==================== sample_unpacker
sample_unpacker, the metal 2 layer:
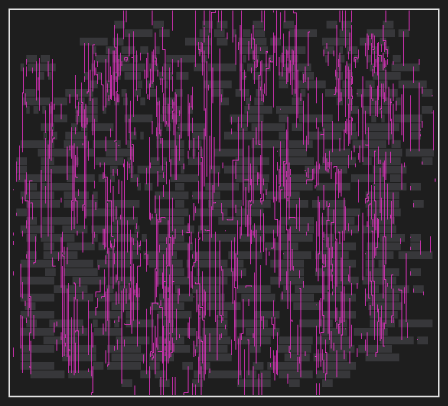
sample_unpacker, sequential cells colored by netlist name:
Other sequential cells in the stronger gray, the rest of the logic in the fainter gray.
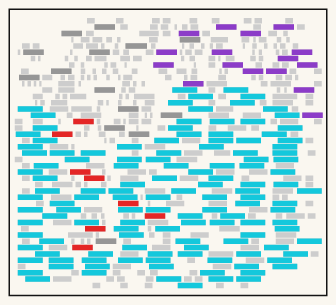
sample_unpacker, cell outlines without signal wires:
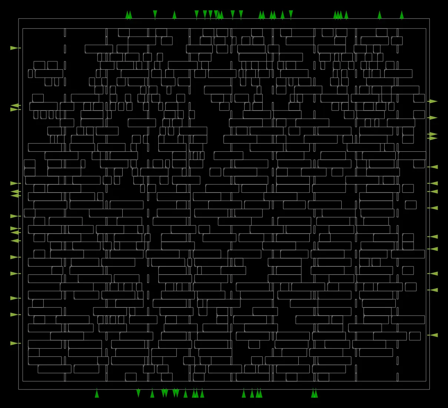
$ cat config.mk
export PLATFORM = sky130hd
export DESIGN_NAME = sample_unpacker
export DESIGN_NICKNAME = d
export VERILOG_FILES = /design/src/rtl/sample_unpacker_pkg.sv /design/src/rtl/sync_fifo.sv /design/src/rtl/sample_unpacker.sv
export SDC_FILE = /design/constraint.sdc
export NUM_CORES = 1
export LEC_CHECK = 0
export CELL_PAD_IN_SITES_DETAIL_PLACEMENT = 1
export CELL_PAD_IN_SITES_GLOBAL_PLACEMENT = 2
export CORE_ASPECT_RATIO = 0.9
export CORE_UTILIZATION = 42
export CTS_BUF_LIST = sky130_fd_sc_hd__clkbuf_16
export DETAILED_ROUTE_END_ITERATION = 12
export HOLD_SLACK_MARGIN = 0.1
export PLACE_DENSITY_LB_ADDON = 0.1
export SYNTH_ARGS = -nofsm -noshare
export SYNTH_HDL_FRONTEND = slang
export SYNTH_SLANG_ARGS = --single-unit
$ cat constraint.sdc
create_clock -name clk -period 2.8 [get_ports clk]
set_input_delay 0.28 -clock clk [delete_from_list [all_inputs] [get_ports clk]]
set_output_delay 0.28 -clock clk [all_outputs]
set_load 0.05 [all_outputs]
$ cat src/rtl/sample_unpacker_pkg.sv
// Shared constants and helpers for the flash-word to audio-byte unpacker.
package sample_unpacker_pkg;

  localparam int BYTES_PER_WORD = 4;
  localparam int BYTE_W         = 8;
  localparam int WORD_W         = BYTES_PER_WORD * BYTE_W;

  typedef logic [1:0] byte_idx_t;

  localparam byte_idx_t FWD_FIRST = 2'd0;
  localparam byte_idx_t REV_FIRST = 2'd3;

  // Extract byte[idx] of a word; byte0 is the least significant byte.
  function automatic logic [BYTE_W-1:0] word_byte(input logic [WORD_W-1:0] word,
                                                  input byte_idx_t idx);
    logic [BYTE_W-1:0] b;
    case (idx)
      2'd0:    b = word[7:0];
      2'd1:    b = word[15:8];
      2'd2:    b = word[23:16];
      default: b = word[31:24];
    endcase
    return b;
  endfunction

  // Index of the first byte of a word in the given playback direction.
  function automatic byte_idx_t first_idx(input logic rev);
    return rev ? REV_FIRST : FWD_FIRST;
  endfunction

endpackage

$ cat src/rtl/sync_fifo.sv
// Single-clock word FIFO with registered full/empty flags and synchronous clear.
module sync_fifo #(
  parameter int WIDTH = 32,
  parameter int DEPTH = 4
) (
  input  logic                       clk,
  input  logic                       reset,
  input  logic                       clear,
  input  logic                       push,
  input  logic                       pop,
  input  logic [WIDTH-1:0]           wdata,
  output logic [WIDTH-1:0]           rdata,
  output logic                       full,
  output logic                       empty,
  output logic [$clog2(DEPTH):0]     level
);

  localparam int AW = $clog2(DEPTH);
  localparam int LW = AW + 1;

  logic [WIDTH-1:0] mem [DEPTH];
  logic [AW-1:0]    wr_ptr;
  logic [AW-1:0]    rd_ptr;
  logic [LW-1:0]    level_next;
  logic             do_push;
  logic             do_pop;

  // A full FIFO refuses the write even when the head is popped this cycle.
  assign do_push = push && !full;
  assign do_pop  = pop && !empty;
  assign rdata   = mem[rd_ptr];

  // Next occupancy; clear wins over any push or pop.
  always_comb begin
    level_next = level;
    if (clear)
      level_next = '0;
    else if (do_push && !do_pop)
      level_next = level + LW'(1);
    else if (do_pop && !do_push)
      level_next = level - LW'(1);
  end

  // Storage array, written only on an accepted push.
  always_ff @(posedge clk) begin
    if (do_push && !clear)
      mem[wr_ptr] <= wdata;
  end

  // Pointers, level and flags; flags are registered from the next level.
  always_ff @(posedge clk or posedge reset) begin
    if (reset) begin
      wr_ptr <= '0;
      rd_ptr <= '0;
      level  <= '0;
      full   <= 1'b0;
      empty  <= 1'b1;
    end else begin
      if (clear) begin
        wr_ptr <= '0;
        rd_ptr <= '0;
      end else begin
        if (do_push) wr_ptr <= wr_ptr + AW'(1);
        if (do_pop)  rd_ptr <= rd_ptr + AW'(1);
      end
      level <= level_next;
      full  <= (level_next == LW'(DEPTH));
      empty <= (level_next == '0);
    end
  end

endmodule

$ cat src/rtl/sample_unpacker.sv
// Buffers 32-bit flash words and plays them out one byte per sample tick.
module sample_unpacker
  import sample_unpacker_pkg::*;
#(
  parameter int FIFO_DEPTH = 4,
  parameter int UNDERRUN_W = 16
) (
  input  logic                          clk,
  input  logic                          reset,
  input  logic                          flush,
  input  logic                          enable,
  input  logic                          reverse,
  input  logic                          word_valid,
  input  logic [WORD_W-1:0]             word_data,
  output logic                          word_ready,
  input  logic                          sample_tick,
  output logic [BYTE_W-1:0]             audio_out,
  output logic                          audio_valid,
  output logic                          underrun,
  output logic [UNDERRUN_W-1:0]         underrun_count,
  output logic [$clog2(FIFO_DEPTH):0]   fifo_level
);

  logic [WORD_W-1:0] head_word;
  logic              fifo_full;
  logic              fifo_empty;
  logic              tick_ok;
  logic              have_data;
  logic              at_last;
  logic              do_pop;
  logic              do_push;
  byte_idx_t         byte_idx;
  logic              dir_lat;

  // word_ready comes straight from the registered full flag.
  assign word_ready = !fifo_full;
  assign tick_ok    = sample_tick && enable && !flush;
  assign have_data  = !fifo_empty;
  assign at_last    = dir_lat ? (byte_idx == FWD_FIRST) : (byte_idx == REV_FIRST);
  assign do_pop     = tick_ok && have_data && at_last;
  assign do_push    = word_valid && word_ready && !flush;

  sync_fifo #(
    .WIDTH (WORD_W),
    .DEPTH (FIFO_DEPTH)
  ) u_fifo (
    .clk   (clk),
    .reset (reset),
    .clear (flush),
    .push  (do_push),
    .pop   (do_pop),
    .wdata (word_data),
    .rdata (head_word),
    .full  (fifo_full),
    .empty (fifo_empty),
    .level (fifo_level)
  );

  // Byte sequencer: direction is relatched only at word boundaries.
  always_ff @(posedge clk or posedge reset) begin
    if (reset) begin
      dir_lat  <= 1'b0;
      byte_idx <= FWD_FIRST;
    end else if (flush || do_pop) begin
      dir_lat  <= reverse;
      byte_idx <= first_idx(reverse);
    end else if (tick_ok && have_data) begin
      byte_idx <= dir_lat ? byte_idx - 2'd1 : byte_idx + 2'd1;
    end
  end

  // Output sample register and one-cycle event pulses.
  always_ff @(posedge clk or posedge reset) begin
    if (reset) begin
      audio_out   <= '0;
      audio_valid <= 1'b0;
      underrun    <= 1'b0;
    end else begin
      audio_valid <= tick_ok && have_data;
      underrun    <= tick_ok && !have_data;
      if (!enable)
        audio_out <= '0;
      else if (tick_ok && have_data)
        audio_out <= word_byte(head_word, byte_idx);
    end
  end

  // Saturating count of ticks that found the FIFO empty.
  always_ff @(posedge clk or posedge reset) begin
    if (reset)
      underrun_count <= '0;
    else if (tick_ok && !have_data && (underrun_count != '1))
      underrun_count <= underrun_count + UNDERRUN_W'(1);
  end

endmodule

==> impl_metrics.yaml <==
# implementation run metrics
status:
  outcome: "completed"
synth:
  numSynthFlops: 166
  synthDistinctLibCells: 51
  area_leaders: "edfxtp_1 (56%), dfrtp_1 (14%), mux4_2 (11%)"
  synth.cells.most_frequent: "edfxtp_1 (128), dfrtp_1 (37), mux4_2 (32), a21oi_1 (17)"
clocking:
  numCtsBuffers: 17
  clock-root-buffer: "clkbuf_16"
layout:
  top_register: "u_fifo.mem"
  largest_reg_flops: 128
  seq_cells: 166
  stdcell_area_sq_um: 8431
  fin_cells: 680
  nMultiInputCombCells: 183
  area_dominant_class: "registers"
power:
  p_clk_mw: 2.39
  p_clk_frac: 0.407
  p_leak_nw: 2.977
placement:
  hpwl_microns: 9339
  place_inst: 648
global_routing:
  first_global_vias: 3916
  grt_use_total: 0.1922
worst_setup_path:
  critical_path_class: "reg -> reg"
  max_stage_delay_ns: 0.48
  critPathTopFamily: "multiplexers"
final_timing:
  worst_slack_ns: 0.3791
  fin_skew_ns: 0.009358
  layout_min_cycle_time_ns: 2.421
  finalSetupTns_ns: 0
die:
  die_h_microns: 123.0
  die_area_sq_um: 16780
## Picture notes: 'the metal 2 layer' of sample_unpacker
wire length on this layer = 7,140 microns
share of all routed wire = 48%
total wire length: 14,830 microns
met2 usage: 0.2995
Via Count: 3,748

## Picture notes: 'sequential cells colored by netlist name' of sample_unpacker
purple -> underrun_count  # placed flops 16
red -> audio_out  # placed flops 8
cyan -> u_fifo.mem  # placed flops 128
sequential power: 2.84 mW
Seq/total area: 0.5690
post-layout util: 0.5385
Seq. cell area: 4797 sq um

## Picture notes: 'cell outlines without signal wires' of sample_unpacker
inserted tap cell count: 202
fillers: 1,422

cells by family (layout without fill, tap and decap cells):
| family | Yosys count | count (layout) | share of synthesized area |
|---|---|---|---|
| simple gates | 54 | 54 | 0.05422 |
| flops | 166 | 166 | 0.7021 |
| compound gates | 64 | 64 | 0.06375 |
| buf+inv | 34 | 129 | 0.02326 |
| mux | 39 | 39 | 0.1167 |
| xor+xnor | 14 | 14 | 0.01795 |
| fa+ha+maj | 12 | 12 | 0.02198 |

==================== load_store_unit
load_store_unit, cell outlines without signal wires:
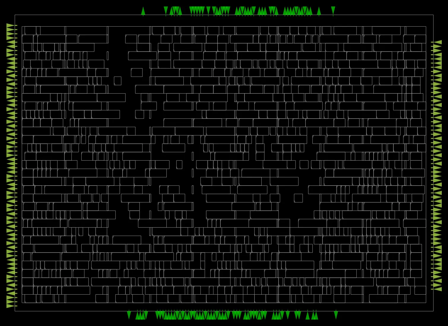
load_store_unit, placement density heat map:
The die is cut into 14 by 10 equal tiles; white is low, dark blue is high, 0 to 100% covered.
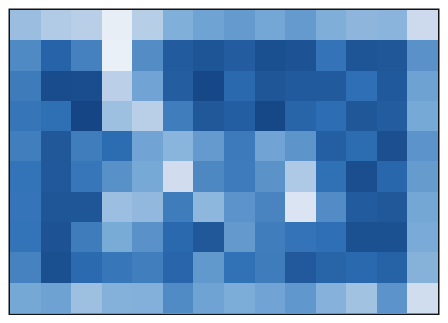
load_store_unit, sequential cells colored by netlist name:
Other sequential cells in the stronger gray, the rest of the logic in the fainter gray.
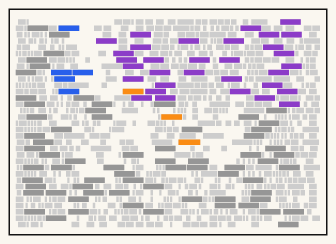
### src/rtl/load_store_unit.sv
// Memory stage behind integer_unit: one load or store at a time over a req/gnt/rvalid bus,
// with byte-lane alignment, load extension and a single-cycle writeback beat.
//
// state | meaning
// IDLE  | ready for a new op from execute
// REQ   | bus request held until granted
// RESP  | waiting for the response beat
// DONE  | one-cycle writeback / exception pulse
module load_store_unit #(
  parameter int XLEN = 32
) (
  input  logic            clk,
  input  logic            rstn,
  input  logic            i_ex_valid,
  output logic            o_ex_ready,
  input  logic [XLEN-1:0] i_ex_addr,
  input  logic [XLEN-1:0] i_ex_wdata,
  input  logic [2:0]      i_ex_funct3,
  input  logic            i_ex_load,
  input  logic            i_ex_store,
  input  logic [4:0]      i_ex_rd,
  output logic            o_mem_req,
  input  logic            i_mem_gnt,
  output logic            o_mem_we,
  output logic [XLEN-1:0] o_mem_addr,
  output logic [3:0]      o_mem_be,
  output logic [XLEN-1:0] o_mem_wdata,
  input  logic            i_mem_rvalid,
  input  logic [XLEN-1:0] i_mem_rdata,
  input  logic            i_mem_err,
  output logic            o_wb_valid,
  output logic            o_wb_we,
  output logic [4:0]      o_wb_rd,
  output logic [XLEN-1:0] o_wb_data,
  output logic            o_exc_misalign,
  output logic            o_exc_fault
);

  typedef enum logic [1:0] {IDLE, REQ, RESP, DONE} state_t;

  state_t          state, state_nxt;
  logic [XLEN-1:0] addr_q, wdata_q, rdata_q;
  logic [2:0]      funct3_q;
  logic [4:0]      rd_q;
  logic            load_q, misalign_q, err_q;

  logic            accept, ex_active, ex_misalign;
  logic [1:0]      sh;
  logic [3:0]      be;
  logic [XLEN-1:0] wdata_rep, rdata_sh, load_ext;

  assign accept    = i_ex_valid && (state == IDLE);
  assign ex_active = i_ex_load || i_ex_store;

  // funct3[1:0] selects width: 00 byte, 01 half, anything else word
  always_comb begin
    ex_misalign = 1'b0;
    case (i_ex_funct3[1:0])
      2'b00:   ex_misalign = 1'b0;
      2'b01:   ex_misalign = i_ex_addr[0];
      default: ex_misalign = |i_ex_addr[1:0];
    endcase
  end

  always_ff @(posedge clk or negedge rstn) begin
    if (!rstn) state <= IDLE;
    else       state <= state_nxt;
  end

  always_ff @(posedge clk or negedge rstn) begin
    if (!rstn) begin
      addr_q     <= '0;
      wdata_q    <= '0;
      rdata_q    <= '0;
      funct3_q   <= '0;
      rd_q       <= '0;
      load_q     <= 1'b0;
      misalign_q <= 1'b0;
      err_q      <= 1'b0;
    end else begin
      if (accept && ex_active) begin
        addr_q     <= i_ex_addr;
        wdata_q    <= i_ex_wdata;
        funct3_q   <= i_ex_funct3;
        rd_q       <= i_ex_rd;
        load_q     <= i_ex_load;
        misalign_q <= ex_misalign;
        err_q      <= 1'b0;
      end
      if (state == RESP && i_mem_rvalid) begin
        rdata_q <= i_mem_rdata;
        err_q   <= i_mem_err;
      end
    end
  end

  assign sh       = addr_q[1:0];
  assign rdata_sh = rdata_q >> {sh, 3'b000};

  always_comb begin
    be        = 4'b1111;
    wdata_rep = wdata_q;
    load_ext  = rdata_sh;
    case (funct3_q[1:0])
      2'b00: begin
        be        = 4'b0001 << sh;
        wdata_rep = {4{wdata_q[7:0]}};
        load_ext  = funct3_q[2] ? {{(XLEN-8){1'b0}}, rdata_sh[7:0]}
                                : {{(XLEN-8){rdata_sh[7]}}, rdata_sh[7:0]};
      end
      2'b01: begin
        be        = 4'b0011 << sh;
        wdata_rep = {2{wdata_q[15:0]}};
        load_ext  = funct3_q[2] ? {{(XLEN-16){1'b0}}, rdata_sh[15:0]}
                                : {{(XLEN-16){rdata_sh[15]}}, rdata_sh[15:0]};
      end
      default: begin
        be        = 4'b1111;
        wdata_rep = wdata_q;
        load_ext  = rdata_sh;
      end
    endcase
  end

  always_comb begin
    state_nxt      = state;
    o_ex_ready     = (state == IDLE);
    o_mem_req      = 1'b0;
    o_mem_we       = 1'b0;
    o_mem_addr     = '0;
    o_mem_be       = 4'b0000;
    o_mem_wdata    = '0;
    o_wb_valid     = 1'b0;
    o_wb_we        = 1'b0;
    o_wb_rd        = '0;
    o_wb_data      = '0;
    o_exc_misalign = 1'b0;
    o_exc_fault    = 1'b0;
    case (state)
      IDLE: begin
        if (accept && ex_active) state_nxt = ex_misalign ? DONE : REQ;
      end
      REQ: begin
        o_mem_req   = 1'b1;
        o_mem_we    = !load_q;
        o_mem_addr  = {addr_q[XLEN-1:2], 2'b00};
        o_mem_be    = be;
        o_mem_wdata = wdata_rep;
        if (i_mem_gnt) state_nxt = RESP;
      end
      // rvalid is only looked at here, so a beat coincident with gnt is dropped
      RESP: begin
        if (i_mem_rvalid) state_nxt = DONE;
      end
      DONE: begin
        o_wb_valid     = 1'b1;
        o_wb_we        = load_q && !err_q && !misalign_q && (rd_q != 5'd0);
        o_wb_rd        = rd_q;
        o_wb_data      = load_ext;
        o_exc_misalign = misalign_q;
        o_exc_fault    = err_q;
        state_nxt      = IDLE;
      end
      default: state_nxt = IDLE;
    endcase
  end

endmodule

### config.mk
export PLATFORM = sky130hd
export DESIGN_NAME = load_store_unit
export DESIGN_NICKNAME = d
export VERILOG_FILES = /design/src/rtl/load_store_unit.sv
export SDC_FILE = /design/constraint.sdc
export NUM_CORES = 1
export LEC_CHECK = 0
export ABC_CLOCK_PERIOD_IN_PS = 3340
export CAP_MARGIN = 10
export CORE_ASPECT_RATIO = 0.7
export CORE_MARGIN = 2
export CORE_UTILIZATION = 48
export DETAILED_ROUTE_END_ITERATION = 8
export PLACE_DENSITY = 0.95
export SYNTH_ARGS = -nofsm -noshare
export SYNTH_HDL_FRONTEND = slang
export SYNTH_SLANG_ARGS = --single-unit
### constraint.sdc
create_clock -name clk -period 3.34 [get_ports clk]
set_input_delay 0.668 -clock clk [delete_from_list [all_inputs] [get_ports clk]]
set_output_delay 0.668 -clock clk [all_outputs]
set_load 0.05 [all_outputs]
==> impl_metrics.yaml <==
# implementation run metrics
global_routing:
  use_met2: 0.4423
  grt_use_met3: 0.09900
  grt_pass1_wl_microns: 26950
  top_usage_layer: "met2"
worst_setup_path:
  cp_num_cells: 5
  cp-end-kind: "primary output"
  critPathBufInv: 1
  worstSetupStartpointType: "flip-flop"
  crit_path_start: "addr_q[1]"
  r2r_end: "state[1]"
  critical_path_arrival_ns: 2.41
  crit_end: "o_wb_data[23]"
run:
  cap_violations: 0
final_timing:
  fin_skew_ns: 0.007206
  rsz0062_at_grt: "no"
  worst_slack_ns: 0.2617
  setup_violations: 0
  worst_pin_slew_ns: 0.7482
  slew_viol_final: 0
clocking:
  clock_latency_ns: 0.34
  clk_pin_slew_ns: 0.07
  cts_buffer_depth: 2
  cts.sinks: 109
synth:
  ys_area_sq_um: 5837
  edf_count: 0
detailed_routing:
  wirelength_microns: 16980
  viasPerCell: 5.164
layout:
  clk_share: 0.03358
  stdcell_area_sq_um: 8571
  area_dominant_class: "multi-input combinational cells"
die:
  die_h_microns: 96.26
status:
  outcome: "completed"
About 'cell outlines without signal wires' of load_store_unit:
post-layout util: 0.7283
inserted tap cell count: 157
fillers: 892
row cnt: 33

About 'placement density heat map' of load_store_unit:
emptiest ninth of the die = north-west
tiles over 75% full = 35%
mean over tiles = 64%
fullest tile = 92%
core area: 11,770 sq um
FP Core Util: 0.4960

About 'sequential cells colored by netlist name' of load_store_unit:
orange -> funct3_q  # placed flops 3
purple -> rdata_q  # placed flops 32
blue -> rd_q  # placed flops 5, where north-west
not colored = 69
Seq/total area: 0.3185
sequential power: 2.51 mW
Seq. cell area: 2730 sq um

## state kept, by name (all words and copies together) (netlist names)
signal and count:
funct3_q 3, rd_q 5, err_q 1, load_q 1, wdata_q 32, misalign_q 1, rdata_q 32, state 2
addr_q 32
## through the flow
step	hold slack [ns]	instances	utilization
after floorplan	0.3724	665	-
after global placement	0.4476	1009	0.7025
final	0.3784	1025	0.7283
after detailed placement	0.4542	1009	0.7025
after CTS	0.4146	1025	0.7271
after global routing	0.4273	1025	0.7283

==================== sdhci_cmd_arbiter
sdhci_cmd_arbiter, M1 wires:
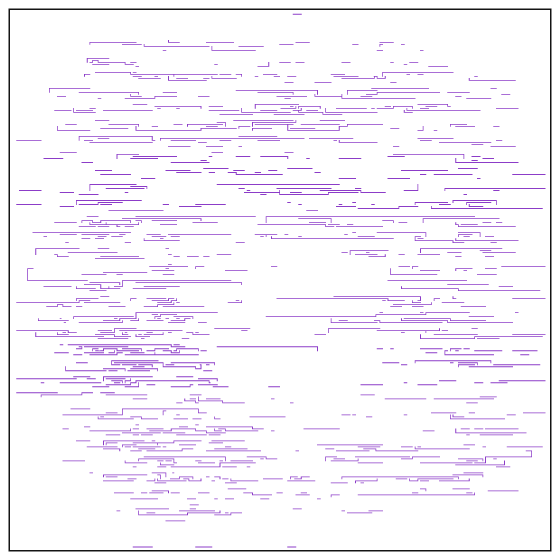
sdhci_cmd_arbiter, sequential cells colored by netlist name:
Other sequential cells in the stronger gray, the rest of the logic in the fainter gray.
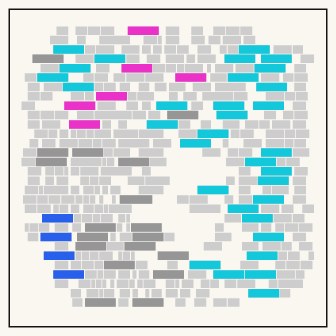
sdhci_cmd_arbiter, the metal 2 layer:
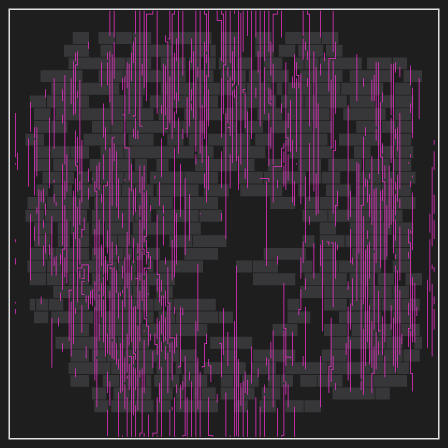
**src/rtl/sdhci_cmd_arbiter.sv**
```systemverilog
// sdhci_cmd_arbiter
// Arbitrates the SD CMD line between driver-issued commands and the auto-CMD12
// (STOP_TRANSMISSION) request from the data path. Requests are latched as pending
// flags. A pending CMD12 always wins. Completion errors on one owner cancel the
// pending command of the other owner and are recorded in a W1C status register.
//
// Ports:
//   clk_i, rst_ni              clock, asynchronous active-low reset
//   drv_cmd_*_i                driver command request and payload (single-cycle valid)
//   acmd12_req_i               auto-CMD12 request pulse from the data path
//   cmd_valid_o/cmd_ready_i    command handshake toward the CMD-line sequencer
//   cmd_*_o                    command payload, forced to zero while not issuing
//   cmd_done_i, cmd_err_i      response-phase completion {index,end,crc,timeout}
//   drv_cmd_busy_o             driver command pending or in flight
//   drv_cmd_done_o/err_o       driver completion pulse, error held until next completion
//   drv_cmd_dropped_o          driver command cancelled by a failed CMD12
//   acmd12_done_o              CMD12 completion pulse
//   acmd_err_status_o          auto-CMD error status (W1C via acmd_err_clr_i)
//   acmd_err_int_o             level interrupt, |acmd_err_status_o[4:0]
module sdhci_cmd_arbiter (
  input  logic        clk_i,
  input  logic        rst_ni,
  input  logic        drv_cmd_valid_i,
  input  logic [5:0]  drv_cmd_index_i,
  input  logic [31:0] drv_cmd_arg_i,
  input  logic [1:0]  drv_cmd_resp_type_i,
  input  logic        drv_cmd_crc_chk_i,
  input  logic        drv_cmd_idx_chk_i,
  input  logic        acmd12_req_i,
  output logic        cmd_valid_o,
  input  logic        cmd_ready_i,
  output logic [5:0]  cmd_index_o,
  output logic [31:0] cmd_arg_o,
  output logic [1:0]  cmd_resp_type_o,
  output logic        cmd_crc_chk_o,
  output logic        cmd_idx_chk_o,
  input  logic        cmd_done_i,
  input  logic [3:0]  cmd_err_i,
  output logic        drv_cmd_busy_o,
  output logic        drv_cmd_done_o,
  output logic [3:0]  drv_cmd_err_o,
  output logic        drv_cmd_dropped_o,
  output logic        acmd12_done_o,
  output logic [7:0]  acmd_err_status_o,
  input  logic [7:0]  acmd_err_clr_i,
  output logic        acmd_err_int_o
);

  typedef enum logic [1:0] {StIdle, StIssue, StWaitResp} state_e;
  typedef enum logic {OwnDrv, OwnAcmd} owner_e;

  state_e      state_q;
  owner_e      owner_q;
  logic        drv_pend_q;
  logic        acmd_pend_q;
  logic [5:0]  drv_index_q;
  logic [31:0] drv_arg_q;
  logic [1:0]  drv_resp_type_q;
  logic        drv_crc_chk_q;
  logic        drv_idx_chk_q;
  logic        drv_done_q;
  logic [3:0]  drv_err_q;
  logic        drv_dropped_q;
  logic        acmd_done_q;
  logic [7:0]  status_q;
  logic [7:0]  status_set;
  logic [7:0]  status_d;

  logic busy;
  logic acmd_in_flight;
  logic drv_accept;
  logic acmd_accept;
  logic done_evt;
  logic err_any;

  assign busy           = drv_pend_q | ((owner_q == OwnDrv) && (state_q != StIdle));
  assign acmd_in_flight = (owner_q == OwnAcmd) && (state_q != StIdle);
  assign drv_accept     = drv_cmd_valid_i & ~busy;
  assign acmd_accept    = acmd12_req_i & ~acmd_pend_q & ~acmd_in_flight;
  assign done_evt       = (state_q == StWaitResp) & cmd_done_i;
  assign err_any        = |cmd_err_i;

  // Status bits: [0] CMD12 not executed, [4:1] CMD12 {index,end,crc,timeout},
  // [7] driver command dropped; [6:5] reserved.
  always_comb begin
    status_set = 8'h00;
    if (done_evt && (owner_q == OwnDrv)) begin
      status_set[0] = err_any & acmd_pend_q;
    end
    if (done_evt && (owner_q == OwnAcmd)) begin
      status_set[4:1] = cmd_err_i;
      status_set[7]   = err_any & drv_pend_q;
    end
    // A set in the same cycle as its clear must survive.
    status_d = ((status_q & ~acmd_err_clr_i) | status_set) & 8'h9f;
  end

  always_ff @(posedge clk_i or negedge rst_ni) begin
    if (!rst_ni) begin
      state_q         <= StIdle;
      owner_q         <= OwnDrv;
      drv_pend_q      <= 1'b0;
      acmd_pend_q     <= 1'b0;
      drv_index_q     <= '0;
      drv_arg_q       <= '0;
      drv_resp_type_q <= '0;
      drv_crc_chk_q   <= 1'b0;
      drv_idx_chk_q   <= 1'b0;
      drv_done_q      <= 1'b0;
      drv_err_q       <= '0;
      drv_dropped_q   <= 1'b0;
      acmd_done_q     <= 1'b0;
      status_q        <= '0;
    end else begin
      drv_done_q    <= 1'b0;
      drv_dropped_q <= 1'b0;
      acmd_done_q   <= 1'b0;
      status_q      <= status_d;

      if (drv_accept) begin
        drv_pend_q      <= 1'b1;
        drv_index_q     <= drv_cmd_index_i;
        drv_arg_q       <= drv_cmd_arg_i;
        drv_resp_type_q <= drv_cmd_resp_type_i;
        drv_crc_chk_q   <= drv_cmd_crc_chk_i;
        drv_idx_chk_q   <= drv_cmd_idx_chk_i;
      end
      if (acmd_accept) begin
        acmd_pend_q <= 1'b1;
      end

      unique case (state_q)
        StIdle: begin
          if (acmd_pend_q) begin
            owner_q <= OwnAcmd;
            state_q <= StIssue;
          end else if (drv_pend_q) begin
            owner_q <= OwnDrv;
            state_q <= StIssue;
          end
        end
        StIssue: begin
          if (cmd_ready_i) begin
            state_q <= StWaitResp;
            if (owner_q == OwnAcmd) acmd_pend_q <= 1'b0;
            else                    drv_pend_q  <= 1'b0;
          end
        end
        StWaitResp: begin
          if (cmd_done_i) begin
            state_q <= StIdle;
            if (owner_q == OwnDrv) begin
              drv_done_q <= 1'b1;
              drv_err_q  <= cmd_err_i;
              // A failed driver command means the data transfer it closed is
              // broken; the queued CMD12 is abandoned.
              if (err_any && acmd_pend_q) acmd_pend_q <= 1'b0;
            end else begin
              acmd_done_q <= 1'b1;
              if (err_any && drv_pend_q) begin
                drv_pend_q    <= 1'b0;
                drv_dropped_q <= 1'b1;
              end
            end
          end
        end
        default: state_q <= StIdle;
      endcase
    end
  end

  always_comb begin
    cmd_valid_o     = (state_q == StIssue);
    cmd_index_o     = '0;
    cmd_arg_o       = '0;
    cmd_resp_type_o = '0;
    cmd_crc_chk_o   = 1'b0;
    cmd_idx_chk_o   = 1'b0;
    if (cmd_valid_o) begin
      if (owner_q == OwnAcmd) begin
        // STOP_TRANSMISSION, R1b
        cmd_index_o     = 6'd12;
        cmd_arg_o       = 32'h0;
        cmd_resp_type_o = 2'b11;
        cmd_crc_chk_o   = 1'b1;
        cmd_idx_chk_o   = 1'b1;
      end else begin
        cmd_index_o     = drv_index_q;
        cmd_arg_o       = drv_arg_q;
        cmd_resp_type_o = drv_resp_type_q;
        cmd_crc_chk_o   = drv_crc_chk_q;
        cmd_idx_chk_o   = drv_idx_chk_q;
      end
    end
  end

  assign drv_cmd_busy_o    = busy;
  assign drv_cmd_done_o    = drv_done_q;
  assign drv_cmd_err_o     = drv_err_q;
  assign drv_cmd_dropped_o = drv_dropped_q;
  assign acmd12_done_o     = acmd_done_q;
  assign acmd_err_status_o = status_q;
  assign acmd_err_int_o    = |status_q[4:0];

endmodule
```
**config.mk**
```make
export PLATFORM = sky130hd
export DESIGN_NAME = sdhci_cmd_arbiter
export DESIGN_NICKNAME = d
export VERILOG_FILES = /design/src/rtl/sdhci_cmd_arbiter.sv
export SDC_FILE = /design/constraint.sdc
export NUM_CORES = 1
export LEC_CHECK = 0
export CAP_MARGIN = 30
export CORE_MARGIN = 3
export CORE_UTILIZATION = 39
export DETAILED_ROUTE_END_ITERATION = 10
export GPL_TIMING_DRIVEN = 0
export MAX_ROUTING_LAYER = met4
export PLACE_DENSITY = 0.89
export SYNTH_ARGS = -nofsm -noshare
export SYNTH_HDL_FRONTEND = slang
export SYNTH_SLANG_ARGS = --single-unit
```
**constraint.sdc**
```tcl
create_clock -name clk_i -period 1.6 [get_ports clk_i]
set_clock_uncertainty 0.05 [all_clocks]
set_input_delay 0.32 -clock clk_i [delete_from_list [all_inputs] [get_ports clk_i]]
set_output_delay 0.32 -clock clk_i [all_outputs]
set_load 0.02 [all_outputs]
```
==> impl_metrics.yaml <==
# implementation run metrics
worst_setup_path:
  max_stage_delay_ns: 0.41
  critPathTopFamily: "buffers and inverters"
  path_max_fanout: 8
  cp-end-kind: "primary output"
  cp_num_cells: 6
  critical_path_arrival_ns: 1.66
  crit_end: "cmd_arg_o[9]"
  reg2regPathDepth: 9
layout:
  clk_share: 0.03929
  logic_area_sq_um: 1364
  comb_area_share: 0.2781
  largest_reg_flops: 32
  top_register: "drv_arg_q"
  nMultiInputCombCells: 136
  areaGrowthSynthToFinish_pct: 71.33
  drive_gt1_frac: 0.5120
detailed_routing:
  dr_wl_met3_microns: 378
  drt_iter0_markers: 57
  dr_wl_met2_microns: 4518
  wirelength_met1_microns: 3186
  routed.top_layer: "met4"
  drc_errors: 0
synth:
  ys_sh_adder: 0.01311
  synthDistinctLibCells: 31
  synth_top_cell_by_count: "dfrtp_1"
  ys_area_sq_um: 2863
  syn_area_per_cell_sq_um: 13.13
  edf_count: 0
  ys_seq_share: 0.5245
  synth_top_area_share: 0.5245
  synth.cells.most_frequent: "dfrtp_1 (60), mux2_4 (39), and2_1 (36), inv_1 (10), mux2_2 (8)"
die:
  die_w_microns: 91.68
  die_h_microns: 91.68
  coreArea_sq_um: 6944
  die_area_sq_um: 8404
  nWellTaps: 96
final_timing:
  slew_viol_final: 0
  finalHoldViolations: 0
  worst_slack_ns: -0.4269
  fin_crit_sh: 1.267
  setup_violations: 93
status:
  violations: "negative setup slack"
  outcome: "finished, violations left"
global_routing:
  grt-ovfl-total: 0
  grt_use_total: 0.1874
  grt_antenna_before_repair: 0
  grt_pass1_wl_microns: 11990
  first_global_vias: 2342
  top_usage_layer: "met2"
  grt_use_met3: 0.03363
placement:
  place_inst: 431
  pre_cts_ws_ns: -0.8069
clocking:
  cts_tree: "built"
  cts.sinks: 60
  clock_latency_ns: 0.33
  clock-root-buffer: "clkbuf_8"
  clk_pin_slew_ns: 0.08
hold_path:
  whs_path_depth: 1
run:
  warnings: 33
  cap_violations: 0
About 'M1 wires' of sdhci_cmd_arbiter:
share of all routed wire = 39%
wire length on this layer = 3,190 microns
nets with wire on the layer = 381
longest straight run = 35.4 microns
main direction = horizontal
Via Count: 2,234
met1 Use GR: 0.2206
total wire length: 8233 microns

About 'sequential cells colored by netlist name' of sdhci_cmd_arbiter:
cyan -> drv_arg_q  # placed flops 32, where all over the die
blue -> drv_cmd_err_o  # placed flops 4, where south-west
magenta -> drv_index_q  # placed flops 6
post-layout util: 0.7063
sequential power: 2.67 mW
Seq. cell area: 1503 sq um
Seq/total area: 0.3064

About 'the metal 2 layer' of sdhci_cmd_arbiter:
main direction = vertical
share of all routed wire = 55%
nets with wire on the layer = 392
longest straight run = 40.5 microns
met2 usage: 0.3214

power breakdown:
part           switching, mW  internal, mW  total (mW)
logic                   2.02          3.09        5.11
registers              0.454          2.22        2.67
clock network          0.618         0.716        1.33
metrics by stage:
step	cell area [sq um]	setup TNS, ns
after global routing	4905	-36.45
after floorplan	2943	-5.304
after detailed placement	4229	-38.88
after global placement	4214	-138.21
final	4905	-32.10
after CTS	4544	-27.07
what timing repair did:
action	CTS	global route
setup buffers	7	8
setup endpoints to repair	98	94
hold buffers	1	0
gates cloned	3	6
hold endpoints to repair	20	0
gates resized	268	65
pin swaps	13	2

==================== tt_um_jleugeri_ttt_router
tt_um_jleugeri_ttt_router, placement density heat map:
The die is cut into 26 by 26 equal tiles; white is low, dark blue is high, 0 to 100% covered.
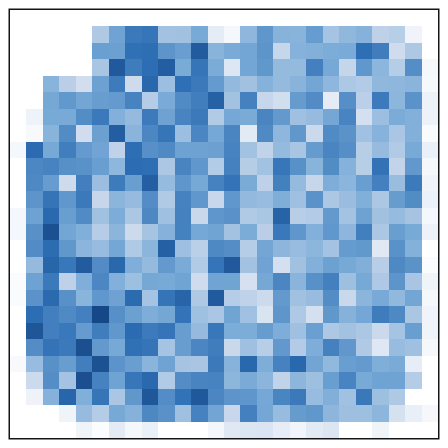
tt_um_jleugeri_ttt_router, sequential cells colored by netlist name:
Other sequential cells in the stronger gray, the rest of the logic in the fainter gray.
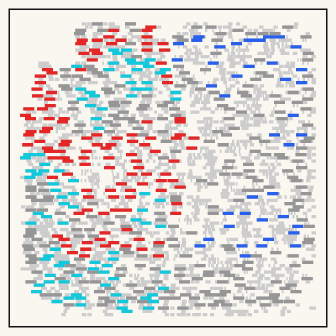
File: src/rtl/tt_um_jleugeri_ttt_router.sv
// Sequential TTT event router: scans snapshotted start/stop events per source and
// accumulates signed, saturating good/bad token deltas through a programmable fan-out table.
module tt_um_jleugeri_ttt_router #(
    parameter int NUM_PROCESSORS  = 10,
    parameter int FANOUT          = 3,
    parameter int NEW_TOKENS_BITS = 4,
    parameter int WEIGHT_BITS     = 3,
    localparam int IDX_W  = $clog2(NUM_PROCESSORS),
    localparam int SLOT_W = (FANOUT > 1) ? $clog2(FANOUT) : 1
) (
    input  logic                                  clk,
    input  logic                                  rst_n,
    input  logic [2*NUM_PROCESSORS-1:0]           tstartstop,
    input  logic                                  go_in,
    output logic                                  busy_out,
    output logic                                  done_out,
    input  logic                                  cfg_we,
    input  logic [IDX_W-1:0]                      cfg_src,
    input  logic [SLOT_W-1:0]                     cfg_slot,
    input  logic                                  cfg_valid,
    input  logic [IDX_W-1:0]                      cfg_tgt,
    input  logic [WEIGHT_BITS-1:0]                cfg_w_good,
    input  logic [WEIGHT_BITS-1:0]                cfg_w_bad,
    output logic [NUM_PROCESSORS*NEW_TOKENS_BITS-1:0] new_good_tokens,
    output logic [NUM_PROCESSORS*NEW_TOKENS_BITS-1:0] new_bad_tokens
);

    localparam int B     = NEW_TOKENS_BITS;
    localparam int W     = WEIGHT_BITS;
    localparam int SUM_W = ((B > W + 1) ? B : W + 1) + 1;
    localparam logic signed [SUM_W-1:0] SAT_MAX = SUM_W'((2 ** (B - 1)) - 1);
    localparam logic signed [SUM_W-1:0] SAT_MIN = SUM_W'(-(2 ** (B - 1)));

    typedef enum logic [1:0] {S_IDLE, S_SCAN, S_ROUTE, S_DONE} state_t;

    state_t                        r_state, w_state_next;
    logic [2*NUM_PROCESSORS-1:0]   r_events;
    logic [IDX_W-1:0]              r_src;
    logic [SLOT_W-1:0]             r_slot;

    logic                          r_cfg_valid [NUM_PROCESSORS][FANOUT];
    logic [IDX_W-1:0]              r_cfg_tgt   [NUM_PROCESSORS][FANOUT];
    logic [W-1:0]                  r_cfg_wg    [NUM_PROCESSORS][FANOUT];
    logic [W-1:0]                  r_cfg_wb    [NUM_PROCESSORS][FANOUT];

    logic w_start, w_stop, w_active, w_neg, w_last_src, w_last_slot, w_cfg_ok, w_load;
    logic                 w_ent_valid;
    logic [IDX_W-1:0]     w_ent_tgt;
    logic signed [W:0]    w_wg_ext, w_wb_ext, w_term_good, w_term_bad;

    // Add at full width, then clamp; the clamped value is what later terms build on.
    function automatic logic signed [B-1:0] sat_add(input logic signed [B-1:0] a,
                                                    input logic signed [W:0]   t);
        logic signed [SUM_W-1:0] s;
        s = {{(SUM_W - B){a[B-1]}}, a} + {{(SUM_W - W - 1){t[W]}}, t};
        if (s > SAT_MAX)      return SAT_MAX[B-1:0];
        else if (s < SAT_MIN) return SAT_MIN[B-1:0];
        else                  return s[B-1:0];
    endfunction

    assign w_start     = r_events[{r_src, 1'b0}];
    assign w_stop      = r_events[{r_src, 1'b1}];
    assign w_active    = w_start ^ w_stop;
    assign w_neg       = w_stop & ~w_start;
    assign w_last_src  = (r_src == IDX_W'(NUM_PROCESSORS - 1));
    assign w_last_slot = (r_slot == SLOT_W'(FANOUT - 1));

    assign w_ent_valid = r_cfg_valid[r_src][r_slot];
    assign w_ent_tgt   = r_cfg_tgt[r_src][r_slot];
    assign w_wg_ext    = {r_cfg_wg[r_src][r_slot][W-1], r_cfg_wg[r_src][r_slot]};
    assign w_wb_ext    = {r_cfg_wb[r_src][r_slot][W-1], r_cfg_wb[r_src][r_slot]};
    assign w_term_good = w_neg ? -w_wg_ext : w_wg_ext;
    assign w_term_bad  = w_neg ? -w_wb_ext : w_wb_ext;

    assign w_cfg_ok = (r_state == S_IDLE) && cfg_we
                   && ({1'b0, cfg_src}  < (IDX_W + 1)'(NUM_PROCESSORS))
                   && ({1'b0, cfg_slot} < (SLOT_W + 1)'(FANOUT));

    assign busy_out = (r_state != S_IDLE);
    assign done_out = (r_state == S_DONE);
    assign w_load   = (w_state_next == S_DONE);

    always_comb begin
        w_state_next = r_state;
        case (r_state)
            S_IDLE:  if (go_in) w_state_next = S_SCAN;
            S_SCAN: begin
                if (w_active)        w_state_next = S_ROUTE;
                else if (w_last_src) w_state_next = S_DONE;
            end
            S_ROUTE: if (w_last_slot) w_state_next = w_last_src ? S_DONE : S_SCAN;
            default: w_state_next = S_IDLE;
        endcase
    end

    always_ff @(posedge clk or negedge rst_n) begin
        if (!rst_n) begin
            r_state  <= S_IDLE;
            r_events <= '0;
            r_src    <= '0;
            r_slot   <= '0;
        end else begin
            r_state <= w_state_next;
            case (r_state)
                S_IDLE: if (go_in) begin
                    r_events <= tstartstop;
                    r_src    <= '0;
                end
                S_SCAN: begin
                    if (w_active)         r_slot <= '0;
                    else if (!w_last_src) r_src  <= r_src + 1'b1;
                end
                S_ROUTE: begin
                    if (!w_last_slot)     r_slot <= r_slot + 1'b1;
                    else if (!w_last_src) r_src  <= r_src + 1'b1;
                end
                default: ;
            endcase
        end
    end

    always_ff @(posedge clk or negedge rst_n) begin
        if (!rst_n) begin
            for (int s = 0; s < NUM_PROCESSORS; s++) begin
                for (int f = 0; f < FANOUT; f++) begin
                    r_cfg_valid[s][f] <= 1'b0;
                    r_cfg_tgt[s][f]   <= '0;
                    r_cfg_wg[s][f]    <= '0;
                    r_cfg_wb[s][f]    <= '0;
                end
            end
        end else if (w_cfg_ok) begin
            r_cfg_valid[cfg_src][cfg_slot] <= cfg_valid;
            r_cfg_tgt[cfg_src][cfg_slot]   <= cfg_tgt;
            r_cfg_wg[cfg_src][cfg_slot]    <= cfg_w_good;
            r_cfg_wb[cfg_src][cfg_slot]    <= cfg_w_bad;
        end
    end

    // Out-of-range targets never match any gi, so they drop out naturally.
    for (genvar gi = 0; gi < NUM_PROCESSORS; gi++) begin : g_tgt
        logic                 w_hit;
        logic signed [B-1:0]  r_acc_good, r_acc_bad, w_good_next, w_bad_next;
        logic [B-1:0]         r_out_good, r_out_bad;

        assign w_hit       = (r_state == S_ROUTE) && w_ent_valid && (w_ent_tgt == IDX_W'(gi));
        assign w_good_next = w_hit ? sat_add(r_acc_good, w_term_good) : r_acc_good;
        assign w_bad_next  = w_hit ? sat_add(r_acc_bad,  w_term_bad)  : r_acc_bad;

        always_ff @(posedge clk or negedge rst_n) begin
            if (!rst_n) begin
                r_acc_good <= '0;
                r_acc_bad  <= '0;
                r_out_good <= '0;
                r_out_bad  <= '0;
            end else begin
                if (r_state == S_IDLE && go_in) begin
                    r_acc_good <= '0;
                    r_acc_bad  <= '0;
                end else begin
                    r_acc_good <= w_good_next;
                    r_acc_bad  <= w_bad_next;
                end
                if (w_load) begin
                    r_out_good <= w_good_next;
                    r_out_bad  <= w_bad_next;
                end
            end
        end

        assign new_good_tokens[gi*B +: B] = r_out_good;
        assign new_bad_tokens[gi*B +: B]  = r_out_bad;
    end

endmodule

File: config.mk
export PLATFORM = sky130hd
export DESIGN_NAME = tt_um_jleugeri_ttt_router
export DESIGN_NICKNAME = d
export VERILOG_FILES = /design/src/rtl/tt_um_jleugeri_ttt_router.sv
export SDC_FILE = /design/constraint.sdc
export NUM_CORES = 1
export LEC_CHECK = 0
export ABC_CLOCK_PERIOD_IN_PS = 5350
export CAP_MARGIN = 20
export CELL_PAD_IN_SITES_DETAIL_PLACEMENT = 0
export CELL_PAD_IN_SITES_GLOBAL_PLACEMENT = 2
export CORE_MARGIN = 8
export CORE_UTILIZATION = 43
export DETAILED_ROUTE_END_ITERATION = 8
export GPL_TIMING_DRIVEN = 1
export PLACE_DENSITY_LB_ADDON = 0.1
export SLEW_MARGIN = 15
export SYNTH_ARGS = -nofsm -noshare
export SYNTH_HDL_FRONTEND = slang
export SYNTH_SLANG_ARGS = --single-unit
File: constraint.sdc
create_clock -name clk -period 5.35 [get_ports clk]
set_input_delay 0.535 -clock clk [delete_from_list [all_inputs] [get_ports clk]]
set_output_delay 0.535 -clock clk [all_outputs]
set_load 0.01 [all_outputs]
==> impl_metrics.yaml <==
# implementation run metrics
status:
  outcome: "finished, violations left"
  violations: "negative hold slack"
die:
  die_w_microns: 263.2
  die_h_microns: 263.2
  io_pins: 123
  num_rows: 90
global_routing:
  first_global_vias: 17910
  grt-ovfl-total: 0
  grtUsageMet1: 0.2524
  grt_use_met3: 0.02843
  use_met2: 0.3393
  grt_pass1_wl_microns: 107100
final_timing:
  setup_violations: 0
  slew_headroom: 0.3103
  holdWs_ns: -0.001065
  fmax_mhz: 205.7
  finalHoldViolations: 1
synth:
  edf_count: 0
  ys_area_sq_um: 26280
  synth_top_cell_by_count: "dfrtp_1"
  numSynthFlops: 518
  synthDistinctLibCells: 66
worst_setup_path:
  critical_path_arrival_ns: 5.39
  crit_end: "g_tgt[8].r_out_bad[2]"
  path_common_cell: "mux2i_1"
  cp-end-kind: "flip-flop"
  cp_num_cells: 17
  path_cells: "buf_4 > mux4_2 > mux2i_1 > o22ai_1 > a21oi_1 > ha_1 > a21o_1 > inv_1 > buf_4 > fa_1 > nor2b_1 > nor3_1 > mux2i_1 > nor2_1 > o21ai_0 > mux2i_1 > o21ai_1"
clocking:
  cts.sinks: 518
  numCtsBuffers: 58
  clk_pin_slew_ns: 0.05
  h-tree-depth: 2
layout:
  layout.cells.most_common: "dfrtp_1"
  drive_gt1_frac: 0.2551
  fin_nets: 2395
  top_register: "r_cfg_tgt"
  areaGrowthSynthToFinish_pct: 15.07
placement:
  gp_congestion: 0.7990
hold_path:
  hold_class: "in -> async"
detailed_routing:
  viasPerCell: 5.454
  dr_wl_met2_microns: 33540
  drc_errors: 0
  wirelength_met1_microns: 30330
  wirelength_microns: 67540
power:
  p_clk_mw: 3.87
  power_frac_seq: 0.367
  p_int_mw: 8.863
About 'placement density heat map' of tt_um_jleugeri_ttt_router:
fullest tile = 91%
mean over tiles = 42%
emptiest ninth of the die = north-west
nearly empty tiles = 12%
core area: 60,360 sq um
FP Core Util: 0.4353
post-layout util: 0.5009

About 'sequential cells colored by netlist name' of tt_um_jleugeri_ttt_router:
red -> r_cfg_tgt  # placed flops 120
blue -> g_tgt.r_acc_good  # placed flops 40
cyan -> r_cfg_wg  # placed flops 90
not colored = 268
Seq. cell area: 12,970 sq um
sequential power: 4.98 mW
Seq/total area: 0.4290

==> per-stage QoR <==
stage | worst slack, ns | cell area, sq um
CTS | 0.4365 | 30230
global route | 0.1585 | 30230
finish | 0.4894 | 30230
detailed placement | 0.4663 | 28390
floorplan | 0.4184 | 26280
global placement | 0.5131 | 28360
==> layout make-up <==
class	count	area, sq um
flip-flops and latches	518	12970
inverters	73	274.0
repair buffers	174	1717
well taps	782	978.4
multi-input cells	1419	12450
fillers	5367	30120
clock inverters	11	170.2
clock buffers	90	1672

==================== instr_fetch_unit
instr_fetch_unit, M1 wires:
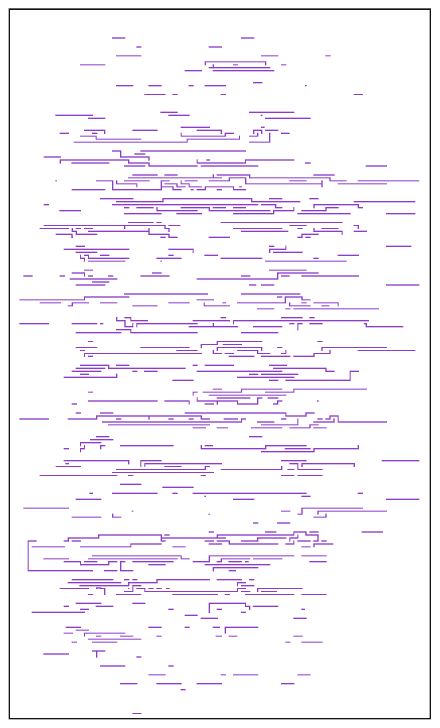
instr_fetch_unit, placement density heat map:
The die is cut into 5 by 8 equal tiles; white is low, dark blue is high, 0 to 100% covered.
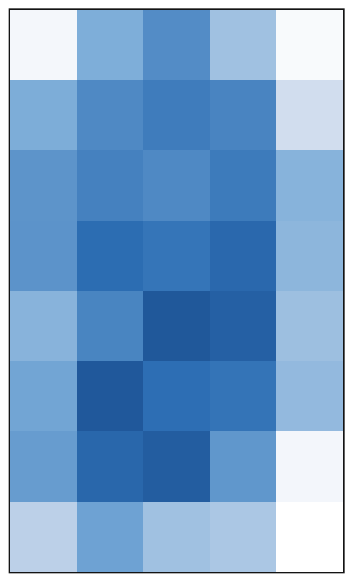
instr_fetch_unit, cell outlines without signal wires:
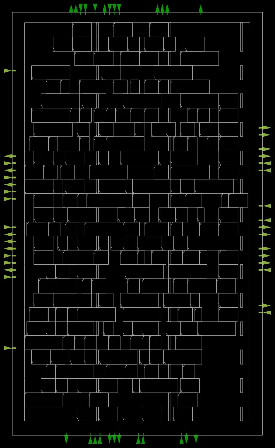
$ cat src/rtl/instr_fetch_unit_pkg.sv
// Shared widths, instruction field positions, FSM encoding and output payload for the fetch stage.
package instr_fetch_unit_pkg;

   localparam int unsigned ADDR_W  = 5;
   localparam int unsigned INSTR_W = 18;
   localparam int unsigned OP_W    = 2;
   localparam int unsigned FIELD_W = 4;

   localparam int unsigned OP_MSB = 17;
   localparam int unsigned OP_LSB = 16;
   localparam int unsigned F3_MSB = 15;
   localparam int unsigned F3_LSB = 12;
   localparam int unsigned F2_MSB = 11;
   localparam int unsigned F2_LSB = 8;
   localparam int unsigned F1_MSB = 7;
   localparam int unsigned F1_LSB = 4;
   localparam int unsigned F0_MSB = 3;
   localparam int unsigned F0_LSB = 0;

   typedef enum logic [1:0] {
      IDLE = 2'd0,
      RUN  = 2'd1,
      DONE = 2'd2
   } fetch_state_e;

   // Decoded instruction plus the address it came from, as presented downstream.
   typedef struct packed {
      logic [ADDR_W-1:0]  pc;
      logic [OP_W-1:0]    op;
      logic [FIELD_W-1:0] f3;
      logic [FIELD_W-1:0] f2;
      logic [FIELD_W-1:0] f1;
      logic [FIELD_W-1:0] f0;
   } fetch_out_t;

endpackage

$ cat src/rtl/instr_fetch_unit_field_split.sv
// Combinational slicing of one instruction word into opcode and four operand fields.
module instr_field_split
   import instr_fetch_unit_pkg::*;
(
   input  logic [INSTR_W-1:0] instruction,
   output logic [OP_W-1:0]    op_c,
   output logic [FIELD_W-1:0] f3_c,
   output logic [FIELD_W-1:0] f2_c,
   output logic [FIELD_W-1:0] f1_c,
   output logic [FIELD_W-1:0] f0_c
);

   assign op_c = instruction[OP_MSB:OP_LSB];
   assign f3_c = instruction[F3_MSB:F3_LSB];
   assign f2_c = instruction[F2_MSB:F2_LSB];
   assign f1_c = instruction[F1_MSB:F1_LSB];
   assign f0_c = instruction[F0_MSB:F0_LSB];

endmodule

$ cat src/rtl/instr_fetch_unit.sv
// Fetch stage: owns the PC, addresses the instruction memory, registers and splits the
// returned word, and hands it downstream over valid/ready with start/redirect/halt control.
module instr_fetch_unit
   import instr_fetch_unit_pkg::*;
#(
   parameter int unsigned RESET_PC  = 0,
   parameter int unsigned LAST_ADDR = 31,
   parameter int unsigned WRAP      = 0
)(
   input  logic               clk,
   input  logic               rst,
   input  logic               start,
   output logic [ADDR_W-1:0]  mem_address,
   input  logic [INSTR_W-1:0] mem_instruction,
   input  logic               redirect_valid,
   input  logic [ADDR_W-1:0]  redirect_addr,
   output logic               out_valid,
   input  logic               out_ready,
   output logic [ADDR_W-1:0]  out_pc,
   output logic [OP_W-1:0]    out_op,
   output logic [FIELD_W-1:0] out_f3,
   output logic [FIELD_W-1:0] out_f2,
   output logic [FIELD_W-1:0] out_f1,
   output logic [FIELD_W-1:0] out_f0,
   output logic               done
);

   localparam logic [ADDR_W-1:0] PC_RESET = ADDR_W'(RESET_PC);
   localparam logic [ADDR_W-1:0] PC_LAST  = ADDR_W'(LAST_ADDR);

   fetch_state_e      state;
   fetch_state_e      state_next;
   logic [ADDR_W-1:0] pc;
   logic [ADDR_W-1:0] pc_next;
   logic              out_valid_next;
   logic              done_next;
   fetch_out_t        payload;
   fetch_out_t        payload_next;
   fetch_out_t        decoded_c;
   logic              fire_c;

   logic [OP_W-1:0]    op_c;
   logic [FIELD_W-1:0] f3_c;
   logic [FIELD_W-1:0] f2_c;
   logic [FIELD_W-1:0] f1_c;
   logic [FIELD_W-1:0] f0_c;

   instr_field_split u_split (
      .instruction (mem_instruction),
      .op_c        (op_c),
      .f3_c        (f3_c),
      .f2_c        (f2_c),
      .f1_c        (f1_c),
      .f0_c        (f0_c)
   );

   assign decoded_c = '{pc: pc, op: op_c, f3: f3_c, f2: f2_c, f1: f1_c, f0: f0_c};

   // A fetch happens when running, the output slot is free or being emptied, and no redirect.
   assign fire_c = (state == RUN) && (!out_valid || out_ready) && !redirect_valid;

   assign mem_address = pc;
   assign out_pc      = payload.pc;
   assign out_op      = payload.op;
   assign out_f3      = payload.f3;
   assign out_f2      = payload.f2;
   assign out_f1      = payload.f1;
   assign out_f0      = payload.f0;

   // State register.
   always_ff @(posedge clk) begin
      if (rst) begin
         state <= IDLE;
      end else begin
         state <= state_next;
      end
   end

   // Next state, next PC and next output slot; redirect outranks everything but reset.
   always_comb begin
      state_next     = state;
      pc_next        = pc;
      out_valid_next = out_valid;
      payload_next   = payload;

      if (redirect_valid) begin
         pc_next        = redirect_addr;
         out_valid_next = 1'b0;
         state_next     = RUN;
      end else if (fire_c) begin
         payload_next   = decoded_c;
         out_valid_next = 1'b1;
         if (pc == PC_LAST) begin
            if (WRAP != 0) begin
               pc_next = PC_RESET;
            end else begin
               state_next = DONE;
            end
         end else begin
            pc_next = pc + ADDR_W'(1);
         end
      end else begin
         if (out_valid && out_ready) begin
            out_valid_next = 1'b0;
         end
         if ((state == IDLE) && start) begin
            state_next = RUN;
         end
      end

      done_next = (state_next == DONE) && !out_valid_next;
   end

   // PC, output slot and done flag registers.
   always_ff @(posedge clk) begin
      if (rst) begin
         pc        <= PC_RESET;
         out_valid <= 1'b0;
         payload   <= '0;
         done      <= 1'b0;
      end else begin
         pc        <= pc_next;
         out_valid <= out_valid_next;
         payload   <= payload_next;
         done      <= done_next;
      end
   end

endmodule

$ cat config.mk
export PLATFORM = sky130hd
export DESIGN_NAME = instr_fetch_unit
export DESIGN_NICKNAME = d
export VERILOG_FILES = /design/src/rtl/instr_fetch_unit_pkg.sv /design/src/rtl/instr_fetch_unit_field_split.sv /design/src/rtl/instr_fetch_unit.sv
export SDC_FILE = /design/constraint.sdc
export NUM_CORES = 1
export LEC_CHECK = 0
export CAP_MARGIN = 20
export CORE_ASPECT_RATIO = 1.75
export CORE_MARGIN = 2
export CORE_UTILIZATION = 47
export DETAILED_ROUTE_END_ITERATION = 12
export GPL_ROUTABILITY_DRIVEN = 0
export PLACE_DENSITY_LB_ADDON = 0.3
export SKIP_CTS_REPAIR_TIMING = 1
export SYNTH_ARGS = -nofsm -noshare
export SYNTH_HDL_FRONTEND = slang
export SYNTH_HIERARCHICAL = 1
export SYNTH_SLANG_ARGS = --single-unit
$ cat constraint.sdc
create_clock -name clk -period 5.4 [get_ports clk]
set_input_delay 1.08 -clock clk [delete_from_list [all_inputs] [get_ports clk]]
set_output_delay 1.08 -clock clk [all_outputs]
set_load 0.05 [all_outputs]
==> impl_metrics.yaml <==
# implementation run metrics
synth:
  synth_area_sq_um: 1588
  numSynthFlops: 32
  synth-simple-area-share: 0.1631
  ys_cells: 182
  ys.flop_type: "dfxtp_1"
  ys_top_logic_family: "AND-OR/OR-AND gates"
  ys_warn_count: 6
  ys_area_sq_um: 1588
die:
  io_pins: 58
layout:
  seq_cells: 32
  comb_area_share: 0.3278
placement:
  hpwl_microns: 2541
clocking:
  clock_latency_ns: 0.28
worst_setup_path:
  worstSetupStartpointType: "primary input"
  critical_path_arrival_ns: 3.06
  critPathBufInv: 3
power:
  p_clk_frac: 0.330
  p_switching_mw: 0.1709
  irDropWorstVdd_mv: 0.2062
  p_clk_mw: 0.188
  p_leak_nw: 0.7274
status:
  outcome: "completed"
detailed_routing:
  viasPerCell: 5.972
  ant_nets: 0
final_timing:
  fmax_mhz: 349.5
  worst_pin_slew_ns: 1.041
run:
  warnings: 26
## Picture notes: 'M1 wires' of instr_fetch_unit
main direction = horizontal
wire length on this layer = 1,580 microns
share of all routed wire = 39%
longest straight run = 16.6 microns
nets with wire on the layer = 203
Via Count: 1,517
met1 Use GR: 0.2191

## Picture notes: 'placement density heat map' of instr_fetch_unit
nearly empty tiles = 2.5%
emptiest ninth of the die = south-east
fullest tile = 84%
densest ninth of the die = center
tiles over 75% full = 20%
mean over tiles = 53%
core area: 3293 sq um
FP Core Util: 0.4821

## Picture notes: 'cell outlines without signal wires' of instr_fetch_unit
Seq/total area: 0.3024
fillers: 308

==> metal layers <==
layer	routed length (microns)	up-vias
met2	2146	63
met4	71	0
met5	0	-
met1	1576	716
li1	-	730
met3	219	8
==> registers in the layout, indices dropped and copies added, names as in the netlist <==
register and count:
out_f0 4, out_f3 4, done 1, out_op 2, state 2, out_valid 1
out_f1 4, mem_address 5, out_pc 5, out_f2 4
==> final timing paths <==
path,from,end,cells past startpoint
max,redirect_valid,out_f1[1],5
min,out_pc[2],out_pc[2],2
min reg2reg,out_pc[2],out_pc[2],2
max reg2reg,mem_address[0],mem_address[3],6

==================== guess_entry_ctrl
guess_entry_ctrl, cell outlines without signal wires:
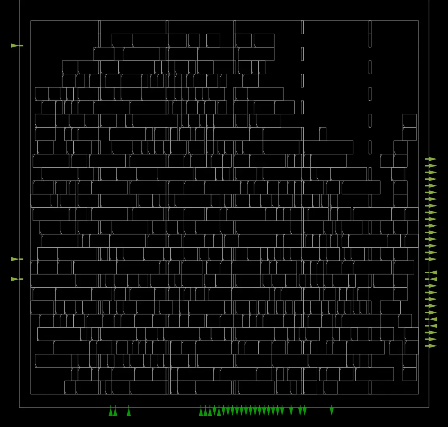
## src/rtl/guess_entry_ctrl_pkg.sv

```systemverilog
// Shared constants and types for the 1A2B guess-row entry controller.
package guess_entry_ctrl_pkg;

  localparam int NUM_SLOTS = 4;
  localparam int DIGIT_W   = 4;
  localparam int IDX_W     = 2;

  // Code a slot holds when no digit has been written; the tile renders it blank.
  localparam logic [DIGIT_W-1:0] EMPTY_CODE = 4'hF;
  localparam logic [DIGIT_W-1:0] MAX_DIGIT  = 4'd9;

  typedef enum logic {
    EDIT = 1'b0,
    SEND = 1'b1
  } state_e;

  // Slot i sits on bits [4i+3:4i] when flattened onto the digits bus.
  typedef logic [NUM_SLOTS-1:0][DIGIT_W-1:0] slots_t;

  function automatic logic [NUM_SLOTS-1:0] idx_to_onehot(input logic [IDX_W-1:0] idx);
    return NUM_SLOTS'(1) << idx;
  endfunction

endpackage

```

## src/rtl/guess_entry_ctrl_click_edge_detect.sv

```systemverilog
// Registered rising-edge detector for the four tile onclick levels, with a
// lowest-index-wins priority encoder so simultaneous clicks pick one tile.
module click_edge_detect
  import guess_entry_ctrl_pkg::*;
(
  input  logic                 clk,
  input  logic                 rst,
  input  logic [NUM_SLOTS-1:0] onclick,
  output logic                 hit,
  output logic [IDX_W-1:0]     idx
);

  logic [NUM_SLOTS-1:0] prev_q;
  logic [NUM_SLOTS-1:0] prev_d;
  logic [NUM_SLOTS-1:0] rise;

  // Previous level is simply the current level one cycle later.
  always_comb prev_d = onclick;

  // Remember last cycle's onclick levels so a held button yields one edge.
  // NOTE: sequential state uses <= so every flop samples pre-edge values.
  always_ff @(posedge clk) begin
    if (rst) prev_q <= '0;
    else     prev_q <= prev_d;
  end

  // Rising edges, then a descending scan so the lowest set index is last written.
  // NOTE: idx gets a default before the loop so no latch is inferred.
  always_comb begin
    rise = onclick & ~prev_q;
    hit  = |rise;
    idx  = '0;
    for (int i = NUM_SLOTS - 1; i >= 0; i--) begin
      if (rise[i]) idx = IDX_W'(i);
    end
  end

endmodule

```

## src/rtl/guess_entry_ctrl.sv

```systemverilog
// Entry controller for one guess row: slot selection by tile click, digit
// writes from the recogniser with duplicate rejection, border blink on the
// active tile, and a valid/ready handoff of a complete guess.
module guess_entry_ctrl
  import guess_entry_ctrl_pkg::*;
#(
  parameter int BLINK_CYCLES = 25_000_000
)(
  input  logic                           clk,
  input  logic                           rst,
  input  logic [NUM_SLOTS-1:0]           onclick,
  input  logic                           recog_valid,
  input  logic [DIGIT_W-1:0]             recog_digit,
  input  logic                           submit,
  input  logic                           clear,
  input  logic                           guess_ready,
  output logic [NUM_SLOTS*DIGIT_W-1:0]   digits,
  output logic [NUM_SLOTS-1:0]           active,
  output logic [NUM_SLOTS-1:0]           border_disable,
  output logic                           guess_valid,
  output logic [NUM_SLOTS*DIGIT_W-1:0]   guess,
  output logic                           err_dup,
  output logic                           err_incomplete
);

  localparam int CNT_W = (BLINK_CYCLES > 2) ? $clog2(BLINK_CYCLES) : 1;
  localparam logic [CNT_W-1:0] CNT_MAX = CNT_W'(BLINK_CYCLES - 1);

  state_e             state_q, state_d;
  slots_t             slots_q, slots_d;
  logic [IDX_W-1:0]   act_idx_q, act_idx_d;
  logic [CNT_W-1:0]   blink_cnt_q, blink_cnt_d;
  logic               phase_q, phase_d;
  logic               err_dup_q, err_dup_d;
  logic               err_inc_q, err_inc_d;

  logic               click_hit;
  logic [IDX_W-1:0]   click_idx;
  logic               all_filled;
  logic               is_dup;
  logic               digit_ok;

  click_edge_detect u_click (
    .clk     (clk),
    .rst     (rst),
    .onclick (onclick),
    .hit     (click_hit),
    .idx     (click_idx)
  );

  // Row completeness and duplicate check against every slot except the active one.
  always_comb begin
    all_filled = 1'b1;
    is_dup     = 1'b0;
    for (int i = 0; i < NUM_SLOTS; i++) begin
      if (slots_q[i] == EMPTY_CODE) all_filled = 1'b0;
      if ((IDX_W'(i) != act_idx_q) && (slots_q[i] == recog_digit)) is_dup = 1'b1;
    end
    digit_ok = recog_valid && (recog_digit <= MAX_DIGIT);
  end

  // FSM state register.
  always_ff @(posedge clk) begin
    if (rst) state_q <= EDIT;
    else     state_q <= state_d;
  end

  // FSM next state: clear suppresses submit; a transfer returns to editing.
  always_comb begin
    state_d = state_q;
    unique case (state_q)
      EDIT: if (submit && !clear && all_filled) state_d = SEND;
      SEND: if (guess_ready)                    state_d = EDIT;
      default:                                  state_d = EDIT;
    endcase
  end

  // FSM outputs: offer the guess in SEND, blink only the active border in EDIT.
  always_comb begin
    guess_valid    = (state_q == SEND);
    border_disable = {NUM_SLOTS{phase_q && (state_q == EDIT)}} & active;
  end

  // Slot, selection, error and blink next-state logic.
  always_comb begin
    slots_d   = slots_q;
    act_idx_d = act_idx_q;
    err_dup_d = 1'b0;
    err_inc_d = 1'b0;

    if (state_q == EDIT) begin
      if (clear) begin
        slots_d   = {NUM_SLOTS{EMPTY_CODE}};
        act_idx_d = '0;
      end else begin
        if (digit_ok) begin
          if (is_dup) begin
            err_dup_d = 1'b1;
          end else begin
            slots_d[act_idx_q] = recog_digit;
            if (act_idx_q != IDX_W'(NUM_SLOTS - 1)) act_idx_d = act_idx_q + IDX_W'(1);
          end
        end
        // A click overrides any auto-advance from a same-cycle write.
        if (click_hit) act_idx_d = click_idx;
        if (submit && !all_filled) err_inc_d = 1'b1;
      end
    end else if (guess_ready) begin
      slots_d   = {NUM_SLOTS{EMPTY_CODE}};
      act_idx_d = '0;
    end

    // A new selection restarts the blink so its border shows at once.
    if (act_idx_d != act_idx_q) begin
      blink_cnt_d = '0;
      phase_d     = 1'b0;
    end else if (blink_cnt_q == CNT_MAX) begin
      blink_cnt_d = '0;
      phase_d     = ~phase_q;
    end else begin
      blink_cnt_d = blink_cnt_q + CNT_W'(1);
      phase_d     = phase_q;
    end
  end

  // Datapath registers; the slot array is only four nibbles so it is reset too.
  // NOTE: slots are reset explicitly because the empty code is visible state, not don't-care storage.
  always_ff @(posedge clk) begin
    if (rst) begin
      slots_q     <= {NUM_SLOTS{EMPTY_CODE}};
      act_idx_q   <= '0;
      blink_cnt_q <= '0;
      phase_q     <= 1'b0;
      err_dup_q   <= 1'b0;
      err_inc_q   <= 1'b0;
    end else begin
      slots_q     <= slots_d;
      act_idx_q   <= act_idx_d;
      blink_cnt_q <= blink_cnt_d;
      phase_q     <= phase_d;
      err_dup_q   <= err_dup_d;
      err_inc_q   <= err_inc_d;
    end
  end

  assign digits         = slots_q;
  assign guess          = slots_q;
  assign active         = idx_to_onehot(act_idx_q);
  assign err_dup        = err_dup_q;
  assign err_incomplete = err_inc_q;

endmodule

```

## config.mk

```make
export PLATFORM = sky130hd
export DESIGN_NAME = guess_entry_ctrl
export DESIGN_NICKNAME = d
export VERILOG_FILES = /design/src/rtl/guess_entry_ctrl_pkg.sv /design/src/rtl/guess_entry_ctrl_click_edge_detect.sv /design/src/rtl/guess_entry_ctrl.sv
export SDC_FILE = /design/constraint.sdc
export NUM_CORES = 1
export LEC_CHECK = 0
export ABC_AREA = 1
export CORE_MARGIN = 2
export CORE_UTILIZATION = 47
export CTS_CLUSTER_DIAMETER = 100
export DETAILED_ROUTE_END_ITERATION = 7
export PLACE_DENSITY = 0.86
export SKIP_CTS_REPAIR_TIMING = 1
export SYNTH_ARGS = -nofsm -noshare
export SYNTH_HDL_FRONTEND = slang
export SYNTH_HIERARCHICAL = 1
export SYNTH_SLANG_ARGS = --single-unit
```

## constraint.sdc

```tcl
create_clock -name clk -period 2 [get_ports clk]
set_input_delay 0.6 -clock clk [delete_from_list [all_inputs] [get_ports clk]]
set_output_delay 0.6 -clock clk [all_outputs]
set_load 0.05 [all_outputs]
```

==> impl_metrics.yaml <==
# implementation run metrics
detailed_routing:
  routed.top_layer: "met4"
  wirelength_met1_microns: 3102
final_timing:
  worst_slack_ns: -0.02098
  setup_violations: 1
worst_setup_path:
  reg2reg_slack_ns: -0.02
  critPathTopFamily: "simple AND/OR/NAND/NOR gates"
  regToRegStartpoint: "blink_cnt_q[0]"
synth:
  ys_area_sq_um: 2974
  ys_sh_xor: 0.07362
  ys_sh_adder: 0.004207
layout:
  antenna_cells: 0
  logic_area_sq_um: 1802
  regArea_sq_um: 1051
  drive_gt1_frac: 0.4460
status:
  violations: "negative setup slack"
  outcome: "finished, violations left"
global_routing:
  grtUsageMet1: 0.2485
run:
  warnings: 28
power:
  p_sw_frac: 0.3609
placement:
  gp_congestion: 0.9236
About 'cell outlines without signal wires' of guess_entry_ctrl:
Seq/total area: 0.2438
core area: 6026 sq um
inserted tap cell count: 75
fillers: 423

[cells in the mapped netlist]
library cell and count:
xnor2_1 10, inv_2 5, clkbuf_1 2, dfxtp_1 51, nor4_1 2, or2_2 1
ha_1 1, nand2_2 8, nand2_1 96, nor2_1 45, nor2_4 21, nor2_2 7
buf_4 16, o211ai_1 14, buf_12 2, clkinv_1 2, nor3_2 1, o21ai_1 2
nor3b_1 2, nand3_4 1, nand4_1 6, a21oi_2 1, nor3_1 5, o21ai_0 1
nand3_1 19, o21ai_2 2, inv_1 59, nand3_2 3, o2111a_1 1, xor2_1 15
a21oi_1 8

==================== router_output_arbiter
==> config.mk <==
export PLATFORM = sky130hd
export DESIGN_NAME = router_output_arbiter
export DESIGN_NICKNAME = d
export VERILOG_FILES = /design/src/rtl/router_output_arbiter.sv
export SDC_FILE = /design/constraint.sdc
export NUM_CORES = 1
export LEC_CHECK = 0
export ABC_AREA = 1
export CAP_MARGIN = 40
export CORE_MARGIN = 2
export CORE_UTILIZATION = 60
export DETAILED_ROUTE_END_ITERATION = 8
export GPL_ROUTABILITY_DRIVEN = 1
export PLACE_DENSITY = 0.82
export SYNTH_ARGS = -nofsm -noshare
export SYNTH_HDL_FRONTEND = slang
export SYNTH_SLANG_ARGS = --single-unit
export TNS_END_PERCENT = 100
==> constraint.sdc <==
create_clock -name clk -period 6.6 [get_ports clk]
set_clock_uncertainty 0.1 [all_clocks]
set_input_delay 1.32 -clock clk [delete_from_list [all_inputs] [get_ports clk]]
set_output_delay 1.32 -clock clk [all_outputs]
set_load 0.005 [all_outputs]
==> src/rtl/router_output_arbiter.sv <==
// Credit-aware round-robin output arbiter for a NoC router port with wormhole packet locking.
// Optional stall counter port (stall_cnt) is built only when ROUTER_OUTARB_STALL_CNT_EN is defined.
module router_output_arbiter #(
  parameter int unsigned NUM_INPUTS   = 5,
  parameter int unsigned CREDIT_DEPTH = 1
) (
  input  logic                  clk,
  input  logic                  rst_n,
  input  logic [NUM_INPUTS-1:0] req,
  input  logic [NUM_INPUTS-1:0] req_is_tail,
  input  logic                  credit_in,
  output logic [NUM_INPUTS-1:0] grant,
  output logic                  send_out,
  output logic [$clog2(CREDIT_DEPTH+1)-1:0] credit_count,
  output logic                  locked,
  output logic                  credit_err
`ifdef ROUTER_OUTARB_STALL_CNT_EN
  ,output logic [31:0]          stall_cnt
`endif
);

  localparam int unsigned CNT_W = $clog2(CREDIT_DEPTH+1);
  localparam int unsigned IDX_W = (NUM_INPUTS > 1) ? $clog2(NUM_INPUTS) : 1;

  typedef enum logic {IDLE, LOCKED} state_e;

  state_e             state_q, state_d;
  logic [IDX_W-1:0]   owner_q, owner_d;
  logic [IDX_W-1:0]   rr_q, rr_d;
  logic [CNT_W-1:0]   credit_q, credit_d;
  logic               err_q, err_d;
  logic [NUM_INPUTS-1:0] grant_c;
  logic [IDX_W-1:0]   pick;
  logic               found;
  int                 cand;

  function automatic logic [IDX_W-1:0] wrap_inc(input logic [IDX_W-1:0] i);
    return (32'(i) == NUM_INPUTS - 1) ? '0 : i + 1'b1;
  endfunction

  // State register: ownership, round-robin pointer, credits
  always_ff @(posedge clk or negedge rst_n) begin
    if (!rst_n) begin
      state_q  <= IDLE;
      owner_q  <= '0;
      rr_q     <= '0;
      credit_q <= CNT_W'(CREDIT_DEPTH);
      err_q    <= 1'b0;
    end else begin
      state_q  <= state_d;
      owner_q  <= owner_d;
      rr_q     <= rr_d;
      credit_q <= credit_d;
      err_q    <= err_d;
    end
  end

  // Arbitration and next-state; descending scan so the lowest offset from rr_q wins
  always_comb begin
    state_d = state_q;
    owner_d = owner_q;
    rr_d    = rr_q;
    grant_c = '0;
    pick    = rr_q;
    found   = 1'b0;
    cand    = 0;
    for (int k = NUM_INPUTS - 1; k >= 0; k--) begin
      cand = (int'(rr_q) + k) % int'(NUM_INPUTS);
      if (req[IDX_W'(cand)]) begin
        pick  = IDX_W'(cand);
        found = 1'b1;
      end
    end
    if (rst_n && credit_q != '0) begin
      case (state_q)
        IDLE: begin
          if (found) begin
            grant_c[pick] = 1'b1;
            if (req_is_tail[pick]) begin
              rr_d = wrap_inc(pick);
            end else begin
              state_d = LOCKED;
              owner_d = pick;
            end
          end
        end
        LOCKED: begin
          if (req[owner_q]) begin
            grant_c[owner_q] = 1'b1;
            if (req_is_tail[owner_q]) begin
              state_d = IDLE;
              rr_d    = wrap_inc(owner_q);
            end
          end
        end
        default: state_d = IDLE;
      endcase
    end
  end

  // Credit accounting; a return with a full counter is an overflow
  always_comb begin
    credit_d = credit_q;
    err_d    = err_q;
    case ({send_out, credit_in})
      2'b10: credit_d = credit_q - 1'b1;
      2'b01: begin
        if (credit_q == CNT_W'(CREDIT_DEPTH)) err_d = 1'b1;
        else                                  credit_d = credit_q + 1'b1;
      end
      default: credit_d = credit_q;
    endcase
  end

  assign grant        = grant_c;
  assign send_out     = |grant_c;
  assign locked       = (state_q == LOCKED);
  assign credit_count = credit_q;
  assign credit_err   = err_q;

`ifdef ROUTER_OUTARB_STALL_CNT_EN
  logic [31:0] stall_q, stall_d;

  // Cycles where someone wants the output but nothing moves
  always_comb begin
    stall_d = stall_q;
    if (|req && !send_out && stall_q != '1) stall_d = stall_q + 32'd1;
  end

  always_ff @(posedge clk or negedge rst_n) begin
    if (!rst_n) stall_q <= '0;
    else        stall_q <= stall_d;
  end

  assign stall_cnt = stall_q;
`endif

endmodule

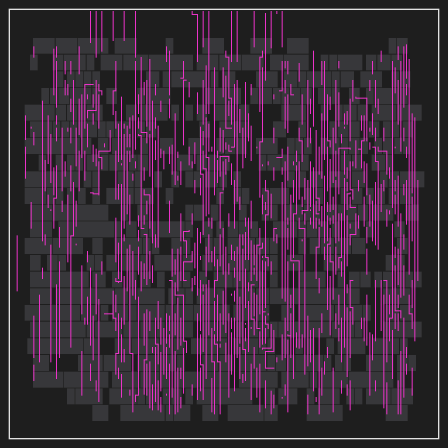
router_output_arbiter: the metal 2 layer
longest straight run = 36.4 microns
share of all routed wire = 49%
nets with wire on the layer = 383
main direction = vertical
total wire length: 6666 microns
met2 usage: 0.4815

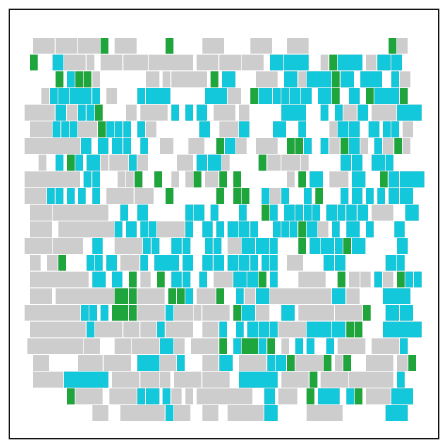
router_output_arbiter: gate families picked out
cyan -> NAND gates  # cells 220
green -> inverters  # cells 67, where all over the die
most numerous logic cell after layout: nand2_1
logic share of the area: 0.7041
Cell Count, Final, Fillers Out: 494

==> impl_metrics.yaml <==
# implementation run metrics
synth:
  area_leaders: "nand2_1 (16%), ha_1 (14%), nand3_1 (11%)"
  syn_area_per_cell_sq_um: 6.253
  ys_sh_mux: 0
  synth_top_cell_by_count: "nand2_1"
  synth_area_leader_cell: "nand2_1"
  async_flop_share: 1.000
  ys_sh_xor: 0.02893
  synth_area_sq_um: 2595
  synth_nets: 458
  ys_area_sq_um: 2595
  synth.cells.most_frequent: "nand2_1 (111), nand3_1 (58), inv_1 (55), ha_1 (29), nand2_2 (23)"
  ys_top_logic_family: "simple AND/OR/NAND/NOR gates"
  synthDistinctLibCells: 46
layout:
  seq-cell-share: 0.07574
  area_dominant_class: "multi-input combinational cells"
  stdcell_area_sq_um: 3007
  fin_nets: 488
  inverters: 67
  drive_gt1_frac: 0.2185
  antenna_cells: 0
  nMultiInputCombCells: 332
  areaGrowthSynthToFinish_pct: 15.86
worst_setup_path:
  regToRegStartpoint: "rr_q[1]"
  critPathTopFamily: "simple AND/OR/NAND/NOR gates"
  worstSetupStartpointType: "flip-flop"
  r2r_end: "credit_count"
  cp_num_cells: 28
  slowest_stage: "clkdlybuf4s50_1"
  critPathBufInv: 5
  path_common_cell: "nand2_1"
  path_max_fanout: 7
  crit_path_start: "rr_q[1]"
  cp_data_required_time_ns: 5.18
hold_path:
  hold_class: "reg -> reg"
  min_to: "credit_err"
  whs_path_depth: 1
final_timing:
  fmax_mhz: 158.1
  slew_viol_final: 0
  slew_headroom: 0.6055
  finalSetupTns_ns: 0
  worst_pin_slew_ns: 0.5856
clocking:
  cts_tree: "built"
  clock_latency_ns: 0.24
  cts_resized: 0
  clock-root-buffer: "clkbuf_8"
  clk_pin_slew_ns: 0.04
  cts_hold_buffers: 0
global_routing:
  grt_max_degree: 21
  grt_antenna_before_repair: 0
  first_global_vias: 2591
  grt_pass1_wl_microns: 11380
  grt_use_total: 0.2772
status:
  outcome: "completed"
die:
  die_h_microns: 69.77
  coreArea_sq_um: 4086
  die_area_sq_um: 4867
  die_w_microns: 69.77
placement:
  port_buffers: 21
  hpwl_microns: 5278
run:
  warnings: 42
detailed_routing:
  first_pass_iters: 5
  drc_errors: 0
## routing by layer
metal / global-route usage / share of wire / up-vias
met5: 0 / 0 / -
met4: 0.09188 / 0.024 / 0
met3: 0.02907 / 0.056 / 19
met2: 0.4815 / 0.49 / 88
met1: 0.3563 / 0.43 / 1216
li1: - / - / 1389
## worst register-to-register path, delay by kind of cell, from the launching register on
kind | cells | cell delay, ns
AOI/OAI and AO/OA | 4 | 0.60
xor gates and xnor gates | 1 | 0.14
adders and majority gates | 4 | 1.24
buffers and inverters | 4 | 0.58
DFF | 1 | 0.41
and+or+nand+nor | 16 | 1.73

==================== serial_add_ctrl
## src/rtl/serial_add_ctrl.sv

```systemverilog
// serial_add_ctrl: bit-serial adder sharing one full-adder cell across all operand bits, LSB first
//   clk, rst_n (async, active-low)
//   start, a, b : request and operands, captured on the accepting edge in IDLE
//   busy        : high while bits are being processed
//   done        : one-cycle pulse when sum/cout are published
//   sum, cout   : registered result, held until the next publish or reset
module halfadd (
  input  logic x,
  input  logic y,
  output logic s,
  output logic c
);
  assign s = x ^ y;
  assign c = x & y;
endmodule

module serial_add_ctrl #(
  parameter int WIDTH = 8,
  parameter int CW    = 5
) (
  input  logic             clk,
  input  logic             rst_n,
  input  logic             start,
  input  logic [WIDTH-1:0] a,
  input  logic [WIDTH-1:0] b,
  output logic             busy,
  output logic             done,
  output logic [WIDTH-1:0] sum,
  output logic             cout
);
  typedef enum logic [1:0] {IDLE, RUN, DONE} state_t;
  state_t state_q, state_d;
  logic [WIDTH-1:0] a_sr_q, a_sr_d, b_sr_q, b_sr_d, res_sr_q, res_sr_d, sum_q, sum_d;
  logic [CW-1:0] cnt_q, cnt_d;
  logic carry_q, carry_d, busy_q, busy_d, done_q, done_d, cout_q, cout_d;
  logic s1, c1, s, c2, c;
  halfadd ha1 (.x(a_sr_q[0]), .y(b_sr_q[0]), .s(s1), .c(c1));
  halfadd ha2 (.x(s1), .y(carry_q), .s(s), .c(c2));
  assign c = c1 | c2;
  always_comb begin
    state_d  = state_q;
    a_sr_d   = a_sr_q;
    b_sr_d   = b_sr_q;
    res_sr_d = res_sr_q;
    carry_d  = carry_q;
    cnt_d    = cnt_q;
    sum_d    = sum_q;
    cout_d   = cout_q;
    if (state_q == IDLE && start) begin
      state_d = RUN;
      a_sr_d  = a;
      b_sr_d  = b;
      carry_d = 1'b0;
      cnt_d   = '0;
    end else if (state_q == RUN) begin
      a_sr_d   = a_sr_q >> 1;
      b_sr_d   = b_sr_q >> 1;
      res_sr_d = {s, res_sr_q[WIDTH-1:1]};
      carry_d  = c;
      cnt_d    = cnt_q + 1'b1;
      // publish on the same edge the final bit lands, so the result is visible during DONE
      if (cnt_q == CW'(WIDTH-1)) begin
        state_d = DONE;
        sum_d   = res_sr_d;
        cout_d  = c;
      end
    end else if (state_q == DONE) begin
      state_d = IDLE;
    end
    busy_d = state_d == RUN;
    done_d = state_d == DONE;
  end
  always_ff @(posedge clk or negedge rst_n) begin
    if (!rst_n) begin
      state_q  <= IDLE;
      a_sr_q   <= '0;
      b_sr_q   <= '0;
      res_sr_q <= '0;
      carry_q  <= 1'b0;
      cnt_q    <= '0;
      busy_q   <= 1'b0;
      done_q   <= 1'b0;
      sum_q    <= '0;
      cout_q   <= 1'b0;
    end else begin
      state_q  <= state_d;
      a_sr_q   <= a_sr_d;
      b_sr_q   <= b_sr_d;
      res_sr_q <= res_sr_d;
      carry_q  <= carry_d;
      cnt_q    <= cnt_d;
      busy_q   <= busy_d;
      done_q   <= done_d;
      sum_q    <= sum_d;
      cout_q   <= cout_d;
    end
  end
  assign busy = busy_q;
  assign done = done_q;
  assign sum  = sum_q;
  assign cout = cout_q;
endmodule

```

## config.mk

```make
export PLATFORM = sky130hd
export DESIGN_NAME = serial_add_ctrl
export DESIGN_NICKNAME = d
export VERILOG_FILES = /design/src/rtl/serial_add_ctrl.sv
export SDC_FILE = /design/constraint.sdc
export NUM_CORES = 1
export LEC_CHECK = 0
export ABC_AREA = 1
export CORE_MARGIN = 4
export CORE_UTILIZATION = 30
export DETAILED_ROUTE_END_ITERATION = 10
export RECOVER_POWER = 100
export SYNTH_ARGS = -nofsm -noshare
export SYNTH_HDL_FRONTEND = slang
export SYNTH_SLANG_ARGS = --single-unit
```

## constraint.sdc

```tcl
create_clock -name clk -period 1.6 [get_ports clk]
set_input_delay 0.32 -clock clk [delete_from_list [all_inputs] [get_ports clk]]
set_output_delay 0.32 -clock clk [all_outputs]
set_load 0.02 [all_outputs]
```

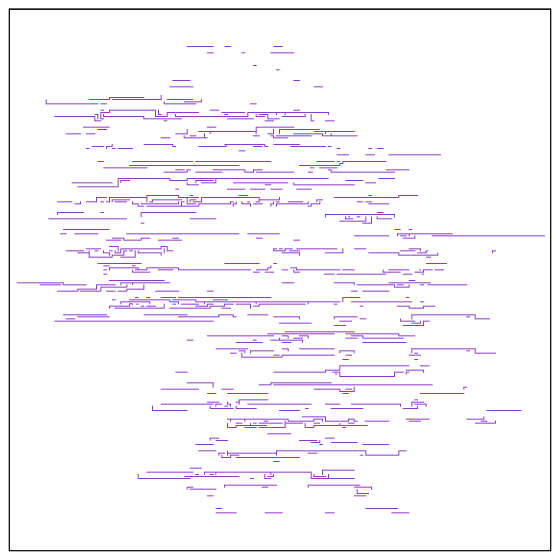
serial_add_ctrl: M1 wires
nets with wire on the layer = 232
share of all routed wire = 50%
Via Count: 1,417
met1 Use GR: 0.1417

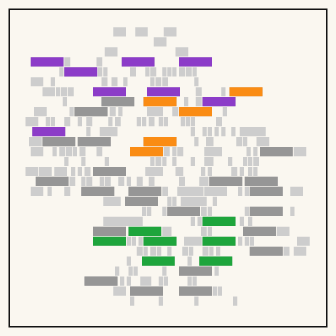
serial_add_ctrl: sequential cells colored by netlist name
Other sequential cells in the stronger gray, the rest of the logic in the fainter gray.
purple -> b_sr_q  # placed flops 8
green -> res_sr_q  # placed flops 7, where south
orange -> cnt_q  # placed flops 5
not colored = 22
post-layout util: 0.3831
Seq/total area: 0.4633
Seq. cell area: 1051 sq um

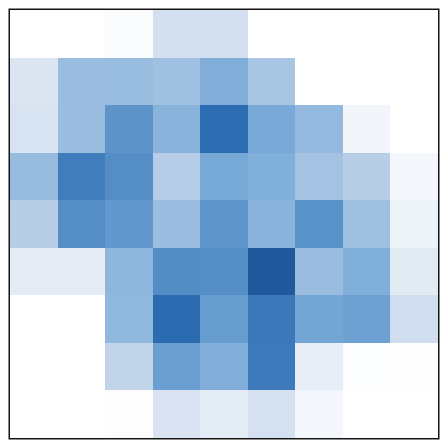
serial_add_ctrl: placement density heat map
The die is cut into 9 by 9 equal tiles; white is low, dark blue is high, 0 to 100% covered.
fullest tile = 83%
emptiest ninth of the die = north-east
nearly empty tiles = 26%
mean over tiles = 29%
densest ninth of the die = center
FP Core Util: 0.3100
core area: 5921 sq um

==> impl_metrics.yaml <==
# implementation run metrics
global_routing:
  grt_max_degree: 31
  grt-ovfl-total: 0
  top_usage_layer: "met2"
  grt_antenna_before_repair: 0
  grt_use_met3: 0.02662
  first_global_vias: 1439
detailed_routing:
  wl_per_cell_microns: 11.55
  viasPerCell: 4.470
  ant_nets: 0
  drc_errors: 0
  drt_iter0_markers: 78
  dr_wl_met2_microns: 1605
placement:
  pre_cts_ws_ns: 0.1412
  gp_congestion: 0.7628
  port_buffers: 29
  post_dp_cell_area_sq_um: 2206
layout:
  nClkBuffers: 6
  fin_nets: 262
  fin_cells: 317
  logic_area_sq_um: 658.1
  areaGrowthSynthToFinish_pct: 23.59
  most-common-layout-cells: "nand2_1 (88), dfrtp_1 (42), nand3_1 (36), clkdlybuf4s50_1 (22), inv_1 (11)"
  stdcell_area_sq_um: 2268
  clk_share: 0.04854
  nFillCells: 623
synth:
  ys_seq_share: 0.5726
  ys_warn_count: 0
  ys_cells: 208
  async_flop_share: 1.000
  area_leaders: "dfrtp_1 (57%), nand2_1 (18%), nand3_1 (9.8%)"
  ys_area_sq_um: 1836
  ys.flop_type: "dfrtp_1"
  edf_count: 0
hold_path:
  hold_class: "reg -> reg"
  whs_path_depth: 1
power:
  p_int_mw: 2.393
  power_frac_seq: 0.430
  power_leader: "registers"
  p_clk_mw: 0.830
  pg_comb_mw: 1.38
  p_seq_mw: 1.67
  p_leak_nw: 1.150
clocking:
  cts.sinks: 42
  cts_buffer_depth: 2
  clock_latency_ns: 0.29
  cts_tree: "built"
  clk_pin_slew_ns: 0.08
  numCtsBuffers: 5
final_timing:
  slew_viol_final: 0
  fin_skew_ns: 0.005458
  finalSetupTns_ns: 0
  rsz0062_at_grt: "no"
worst_setup_path:
  r2r_end: "sum[1]"
  regToRegStartpoint: "state_q[0]"
  path_max_fanout: 2
  worstSetupStartpointType: "flip-flop"
  slowest_stage: "clkdlybuf4s50_1"
  critical_path_class: "reg -> out"
  cp_num_cells: 1
die:
  num_rows: 28
  die_area_sq_um: 7434
  die_h_microns: 86.22
status:
  outcome: "completed"
## state kept, by name, indices dropped and copies added (netlist names)
signal,count
a_sr_q,8
res_sr_q,7
sum,8
state_q,2
cout,1
cnt_q,5
busy,1
b_sr_q,8
carry_q,1
done,1
## what timing repair did
item                       in CTS  in global routing
setup endpoints to repair       1                  5
hold buffers                    1                  0
hold endpoints to repair       16                  0
gates resized                   1                  5
pin swaps                       0                  0
## cells by family after synthesis
logic type	count (synthesis)	share of synthesized area
buf+inv	22	0.06339
compound gates	10	0.02726
simple gates	132	0.3190
fa+ha+maj	2	0.01772
flops	42	0.5726

==================== alu_sequencer_flat
--- src/rtl/alu_sequencer_if.sv ---
// Bus bundle between the ALU sequencer and its environment: the instruction
// handshake, the result handshake, the ALU operand/result wires and the
// debug register read port.
interface alu_sequencer_if #(
    parameter int WIDTH = 16,
    parameter int AW    = 2
);
    logic             instr_valid;
    logic             instr_ready;
    logic             instr_ld;
    logic [3:0]       instr_op;
    logic [AW-1:0]    instr_rd;
    logic [AW-1:0]    instr_ra;
    logic [AW-1:0]    instr_rb;
    logic [WIDTH-1:0] instr_imm;

    logic [WIDTH-1:0] alu_a;
    logic [WIDTH-1:0] alu_b;
    logic [3:0]       alu_s;
    logic [WIDTH-1:0] alu_out;

    logic             res_valid;
    logic             res_ready;
    logic [WIDTH-1:0] res_data;
    logic [AW-1:0]    res_rd;
    logic             res_zero;
    logic             res_neg;

    logic [AW-1:0]    dbg_addr;
    logic [WIDTH-1:0] dbg_data;

    // The sequencer itself.
    modport slave (
        input  instr_valid, instr_ld, instr_op, instr_rd, instr_ra, instr_rb, instr_imm,
        input  alu_out, res_ready, dbg_addr,
        output instr_ready, alu_a, alu_b, alu_s,
        output res_valid, res_data, res_rd, res_zero, res_neg, dbg_data
    );

    // Instruction producer, result consumer and ALU side.
    modport master (
        output instr_valid, instr_ld, instr_op, instr_rd, instr_ra, instr_rb, instr_imm,
        output alu_out, res_ready, dbg_addr,
        input  instr_ready, alu_a, alu_b, alu_s,
        input  res_valid, res_data, res_rd, res_zero, res_neg, dbg_data
    );
endinterface

--- src/rtl/alu_sequencer.sv ---
// Register file and sequencing stage in front of the 16-bit combinational ALU.
// One instruction is in flight at a time: IDLE accepts it, EXEC lets the ALU
// settle on registered operands, RESP presents the result until consumed.
module alu_sequencer #(
    parameter int WIDTH = 16,
    parameter int NREG  = 4,
    parameter int AW    = 2
) (
    input logic           clk,
    input logic           rst_n,
    alu_sequencer_if.slave bus
);

    typedef enum logic [1:0] {
        IDLE,
        EXEC,
        RESP
    } state_t;

    state_t           state;
    state_t           state_next;

    logic [WIDTH-1:0] regs [NREG];
    logic [WIDTH-1:0] alu_a_q;
    logic [WIDTH-1:0] alu_b_q;
    logic [3:0]       alu_s_q;
    logic [WIDTH-1:0] res_data_q;
    logic [AW-1:0]    res_rd_q;
    logic             accept;

    assign accept = bus.instr_valid && (state == IDLE);

    // State register; reset aborts whatever instruction is in flight.
    always_ff @(posedge clk or negedge rst_n) begin
        if (!rst_n) begin
            state <= IDLE;
        end else begin
            state <= state_next;
        end
    end

    // Next-state: loads skip EXEC, ALU ops spend one cycle there.
    always_comb begin
        state_next = state;
        case (state)
            IDLE: begin
                if (bus.instr_valid) begin
                    state_next = bus.instr_ld ? RESP : EXEC;
                end
            end
            EXEC: state_next = RESP;
            RESP: begin
                if (bus.res_ready) begin
                    state_next = IDLE;
                end
            end
            default: state_next = IDLE;
        endcase
    end

    // Datapath: operand capture on accept, writeback on load accept or at end of EXEC.
    always_ff @(posedge clk or negedge rst_n) begin
        if (!rst_n) begin
            for (int i = 0; i < NREG; i++) begin
                regs[i] <= '0;
            end
            alu_a_q    <= '0;
            alu_b_q    <= '0;
            alu_s_q    <= '0;
            res_data_q <= '0;
            res_rd_q   <= '0;
        end else begin
            case (state)
                IDLE: begin
                    if (accept) begin
                        res_rd_q <= bus.instr_rd;
                        if (bus.instr_ld) begin
                            regs[bus.instr_rd] <= bus.instr_imm;
                            res_data_q         <= bus.instr_imm;
                        end else begin
                            alu_a_q <= regs[bus.instr_ra];
                            alu_b_q <= regs[bus.instr_rb];
                            alu_s_q <= bus.instr_op;
                        end
                    end
                end
                EXEC: begin
                    regs[res_rd_q] <= bus.alu_out;
                    res_data_q     <= bus.alu_out;
                end
                default: begin
                end
            endcase
        end
    end

    assign bus.instr_ready = (state == IDLE);
    assign bus.res_valid   = (state == RESP);
    assign bus.alu_a       = alu_a_q;
    assign bus.alu_b       = alu_b_q;
    assign bus.alu_s       = alu_s_q;
    assign bus.res_data    = res_data_q;
    assign bus.res_rd      = res_rd_q;
    assign bus.res_zero    = (res_data_q == '0);
    assign bus.res_neg     = res_data_q[WIDTH-1];
    assign bus.dbg_data    = regs[bus.dbg_addr];

endmodule

--- src/flat_wrapper.sv ---
// flat-port wrapper written by rule: the top's interface ports become plain ports
module alu_sequencer_flat 
#(
    parameter int WIDTH = 16,
    parameter int NREG  = 4,
    parameter int AW    = 2
)
  (clk, rst_n, bus_instr_valid, bus_instr_ld, bus_instr_op, bus_instr_rd, bus_instr_ra, bus_instr_rb, bus_instr_imm, bus_alu_out, bus_res_ready, bus_dbg_addr, bus_instr_ready, bus_alu_a, bus_alu_b, bus_alu_s, bus_res_valid, bus_res_data, bus_res_rd, bus_res_zero, bus_res_neg, bus_dbg_data);
  alu_sequencer_if #(.WIDTH(WIDTH), .AW(AW)) bus_i ();
  input logic clk;
  input logic rst_n;
  input wire logic [$bits(bus_i.instr_valid)-1:0] bus_instr_valid;
  input wire logic [$bits(bus_i.instr_ld)-1:0] bus_instr_ld;
  input wire logic [$bits(bus_i.instr_op)-1:0] bus_instr_op;
  input wire logic [$bits(bus_i.instr_rd)-1:0] bus_instr_rd;
  input wire logic [$bits(bus_i.instr_ra)-1:0] bus_instr_ra;
  input wire logic [$bits(bus_i.instr_rb)-1:0] bus_instr_rb;
  input wire logic [$bits(bus_i.instr_imm)-1:0] bus_instr_imm;
  input wire logic [$bits(bus_i.alu_out)-1:0] bus_alu_out;
  input wire logic [$bits(bus_i.res_ready)-1:0] bus_res_ready;
  input wire logic [$bits(bus_i.dbg_addr)-1:0] bus_dbg_addr;
  output wire logic [$bits(bus_i.instr_ready)-1:0] bus_instr_ready;
  output wire logic [$bits(bus_i.alu_a)-1:0] bus_alu_a;
  output wire logic [$bits(bus_i.alu_b)-1:0] bus_alu_b;
  output wire logic [$bits(bus_i.alu_s)-1:0] bus_alu_s;
  output wire logic [$bits(bus_i.res_valid)-1:0] bus_res_valid;
  output wire logic [$bits(bus_i.res_data)-1:0] bus_res_data;
  output wire logic [$bits(bus_i.res_rd)-1:0] bus_res_rd;
  output wire logic [$bits(bus_i.res_zero)-1:0] bus_res_zero;
  output wire logic [$bits(bus_i.res_neg)-1:0] bus_res_neg;
  output wire logic [$bits(bus_i.dbg_data)-1:0] bus_dbg_data;
  assign bus_i.instr_valid = bus_instr_valid;
  assign bus_i.instr_ld = bus_instr_ld;
  assign bus_i.instr_op = bus_instr_op;
  assign bus_i.instr_rd = bus_instr_rd;
  assign bus_i.instr_ra = bus_instr_ra;
  assign bus_i.instr_rb = bus_instr_rb;
  assign bus_i.instr_imm = bus_instr_imm;
  assign bus_i.alu_out = bus_alu_out;
  assign bus_i.res_ready = bus_res_ready;
  assign bus_i.dbg_addr = bus_dbg_addr;
  assign bus_instr_ready = bus_i.instr_ready;
  assign bus_alu_a = bus_i.alu_a;
  assign bus_alu_b = bus_i.alu_b;
  assign bus_alu_s = bus_i.alu_s;
  assign bus_res_valid = bus_i.res_valid;
  assign bus_res_data = bus_i.res_data;
  assign bus_res_rd = bus_i.res_rd;
  assign bus_res_zero = bus_i.res_zero;
  assign bus_res_neg = bus_i.res_neg;
  assign bus_dbg_data = bus_i.dbg_data;
  alu_sequencer #(.WIDTH(WIDTH), .NREG(NREG), .AW(AW)) u_core (.clk(clk), .rst_n(rst_n), .bus(bus_i));
endmodule
--- config.mk ---
export PLATFORM = sky130hd
export DESIGN_NAME = alu_sequencer_flat
export DESIGN_NICKNAME = d
export VERILOG_FILES = /design/src/rtl/alu_sequencer_if.sv /design/src/rtl/alu_sequencer.sv /design/src/flat_wrapper.sv
export SDC_FILE = /design/constraint.sdc
export NUM_CORES = 1
export LEC_CHECK = 0
export ABC_CLOCK_PERIOD_IN_PS = 2800
export CAP_MARGIN = 10
export CORE_ASPECT_RATIO = 1.2
export CORE_MARGIN = 8
export CORE_UTILIZATION = 35
export DETAILED_ROUTE_END_ITERATION = 8
export PLACE_DENSITY_LB_ADDON = 0.2
export SLEW_MARGIN = 10
export SYNTH_ARGS = -nofsm -noshare
export SYNTH_HDL_FRONTEND = slang
export SYNTH_SLANG_ARGS = --single-unit
--- constraint.sdc ---
create_clock -name clk -period 2.8 [get_ports clk]
set_clock_uncertainty 0.05 [all_clocks]
set_input_delay 0.42 -clock clk [delete_from_list [all_inputs] [get_ports clk]]
set_output_delay 0.42 -clock clk [all_outputs]
set_load 0.02 [all_outputs]
==> impl_metrics.yaml <==
# implementation run metrics
die:
  num_rows: 55
  die_h_microns: 168.2
power:
  power_frac_seq: 0.353
layout:
  fin_nets: 648
  stdcell_area_sq_um: 8916
  final_core_util: 0.4711
status:
  outcome: "completed"
detailed_routing:
  wl_per_cell_microns: 23.52
  wirelength_met1_microns: 8887
synth:
  ys_sh_mux: 0.3467
  ys_top_logic_family: "multiplexers"
  synth_nets: 524
  ys.flop_type: "dfrtp_1"
worst_setup_path:
  critPathBufInv: 3
  reg2regPathDepth: 5
  cp_data_required_time_ns: 2.33
  critical_path_class: "in -> out"
  path_cells: "clkdlybuf4s50_1 > buf_12 > mux4_2 > clkdlybuf4s50_1"
final_timing:
  fmax_mhz: 367.9
  worst_pin_slew_ns: 0.9475
  finalHoldViolations: 0
global_routing:
  grt-ovfl-total: 0
kinds of logic (layout without fill, tap and decap cells):
group                  count (synthesis)  after routing
AND-OR/OR-AND                         84             84
AND/OR/NAND/NOR                       76             76
multiplexers                         150            150
buffers and inverters                 45            181
flip-flops                           120            120
cell type report:
type / instances / area, sq um
clock buffers: 23 / 467.9
clock inverters: 8 / 121.4
fillers: 1688 / 10010
inverters: 1 / 3.754
multi-input cells: 310 / 3526
flip-flops and latches: 120 / 3003
well taps: 256 / 320.3
repair buffers: 149 / 1474
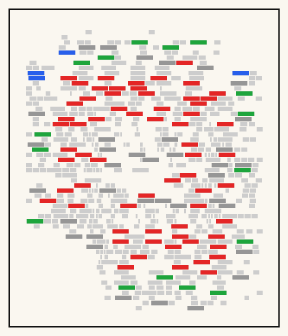
alu_sequencer_flat: sequential cells colored by netlist name
Other sequential cells in the stronger gray, the rest of the logic in the fainter gray.
green -> u_core.bus.alu_a  # placed flops 16, where all over the die
blue -> u_core.bus.alu_s  # placed flops 4
red -> u_core.regs  # placed flops 64
not colored = 36
Seq. cell area: 3003 sq um
sequential power: 2.74 mW
Seq/total area: 0.3368

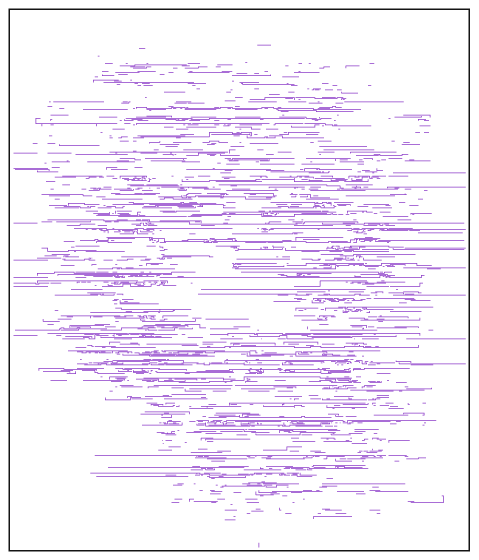
alu_sequencer_flat: M1 wires
main direction = horizontal
share of all routed wire = 44%
total wire length: 20,400 microns
Via Count: 4,962
met1 Use GR: 0.2310


==================== ic_responder_flat
ic_responder_flat, the metal 2 layer:
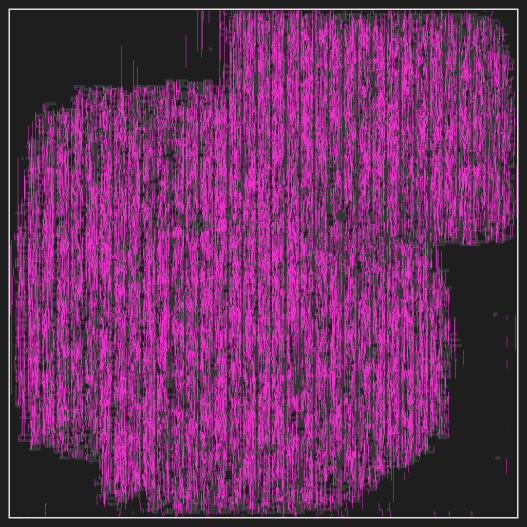
$ cat config.mk
export PLATFORM = sky130hd
export DESIGN_NAME = ic_responder_flat
export DESIGN_NICKNAME = d
export VERILOG_FILES = /design/src/rtl/ic_responder_if.sv /design/src/rtl/ic_responder.sv /design/src/flat_wrapper.sv
export SDC_FILE = /design/constraint.sdc
export NUM_CORES = 2
export LEC_CHECK = 0
export ABC_CLOCK_PERIOD_IN_PS = 9700
export CORE_MARGIN = 2
export CORE_UTILIZATION = 60
export CTS_BUF_LIST = sky130_fd_sc_hd__clkbuf_8
export CTS_CLUSTER_DIAMETER = 40
export DETAILED_ROUTE_END_ITERATION = 12
export GPL_ROUTABILITY_DRIVEN = 0
export PLACE_DENSITY = 0.83
export SYNTH_ARGS = -nofsm -noshare
export SYNTH_HDL_FRONTEND = slang
export SYNTH_SLANG_ARGS = --single-unit
$ cat constraint.sdc
create_clock -name clk -period 9.7 [get_ports clk]
set_input_delay 1.94 -clock clk [delete_from_list [all_inputs] [get_ports clk]]
set_output_delay 1.94 -clock clk [all_outputs]
set_load 0.005 [all_outputs]
$ cat src/rtl/ic_responder_if.sv
// Fetch-side and refill-side signals of the I-cache responder.
// slave = responder view, master = fetch unit plus backing memory view.
interface ic_responder_if #(
  parameter int AW = 64,
  parameter int DW = 32
);
  logic [AW-1:0] ic_read_addr;
  logic          ic_read_en;
  logic          ic_ready;
  logic [DW-1:0] ic_rdata;
  logic          ic_rvalid;
  logic          ic_flush;
  logic          mem_req;
  logic [AW-1:0] mem_addr;
  logic          mem_gnt;
  logic [DW-1:0] mem_rdata;
  logic          mem_rvalid;

  modport slave (
    input  ic_read_addr, ic_read_en, ic_flush, mem_gnt, mem_rdata, mem_rvalid,
    output ic_ready, ic_rdata, ic_rvalid, mem_req, mem_addr
  );

  modport master (
    output ic_read_addr, ic_read_en, ic_flush, mem_gnt, mem_rdata, mem_rvalid,
    input  ic_ready, ic_rdata, ic_rvalid, mem_req, mem_addr
  );
endinterface

$ cat src/rtl/ic_responder.sv
// Direct-mapped read-only I-cache: hit returns next cycle, miss refills a whole line then responds.
// Backpressure: ic_ready drops for the whole miss; requests seen while not ready are dropped.
module ic_responder #(
  parameter int IC_ADDR_WIDTH  = 64,
  parameter int IC_DATA_WIDTH  = 32,
  parameter int LINES          = 16,
  parameter int WORDS_PER_LINE = 4
) (
  input  logic           clk,
  input  logic           rst_n,
  ic_responder_if.slave  bus
);
  localparam int WW  = $clog2(WORDS_PER_LINE);
  localparam int IW  = $clog2(LINES);
  localparam int OFF = WW + 2;
  localparam int TW  = IC_ADDR_WIDTH - OFF - IW;

  typedef enum logic [1:0] {IDLE, MISS_REQ, REFILL, RESP} state_t;

  state_t                     state_q, state_d;
  logic [LINES-1:0]           valid_q;
  logic [TW-1:0]              tag_q  [LINES];
  logic [IC_DATA_WIDTH-1:0]   data_q [LINES][WORDS_PER_LINE];
  logic [IC_ADDR_WIDTH-1:2]   addr_q, addr_d;
  logic [WW-1:0]              cnt_q, cnt_d;
  logic                       flush_pend_q, flush_pend_d;
  logic                       rvalid_q, rvalid_d;
  logic [IC_DATA_WIDTH-1:0]   rdata_q, rdata_d;
  logic [IC_ADDR_WIDTH-1:0]   maddr_q, maddr_d;
  logic                       fill_we, set_line, clr_all;

  logic [WW-1:0] req_word, lat_word;
  logic [IW-1:0] req_idx, lat_idx;
  logic [TW-1:0] req_tag, lat_tag;
  logic          hit;
  logic          unused_lo;

  assign unused_lo = ^bus.ic_read_addr[1:0];
  assign req_word  = bus.ic_read_addr[OFF-1:2];
  assign req_idx   = bus.ic_read_addr[OFF+IW-1:OFF];
  assign req_tag   = bus.ic_read_addr[IC_ADDR_WIDTH-1:OFF+IW];
  assign lat_word  = addr_q[OFF-1:2];
  assign lat_idx   = addr_q[OFF+IW-1:OFF];
  assign lat_tag   = addr_q[IC_ADDR_WIDTH-1:OFF+IW];
  assign hit       = valid_q[req_idx] && (tag_q[req_idx] == req_tag);

  assign bus.ic_ready  = (state_q == IDLE);
  assign bus.mem_req   = (state_q == MISS_REQ);
  assign bus.mem_addr  = maddr_q;
  assign bus.ic_rvalid = rvalid_q | (state_q == RESP);
  // The requested word may be the beat written on the previous edge, so read the array directly.
  assign bus.ic_rdata  = (state_q == RESP) ? data_q[lat_idx][lat_word] : rdata_q;

  always_comb begin
    state_d      = state_q;
    addr_d       = addr_q;
    cnt_d        = cnt_q;
    flush_pend_d = flush_pend_q;
    rvalid_d     = 1'b0;
    rdata_d      = rdata_q;
    maddr_d      = maddr_q;
    fill_we      = 1'b0;
    set_line     = 1'b0;
    clr_all      = 1'b0;
    if (state_q != IDLE && bus.ic_flush) flush_pend_d = 1'b1;
    case (state_q)
      IDLE: begin
        if (bus.ic_read_en) begin
          if (hit) begin
            rvalid_d = 1'b1;
            rdata_d  = data_q[req_idx][req_word];
          end else begin
            addr_d  = bus.ic_read_addr[IC_ADDR_WIDTH-1:2];
            maddr_d = {bus.ic_read_addr[IC_ADDR_WIDTH-1:OFF], {OFF{1'b0}}};
            state_d = MISS_REQ;
          end
        end
        clr_all = bus.ic_flush;
      end
      MISS_REQ: begin
        if (bus.mem_gnt) begin
          cnt_d   = '0;
          state_d = REFILL;
        end
      end
      REFILL: begin
        if (bus.mem_rvalid) begin
          fill_we = 1'b1;
          cnt_d   = cnt_q + 1'b1;
          if (cnt_q == WW'(WORDS_PER_LINE - 1)) begin
            set_line = 1'b1;
            state_d  = RESP;
          end
        end
      end
      RESP: begin
        clr_all      = flush_pend_q | bus.ic_flush;
        flush_pend_d = 1'b0;
        state_d      = IDLE;
      end
      default: state_d = IDLE;
    endcase
  end

  always_ff @(posedge clk or negedge rst_n) begin
    if (!rst_n) begin
      state_q      <= IDLE;
      addr_q       <= '0;
      cnt_q        <= '0;
      flush_pend_q <= 1'b0;
      rvalid_q     <= 1'b0;
      rdata_q      <= '0;
      maddr_q      <= '0;
      valid_q      <= '0;
    end else begin
      state_q      <= state_d;
      addr_q       <= addr_d;
      cnt_q        <= cnt_d;
      flush_pend_q <= flush_pend_d;
      rvalid_q     <= rvalid_d;
      rdata_q      <= rdata_d;
      maddr_q      <= maddr_d;
      if (clr_all)       valid_q          <= '0;
      else if (set_line) valid_q[lat_idx] <= 1'b1;
    end
  end

  // Data and tags need no reset: a line is only trusted once its valid bit is set.
  always_ff @(posedge clk) begin
    if (set_line) tag_q[lat_idx]         <= lat_tag;
    if (fill_we)  data_q[lat_idx][cnt_q] <= bus.mem_rdata;
  end
endmodule

$ cat src/flat_wrapper.sv
// flat-port wrapper written by rule: the top's interface ports become plain ports
module ic_responder_flat 
#(
  parameter int IC_ADDR_WIDTH  = 64,
  parameter int IC_DATA_WIDTH  = 32,
  parameter int LINES          = 16,
  parameter int WORDS_PER_LINE = 4
)
  (clk, rst_n, bus_ic_read_addr, bus_ic_read_en, bus_ic_flush, bus_mem_gnt, bus_mem_rdata, bus_mem_rvalid, bus_ic_ready, bus_ic_rdata, bus_ic_rvalid, bus_mem_req, bus_mem_addr);
  ic_responder_if #(.AW(64), .DW(32)) bus_i ();
  input  logic clk;
  input  logic rst_n;
  input wire logic [$bits(bus_i.ic_read_addr)-1:0] bus_ic_read_addr;
  input wire logic [$bits(bus_i.ic_read_en)-1:0] bus_ic_read_en;
  input wire logic [$bits(bus_i.ic_flush)-1:0] bus_ic_flush;
  input wire logic [$bits(bus_i.mem_gnt)-1:0] bus_mem_gnt;
  input wire logic [$bits(bus_i.mem_rdata)-1:0] bus_mem_rdata;
  input wire logic [$bits(bus_i.mem_rvalid)-1:0] bus_mem_rvalid;
  output wire logic [$bits(bus_i.ic_ready)-1:0] bus_ic_ready;
  output wire logic [$bits(bus_i.ic_rdata)-1:0] bus_ic_rdata;
  output wire logic [$bits(bus_i.ic_rvalid)-1:0] bus_ic_rvalid;
  output wire logic [$bits(bus_i.mem_req)-1:0] bus_mem_req;
  output wire logic [$bits(bus_i.mem_addr)-1:0] bus_mem_addr;
  assign bus_i.ic_read_addr = bus_ic_read_addr;
  assign bus_i.ic_read_en = bus_ic_read_en;
  assign bus_i.ic_flush = bus_ic_flush;
  assign bus_i.mem_gnt = bus_mem_gnt;
  assign bus_i.mem_rdata = bus_mem_rdata;
  assign bus_i.mem_rvalid = bus_mem_rvalid;
  assign bus_ic_ready = bus_i.ic_ready;
  assign bus_ic_rdata = bus_i.ic_rdata;
  assign bus_ic_rvalid = bus_i.ic_rvalid;
  assign bus_mem_req = bus_i.mem_req;
  assign bus_mem_addr = bus_i.mem_addr;
  ic_responder #(.IC_ADDR_WIDTH(IC_ADDR_WIDTH), .IC_DATA_WIDTH(IC_DATA_WIDTH), .LINES(LINES), .WORDS_PER_LINE(WORDS_PER_LINE)) u_core (.clk(clk), .rst_n(rst_n), .bus(bus_i));
endmodule
==> impl_metrics.yaml <==
# implementation run metrics
clocking:
  clock_latency_ns: 1.20
  clk_pin_slew_ns: 0.07
  cts_hold_buffers: 0
  cts_resized: 0
layout:
  nMultiInputCombCells: 2436
  nFillCells: 13110
  inverters: 20
  fin_nets: 6471
  comb_area_share: 0.2808
  drive_gt1_frac: 0.3843
  area_dominant_class: "registers"
  most-common-layout-cells: "edfxtp_1 (2,944), mux4_2 (1,495), clkbuf_8 (542), inv_1 (188), clkdlybuf4s50_1 (159)"
  seq-cell-share: 0.6107
  fin_cells: 9751
power:
  comb_power_share: 0.235
  pg_comb_mw: 8.16
  p_total_mw: 34.77
final_timing:
  fin_skew_ns: 0.1443
  slew_viol_final: 0
  slew_headroom: 0.1286
  holdWs_ns: 0.5009
synth:
  numSynthFlops: 3060
  synth_area_leader_cell: "edfxtp_1"
  area_leaders: "edfxtp_1 (65%), mux4_2 (25%), dfrtp_1 (2.1%)"
  syn_area_per_cell_sq_um: 22.53
  synthDistinctLibCells: 81
  async_flop_share: 0.03791
  ys_warn_count: 0
  synth.cells.most_frequent: "edfxtp_1 (2,944), mux4_2 (1,495), clkbuf_1 (208), mux2i_1 (148), nor2_1 (121)"
global_routing:
  first_global_vias: 74190
  grt_max_degree: 164
  grt_use_total: 0.3360
status:
  outcome: "completed"
detailed_routing:
  viasPerCell: 7.549
worst_setup_path:
  cp_num_cells: 6
  cp-end-kind: "primary output"
  path_cells: "buf_4 > mux4_2 > mux4_2 > mux4_2 > mux2_2 > clkdlybuf4s50_1"
  worstSetupStartpointType: "flip-flop"
  critical_path_arrival_ns: 5.74
  critPathTopFamily: "multiplexers"
## Picture notes: 'the metal 2 layer' of ic_responder_flat
share of all routed wire = 47%
longest straight run = 146 microns
nets with wire on the layer = 6,157
Via Count: 73,620
total wire length: 384,100 microns

-- state kept, by name (all words and copies together), names as in the netlist --
register and cells:
u_core.bus.mem_addr 1, u_core.valid_q 16, u_core.flush_pend_q 1, u_core.addr_q 61
u_core.cnt_q 2, u_core.rdata_q 32, u_core.tag_q 896, u_core.state_q 2
u_core.data_q 2048, u_core.rvalid_q 1
-- layer usage --
layer	share of wire	vias to the layer above	wire length (microns)	GRT usage
met4	0.059	32	22770	0.1742
met3	0.15	1292	57410	0.1048
li1	-	27090	-	-
met5	0.00050	-	191	0
met2	0.47	7104	180400	0.5077
met1	0.32	38100	123400	0.4470

==================== uart_tx_arbiter
uart_tx_arbiter, M1 wires:
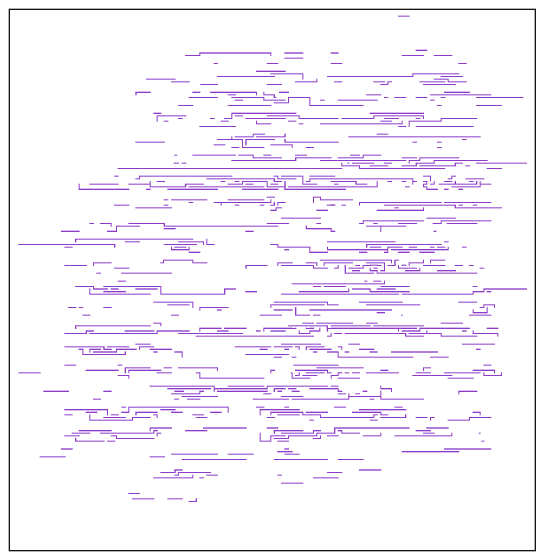
$ cat src/rtl/uart_pkg.sv
// Shared constants and FSM encoding for the arbitrated UART transmitter.
package uart_pkg;

    localparam int FRAME_BITS = 10;
    localparam int DATA_W     = 8;

    localparam logic START_BIT = 1'b0;
    localparam logic STOP_BIT  = 1'b1;

    typedef enum logic [2:0] {
        ST_IDLE,
        ST_START,
        ST_DATA,
        ST_STOP,
        ST_HOLD
    } state_t;

endpackage

$ cat src/rtl/uart_baud_tick.sv
// Bit-period timer: one-cycle tick every CLOCK_DIVIDE+1 clocks.
module uart_baud_tick #(
    parameter int CLOCK_DIVIDE = 10
) (
    input  logic clk,
    input  logic rst,
    input  logic clear,
    output logic tick
);

    localparam int CW =
        (CLOCK_DIVIDE > 0) ? $clog2(CLOCK_DIVIDE + 1) : 1;

    logic [CW-1:0] cnt;

    assign tick = (cnt == CW'(CLOCK_DIVIDE));

    always_ff @(posedge clk or negedge rst) begin
        if (!rst) begin
            cnt <= '0;
        end else if (clear || tick) begin
            cnt <= '0;
        end else begin
            cnt <= cnt + 1'b1;
        end
    end

endmodule

$ cat src/rtl/uart_tx_arbiter.sv
// Round-robin, packet-locked sharing of one 8N1 UART TX line.
module uart_tx_arbiter
    import uart_pkg::*;
#(
    parameter int NREQ         = 2,
    parameter int CLOCK_DIVIDE = 10,
    parameter int LOCK_TIMEOUT = 64
) (
    input  logic                       clk,
    input  logic                       rst,
    input  logic [NREQ-1:0]            req_valid,
    input  logic [DATA_W*NREQ-1:0]     req_data,
    input  logic [NREQ-1:0]            req_last,
    output logic [NREQ-1:0]            req_ready,
    output logic                       tx,
    output logic                       busy,
    output logic                       grant_valid,
    output logic [$clog2(NREQ)-1:0]    grant_id
);

    localparam int IW = $clog2(NREQ);
    localparam int TW =
        (LOCK_TIMEOUT > 0) ? $clog2(LOCK_TIMEOUT + 1) : 1;
    localparam logic [TW-1:0] T_LAST =
        TW'((LOCK_TIMEOUT > 0) ? LOCK_TIMEOUT - 1 : 0);

    state_t            state;
    logic              tick;
    logic              accept;
    logic              owner_valid;
    logic [IW-1:0]     pick;
    logic [IW-1:0]     rr_ptr;
    logic [IW-1:0]     sel;
    logic [NREQ-1:0]   pick_vec;
    logic [NREQ-1:0]   owner_vec;
    logic [DATA_W-1:0] sel_data;
    logic              sel_last;
    logic [DATA_W-1:0] shreg;
    logic              last_q;
    logic [2:0]        bit_idx;
    logic [TW-1:0]     hold_cnt;

    // First valid requester strictly after p, wrapping.
    function automatic logic [IW-1:0] rr_pick(
        input logic [NREQ-1:0] v,
        input logic [IW-1:0]   p
    );
        logic found;
        found   = 1'b0;
        rr_pick = p;
        for (int k = 1; k <= NREQ; k++) begin
            for (int i = 0; i < NREQ; i++) begin
                if (!found && v[i] &&
                    i == (int'(p) + k) % NREQ) begin
                    rr_pick = IW'(i);
                    found   = 1'b1;
                end
            end
        end
    endfunction

    uart_baud_tick #(
        .CLOCK_DIVIDE(CLOCK_DIVIDE)
    ) u_baud (
        .clk  (clk),
        .rst  (rst),
        .clear(accept),
        .tick (tick)
    );

    always_comb begin
        pick        = rr_pick(req_valid, rr_ptr);
        pick_vec    = '0;
        owner_vec   = '0;
        owner_valid = 1'b0;
        for (int i = 0; i < NREQ; i++) begin
            pick_vec[i]  = (pick == IW'(i));
            owner_vec[i] = (grant_id == IW'(i));
            if (grant_id == IW'(i)) begin
                owner_valid = req_valid[i];
            end
        end
        req_ready = '0;
        unique case (state)
            ST_IDLE: if (|req_valid) req_ready = pick_vec;
            ST_STOP: if (tick && !last_q && owner_valid)
                         req_ready = owner_vec;
            ST_HOLD: if (owner_valid) req_ready = owner_vec;
            default: ;
        endcase
        // Keep handshakes dead while reset is asserted.
        if (!rst) req_ready = '0;
        accept   = |req_ready;
        sel      = (state == ST_IDLE) ? pick : grant_id;
        sel_data = '0;
        sel_last = 1'b0;
        for (int i = 0; i < NREQ; i++) begin
            if (sel == IW'(i)) begin
                sel_data = req_data[DATA_W*i +: DATA_W];
                sel_last = req_last[i];
            end
        end
    end

    assign busy = (state != ST_IDLE);

    always_ff @(posedge clk or negedge rst) begin
        if (!rst) begin
            state       <= ST_IDLE;
            tx          <= STOP_BIT;
            grant_valid <= 1'b0;
            grant_id    <= '0;
            rr_ptr      <= IW'(NREQ - 1);
            shreg       <= '0;
            last_q      <= 1'b0;
            bit_idx     <= '0;
            hold_cnt    <= '0;
        end else begin
            unique case (state)
                ST_IDLE: begin
                    if (accept) begin
                        grant_valid <= 1'b1;
                        grant_id    <= pick;
                        rr_ptr      <= pick;
                    end
                end
                ST_START: begin
                    if (tick) begin
                        tx      <= shreg[0];
                        shreg   <= shreg >> 1;
                        bit_idx <= '0;
                        state   <= ST_DATA;
                    end
                end
                ST_DATA: begin
                    if (tick) begin
                        if (bit_idx == 3'd7) begin
                            tx    <= STOP_BIT;
                            state <= ST_STOP;
                        end else begin
                            tx      <= shreg[0];
                            shreg   <= shreg >> 1;
                            bit_idx <= bit_idx + 1'b1;
                        end
                    end
                end
                ST_STOP: begin
                    if (tick) begin
                        if (last_q) begin
                            grant_valid <= 1'b0;
                            state       <= ST_IDLE;
                        end else if (!accept) begin
                            hold_cnt <= '0;
                            state    <= ST_HOLD;
                        end
                    end
                end
                ST_HOLD: begin
                    if (!accept) begin
                        if (LOCK_TIMEOUT != 0 &&
                            hold_cnt == T_LAST) begin
                            grant_valid <= 1'b0;
                            state       <= ST_IDLE;
                        end else begin
                            hold_cnt <= hold_cnt + 1'b1;
                        end
                    end
                end
                default: state <= ST_IDLE;
            endcase
            // Any accepted byte starts a fresh frame next cycle.
            if (accept) begin
                shreg  <= sel_data;
                last_q <= sel_last;
                tx     <= START_BIT;
                state  <= ST_START;
            end
        end
    end

endmodule

$ cat config.mk
export PLATFORM = sky130hd
export DESIGN_NAME = uart_tx_arbiter
export DESIGN_NICKNAME = d
export VERILOG_FILES = /design/src/rtl/uart_pkg.sv /design/src/rtl/uart_baud_tick.sv /design/src/rtl/uart_tx_arbiter.sv
export SDC_FILE = /design/constraint.sdc
export NUM_CORES = 1
export LEC_CHECK = 0
export CAP_MARGIN = 20
export CORE_AREA = 3 3 65 67
export DETAILED_ROUTE_END_ITERATION = 16
export DIE_AREA = 0 0 68 70
export PLACE_DENSITY = 0.79
export SLEW_MARGIN = 20
export SYNTH_ARGS = -nofsm -noshare
export SYNTH_HDL_FRONTEND = slang
export SYNTH_SLANG_ARGS = --single-unit
$ cat constraint.sdc
create_clock -name clk -period 1.9 [get_ports clk]
set_input_delay 0.285 -clock clk [delete_from_list [all_inputs] [get_ports clk]]
set_output_delay 0.285 -clock clk [all_outputs]
set_load 0.01 [all_outputs]
==> impl_metrics.yaml <==
# implementation run metrics
status:
  outcome: "finished, violations left"
  violations: "negative setup slack"
layout:
  seq-cell-share: 0.2914
  fin_nets: 265
  clk_share: 0.03661
  logic_area_sq_um: 1110
global_routing:
  grt_pass1_wl_microns: 6596
  use_met2: 0.2784
die:
  die_h_microns: 70
  coreArea_sq_um: 3689
  io_pins: 28
synth:
  synth_nets: 207
  ys_sh_adder: 0.03511
  ys_cells: 180
detailed_routing:
  dr_wl_met2_microns: 2315
  routed.top_layer: "met4"
worst_setup_path:
  cp-end-kind: "primary output"
  path_cells: "inv_1 > ha_2 > and4bb_2 > nand4_1 > a31oi_4 > buf_6"
clocking:
  clock-root-buffer: "clkbuf_8"
final_timing:
  slew_headroom: 0.7334
  worst_pin_slew_ns: 0.3963
  worst_slack_ns: -0.09054
  setup_violations: 20
power:
  power_density_nw_per_um2: 1223
## Picture notes: 'M1 wires' of uart_tx_arbiter
wire length on this layer = 1,870 microns
share of all routed wire = 43%
main direction = horizontal
longest straight run = 29.0 microns
met1 Use GR: 0.2411
total wire length: 4394 microns
Via Count: 1,551

==> synth_stat cells, drive strengths merged, types with 2 or more instances <==
cell type  count
a211oi         7
or2            2
a21oi         12
nor2          14
or2b           3
buf            8
nor3           3
o21ai         10
dfrtp         28
inv            8
mux2i         12
and3           3
nand3         10
and3b          2
dfstp          2
nor2b          7
nand2         15
a31oi         11
xnor2          3
ha             5
nor3b          2
==> logic make-up after synthesis <==
group                    count (synthesis)
adder cells (fa/ha/maj)                  5
AND-OR/OR-AND                           47
buffers and inverters                   16
AND/OR/NAND/NOR                         66
multiplexers                            13
XOR/XNOR                                 3
flip-flops                              30


==> gallery <==
Sequential cells colored by netlist name.
Other sequential cells in the stronger gray, the rest of the logic in the fainter gray.
shot_01.png
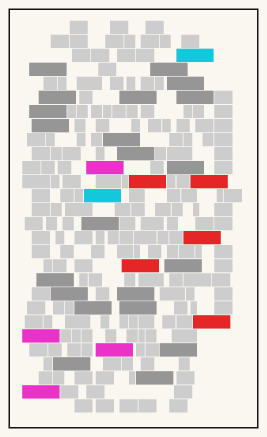
shot_02.png
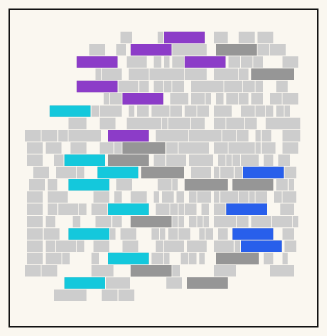
shot_03.png
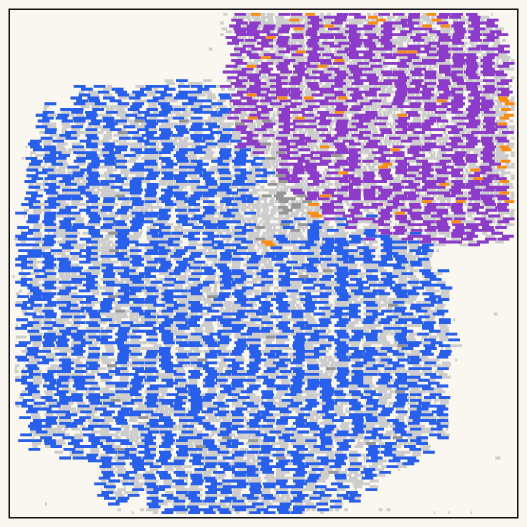
shot_04.png
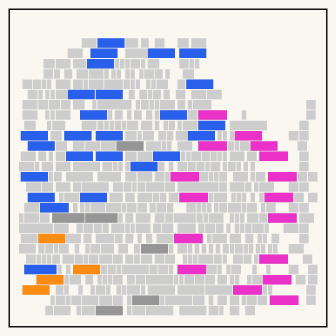
For instr_fetch_unit, see shot_01.png.
For ic_responder_flat, see shot_03.png.
For uart_tx_arbiter, see shot_02.png.
For guess_entry_ctrl, see shot_04.png.
- most sequential cells: shot_03.png

Key to shot_04.png:
blue -> blink_cnt_q  # placed flops 25
magenta -> digits  # placed flops 16
orange -> u_click/prev_q  # placed flops 4, where south-west
not colored = 6


==> gallery <==
Placement density heat map.
picture 1
The die is cut into 24 by 24 equal tiles; white is low, dark blue is high, 0 to 100% covered.
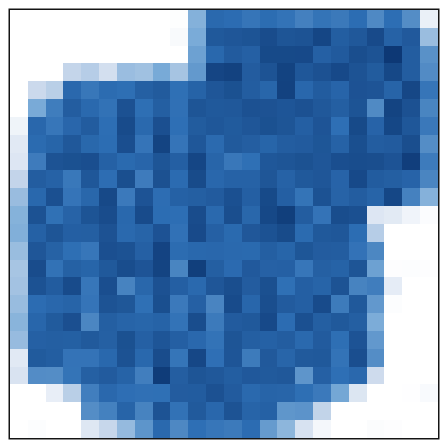
picture 2
The die is cut into 8 by 8 equal tiles; white is low, dark blue is high, 0 to 100% covered.
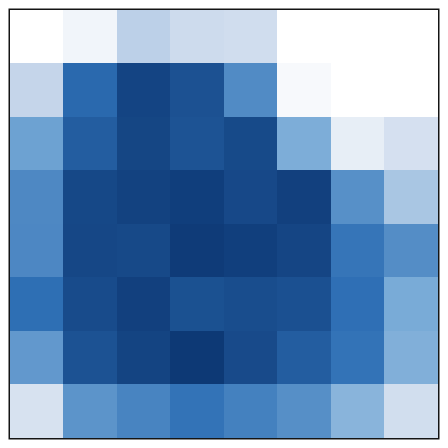
picture 3
The die is cut into 14 by 17 equal tiles; white is low, dark blue is high, 0 to 100% covered.
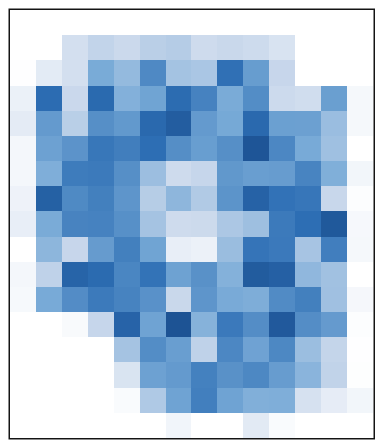
picture 4
The die is cut into 14 by 12 equal tiles; white is low, dark blue is high, 0 to 100% covered.
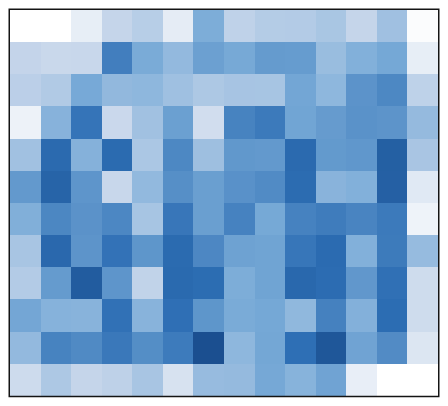
picture 5
The die is cut into 9 by 9 equal tiles; white is low, dark blue is high, 0 to 100% covered.
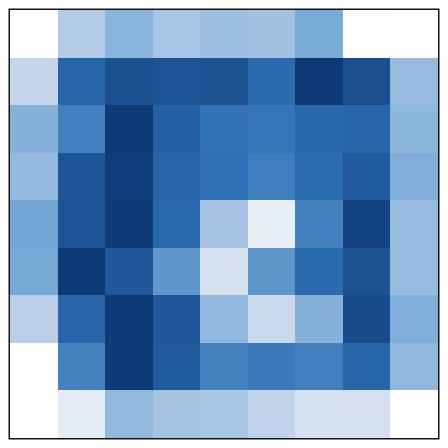
picture 6
The die is cut into 7 by 7 equal tiles; white is low, dark blue is high, 0 to 100% covered.
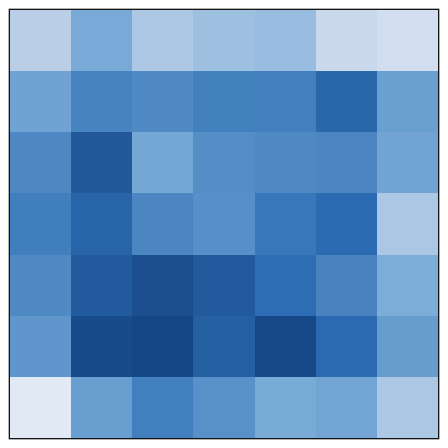
alu_sequencer_flat is picture 3.
router_output_arbiter is picture 6.
ic_responder_flat is picture 1.
sample_unpacker is picture 4.
sdhci_cmd_arbiter is picture 5.
guess_entry_ctrl is picture 2.

Power figures rest on the tool's default switching activity, not on a simulated workload.
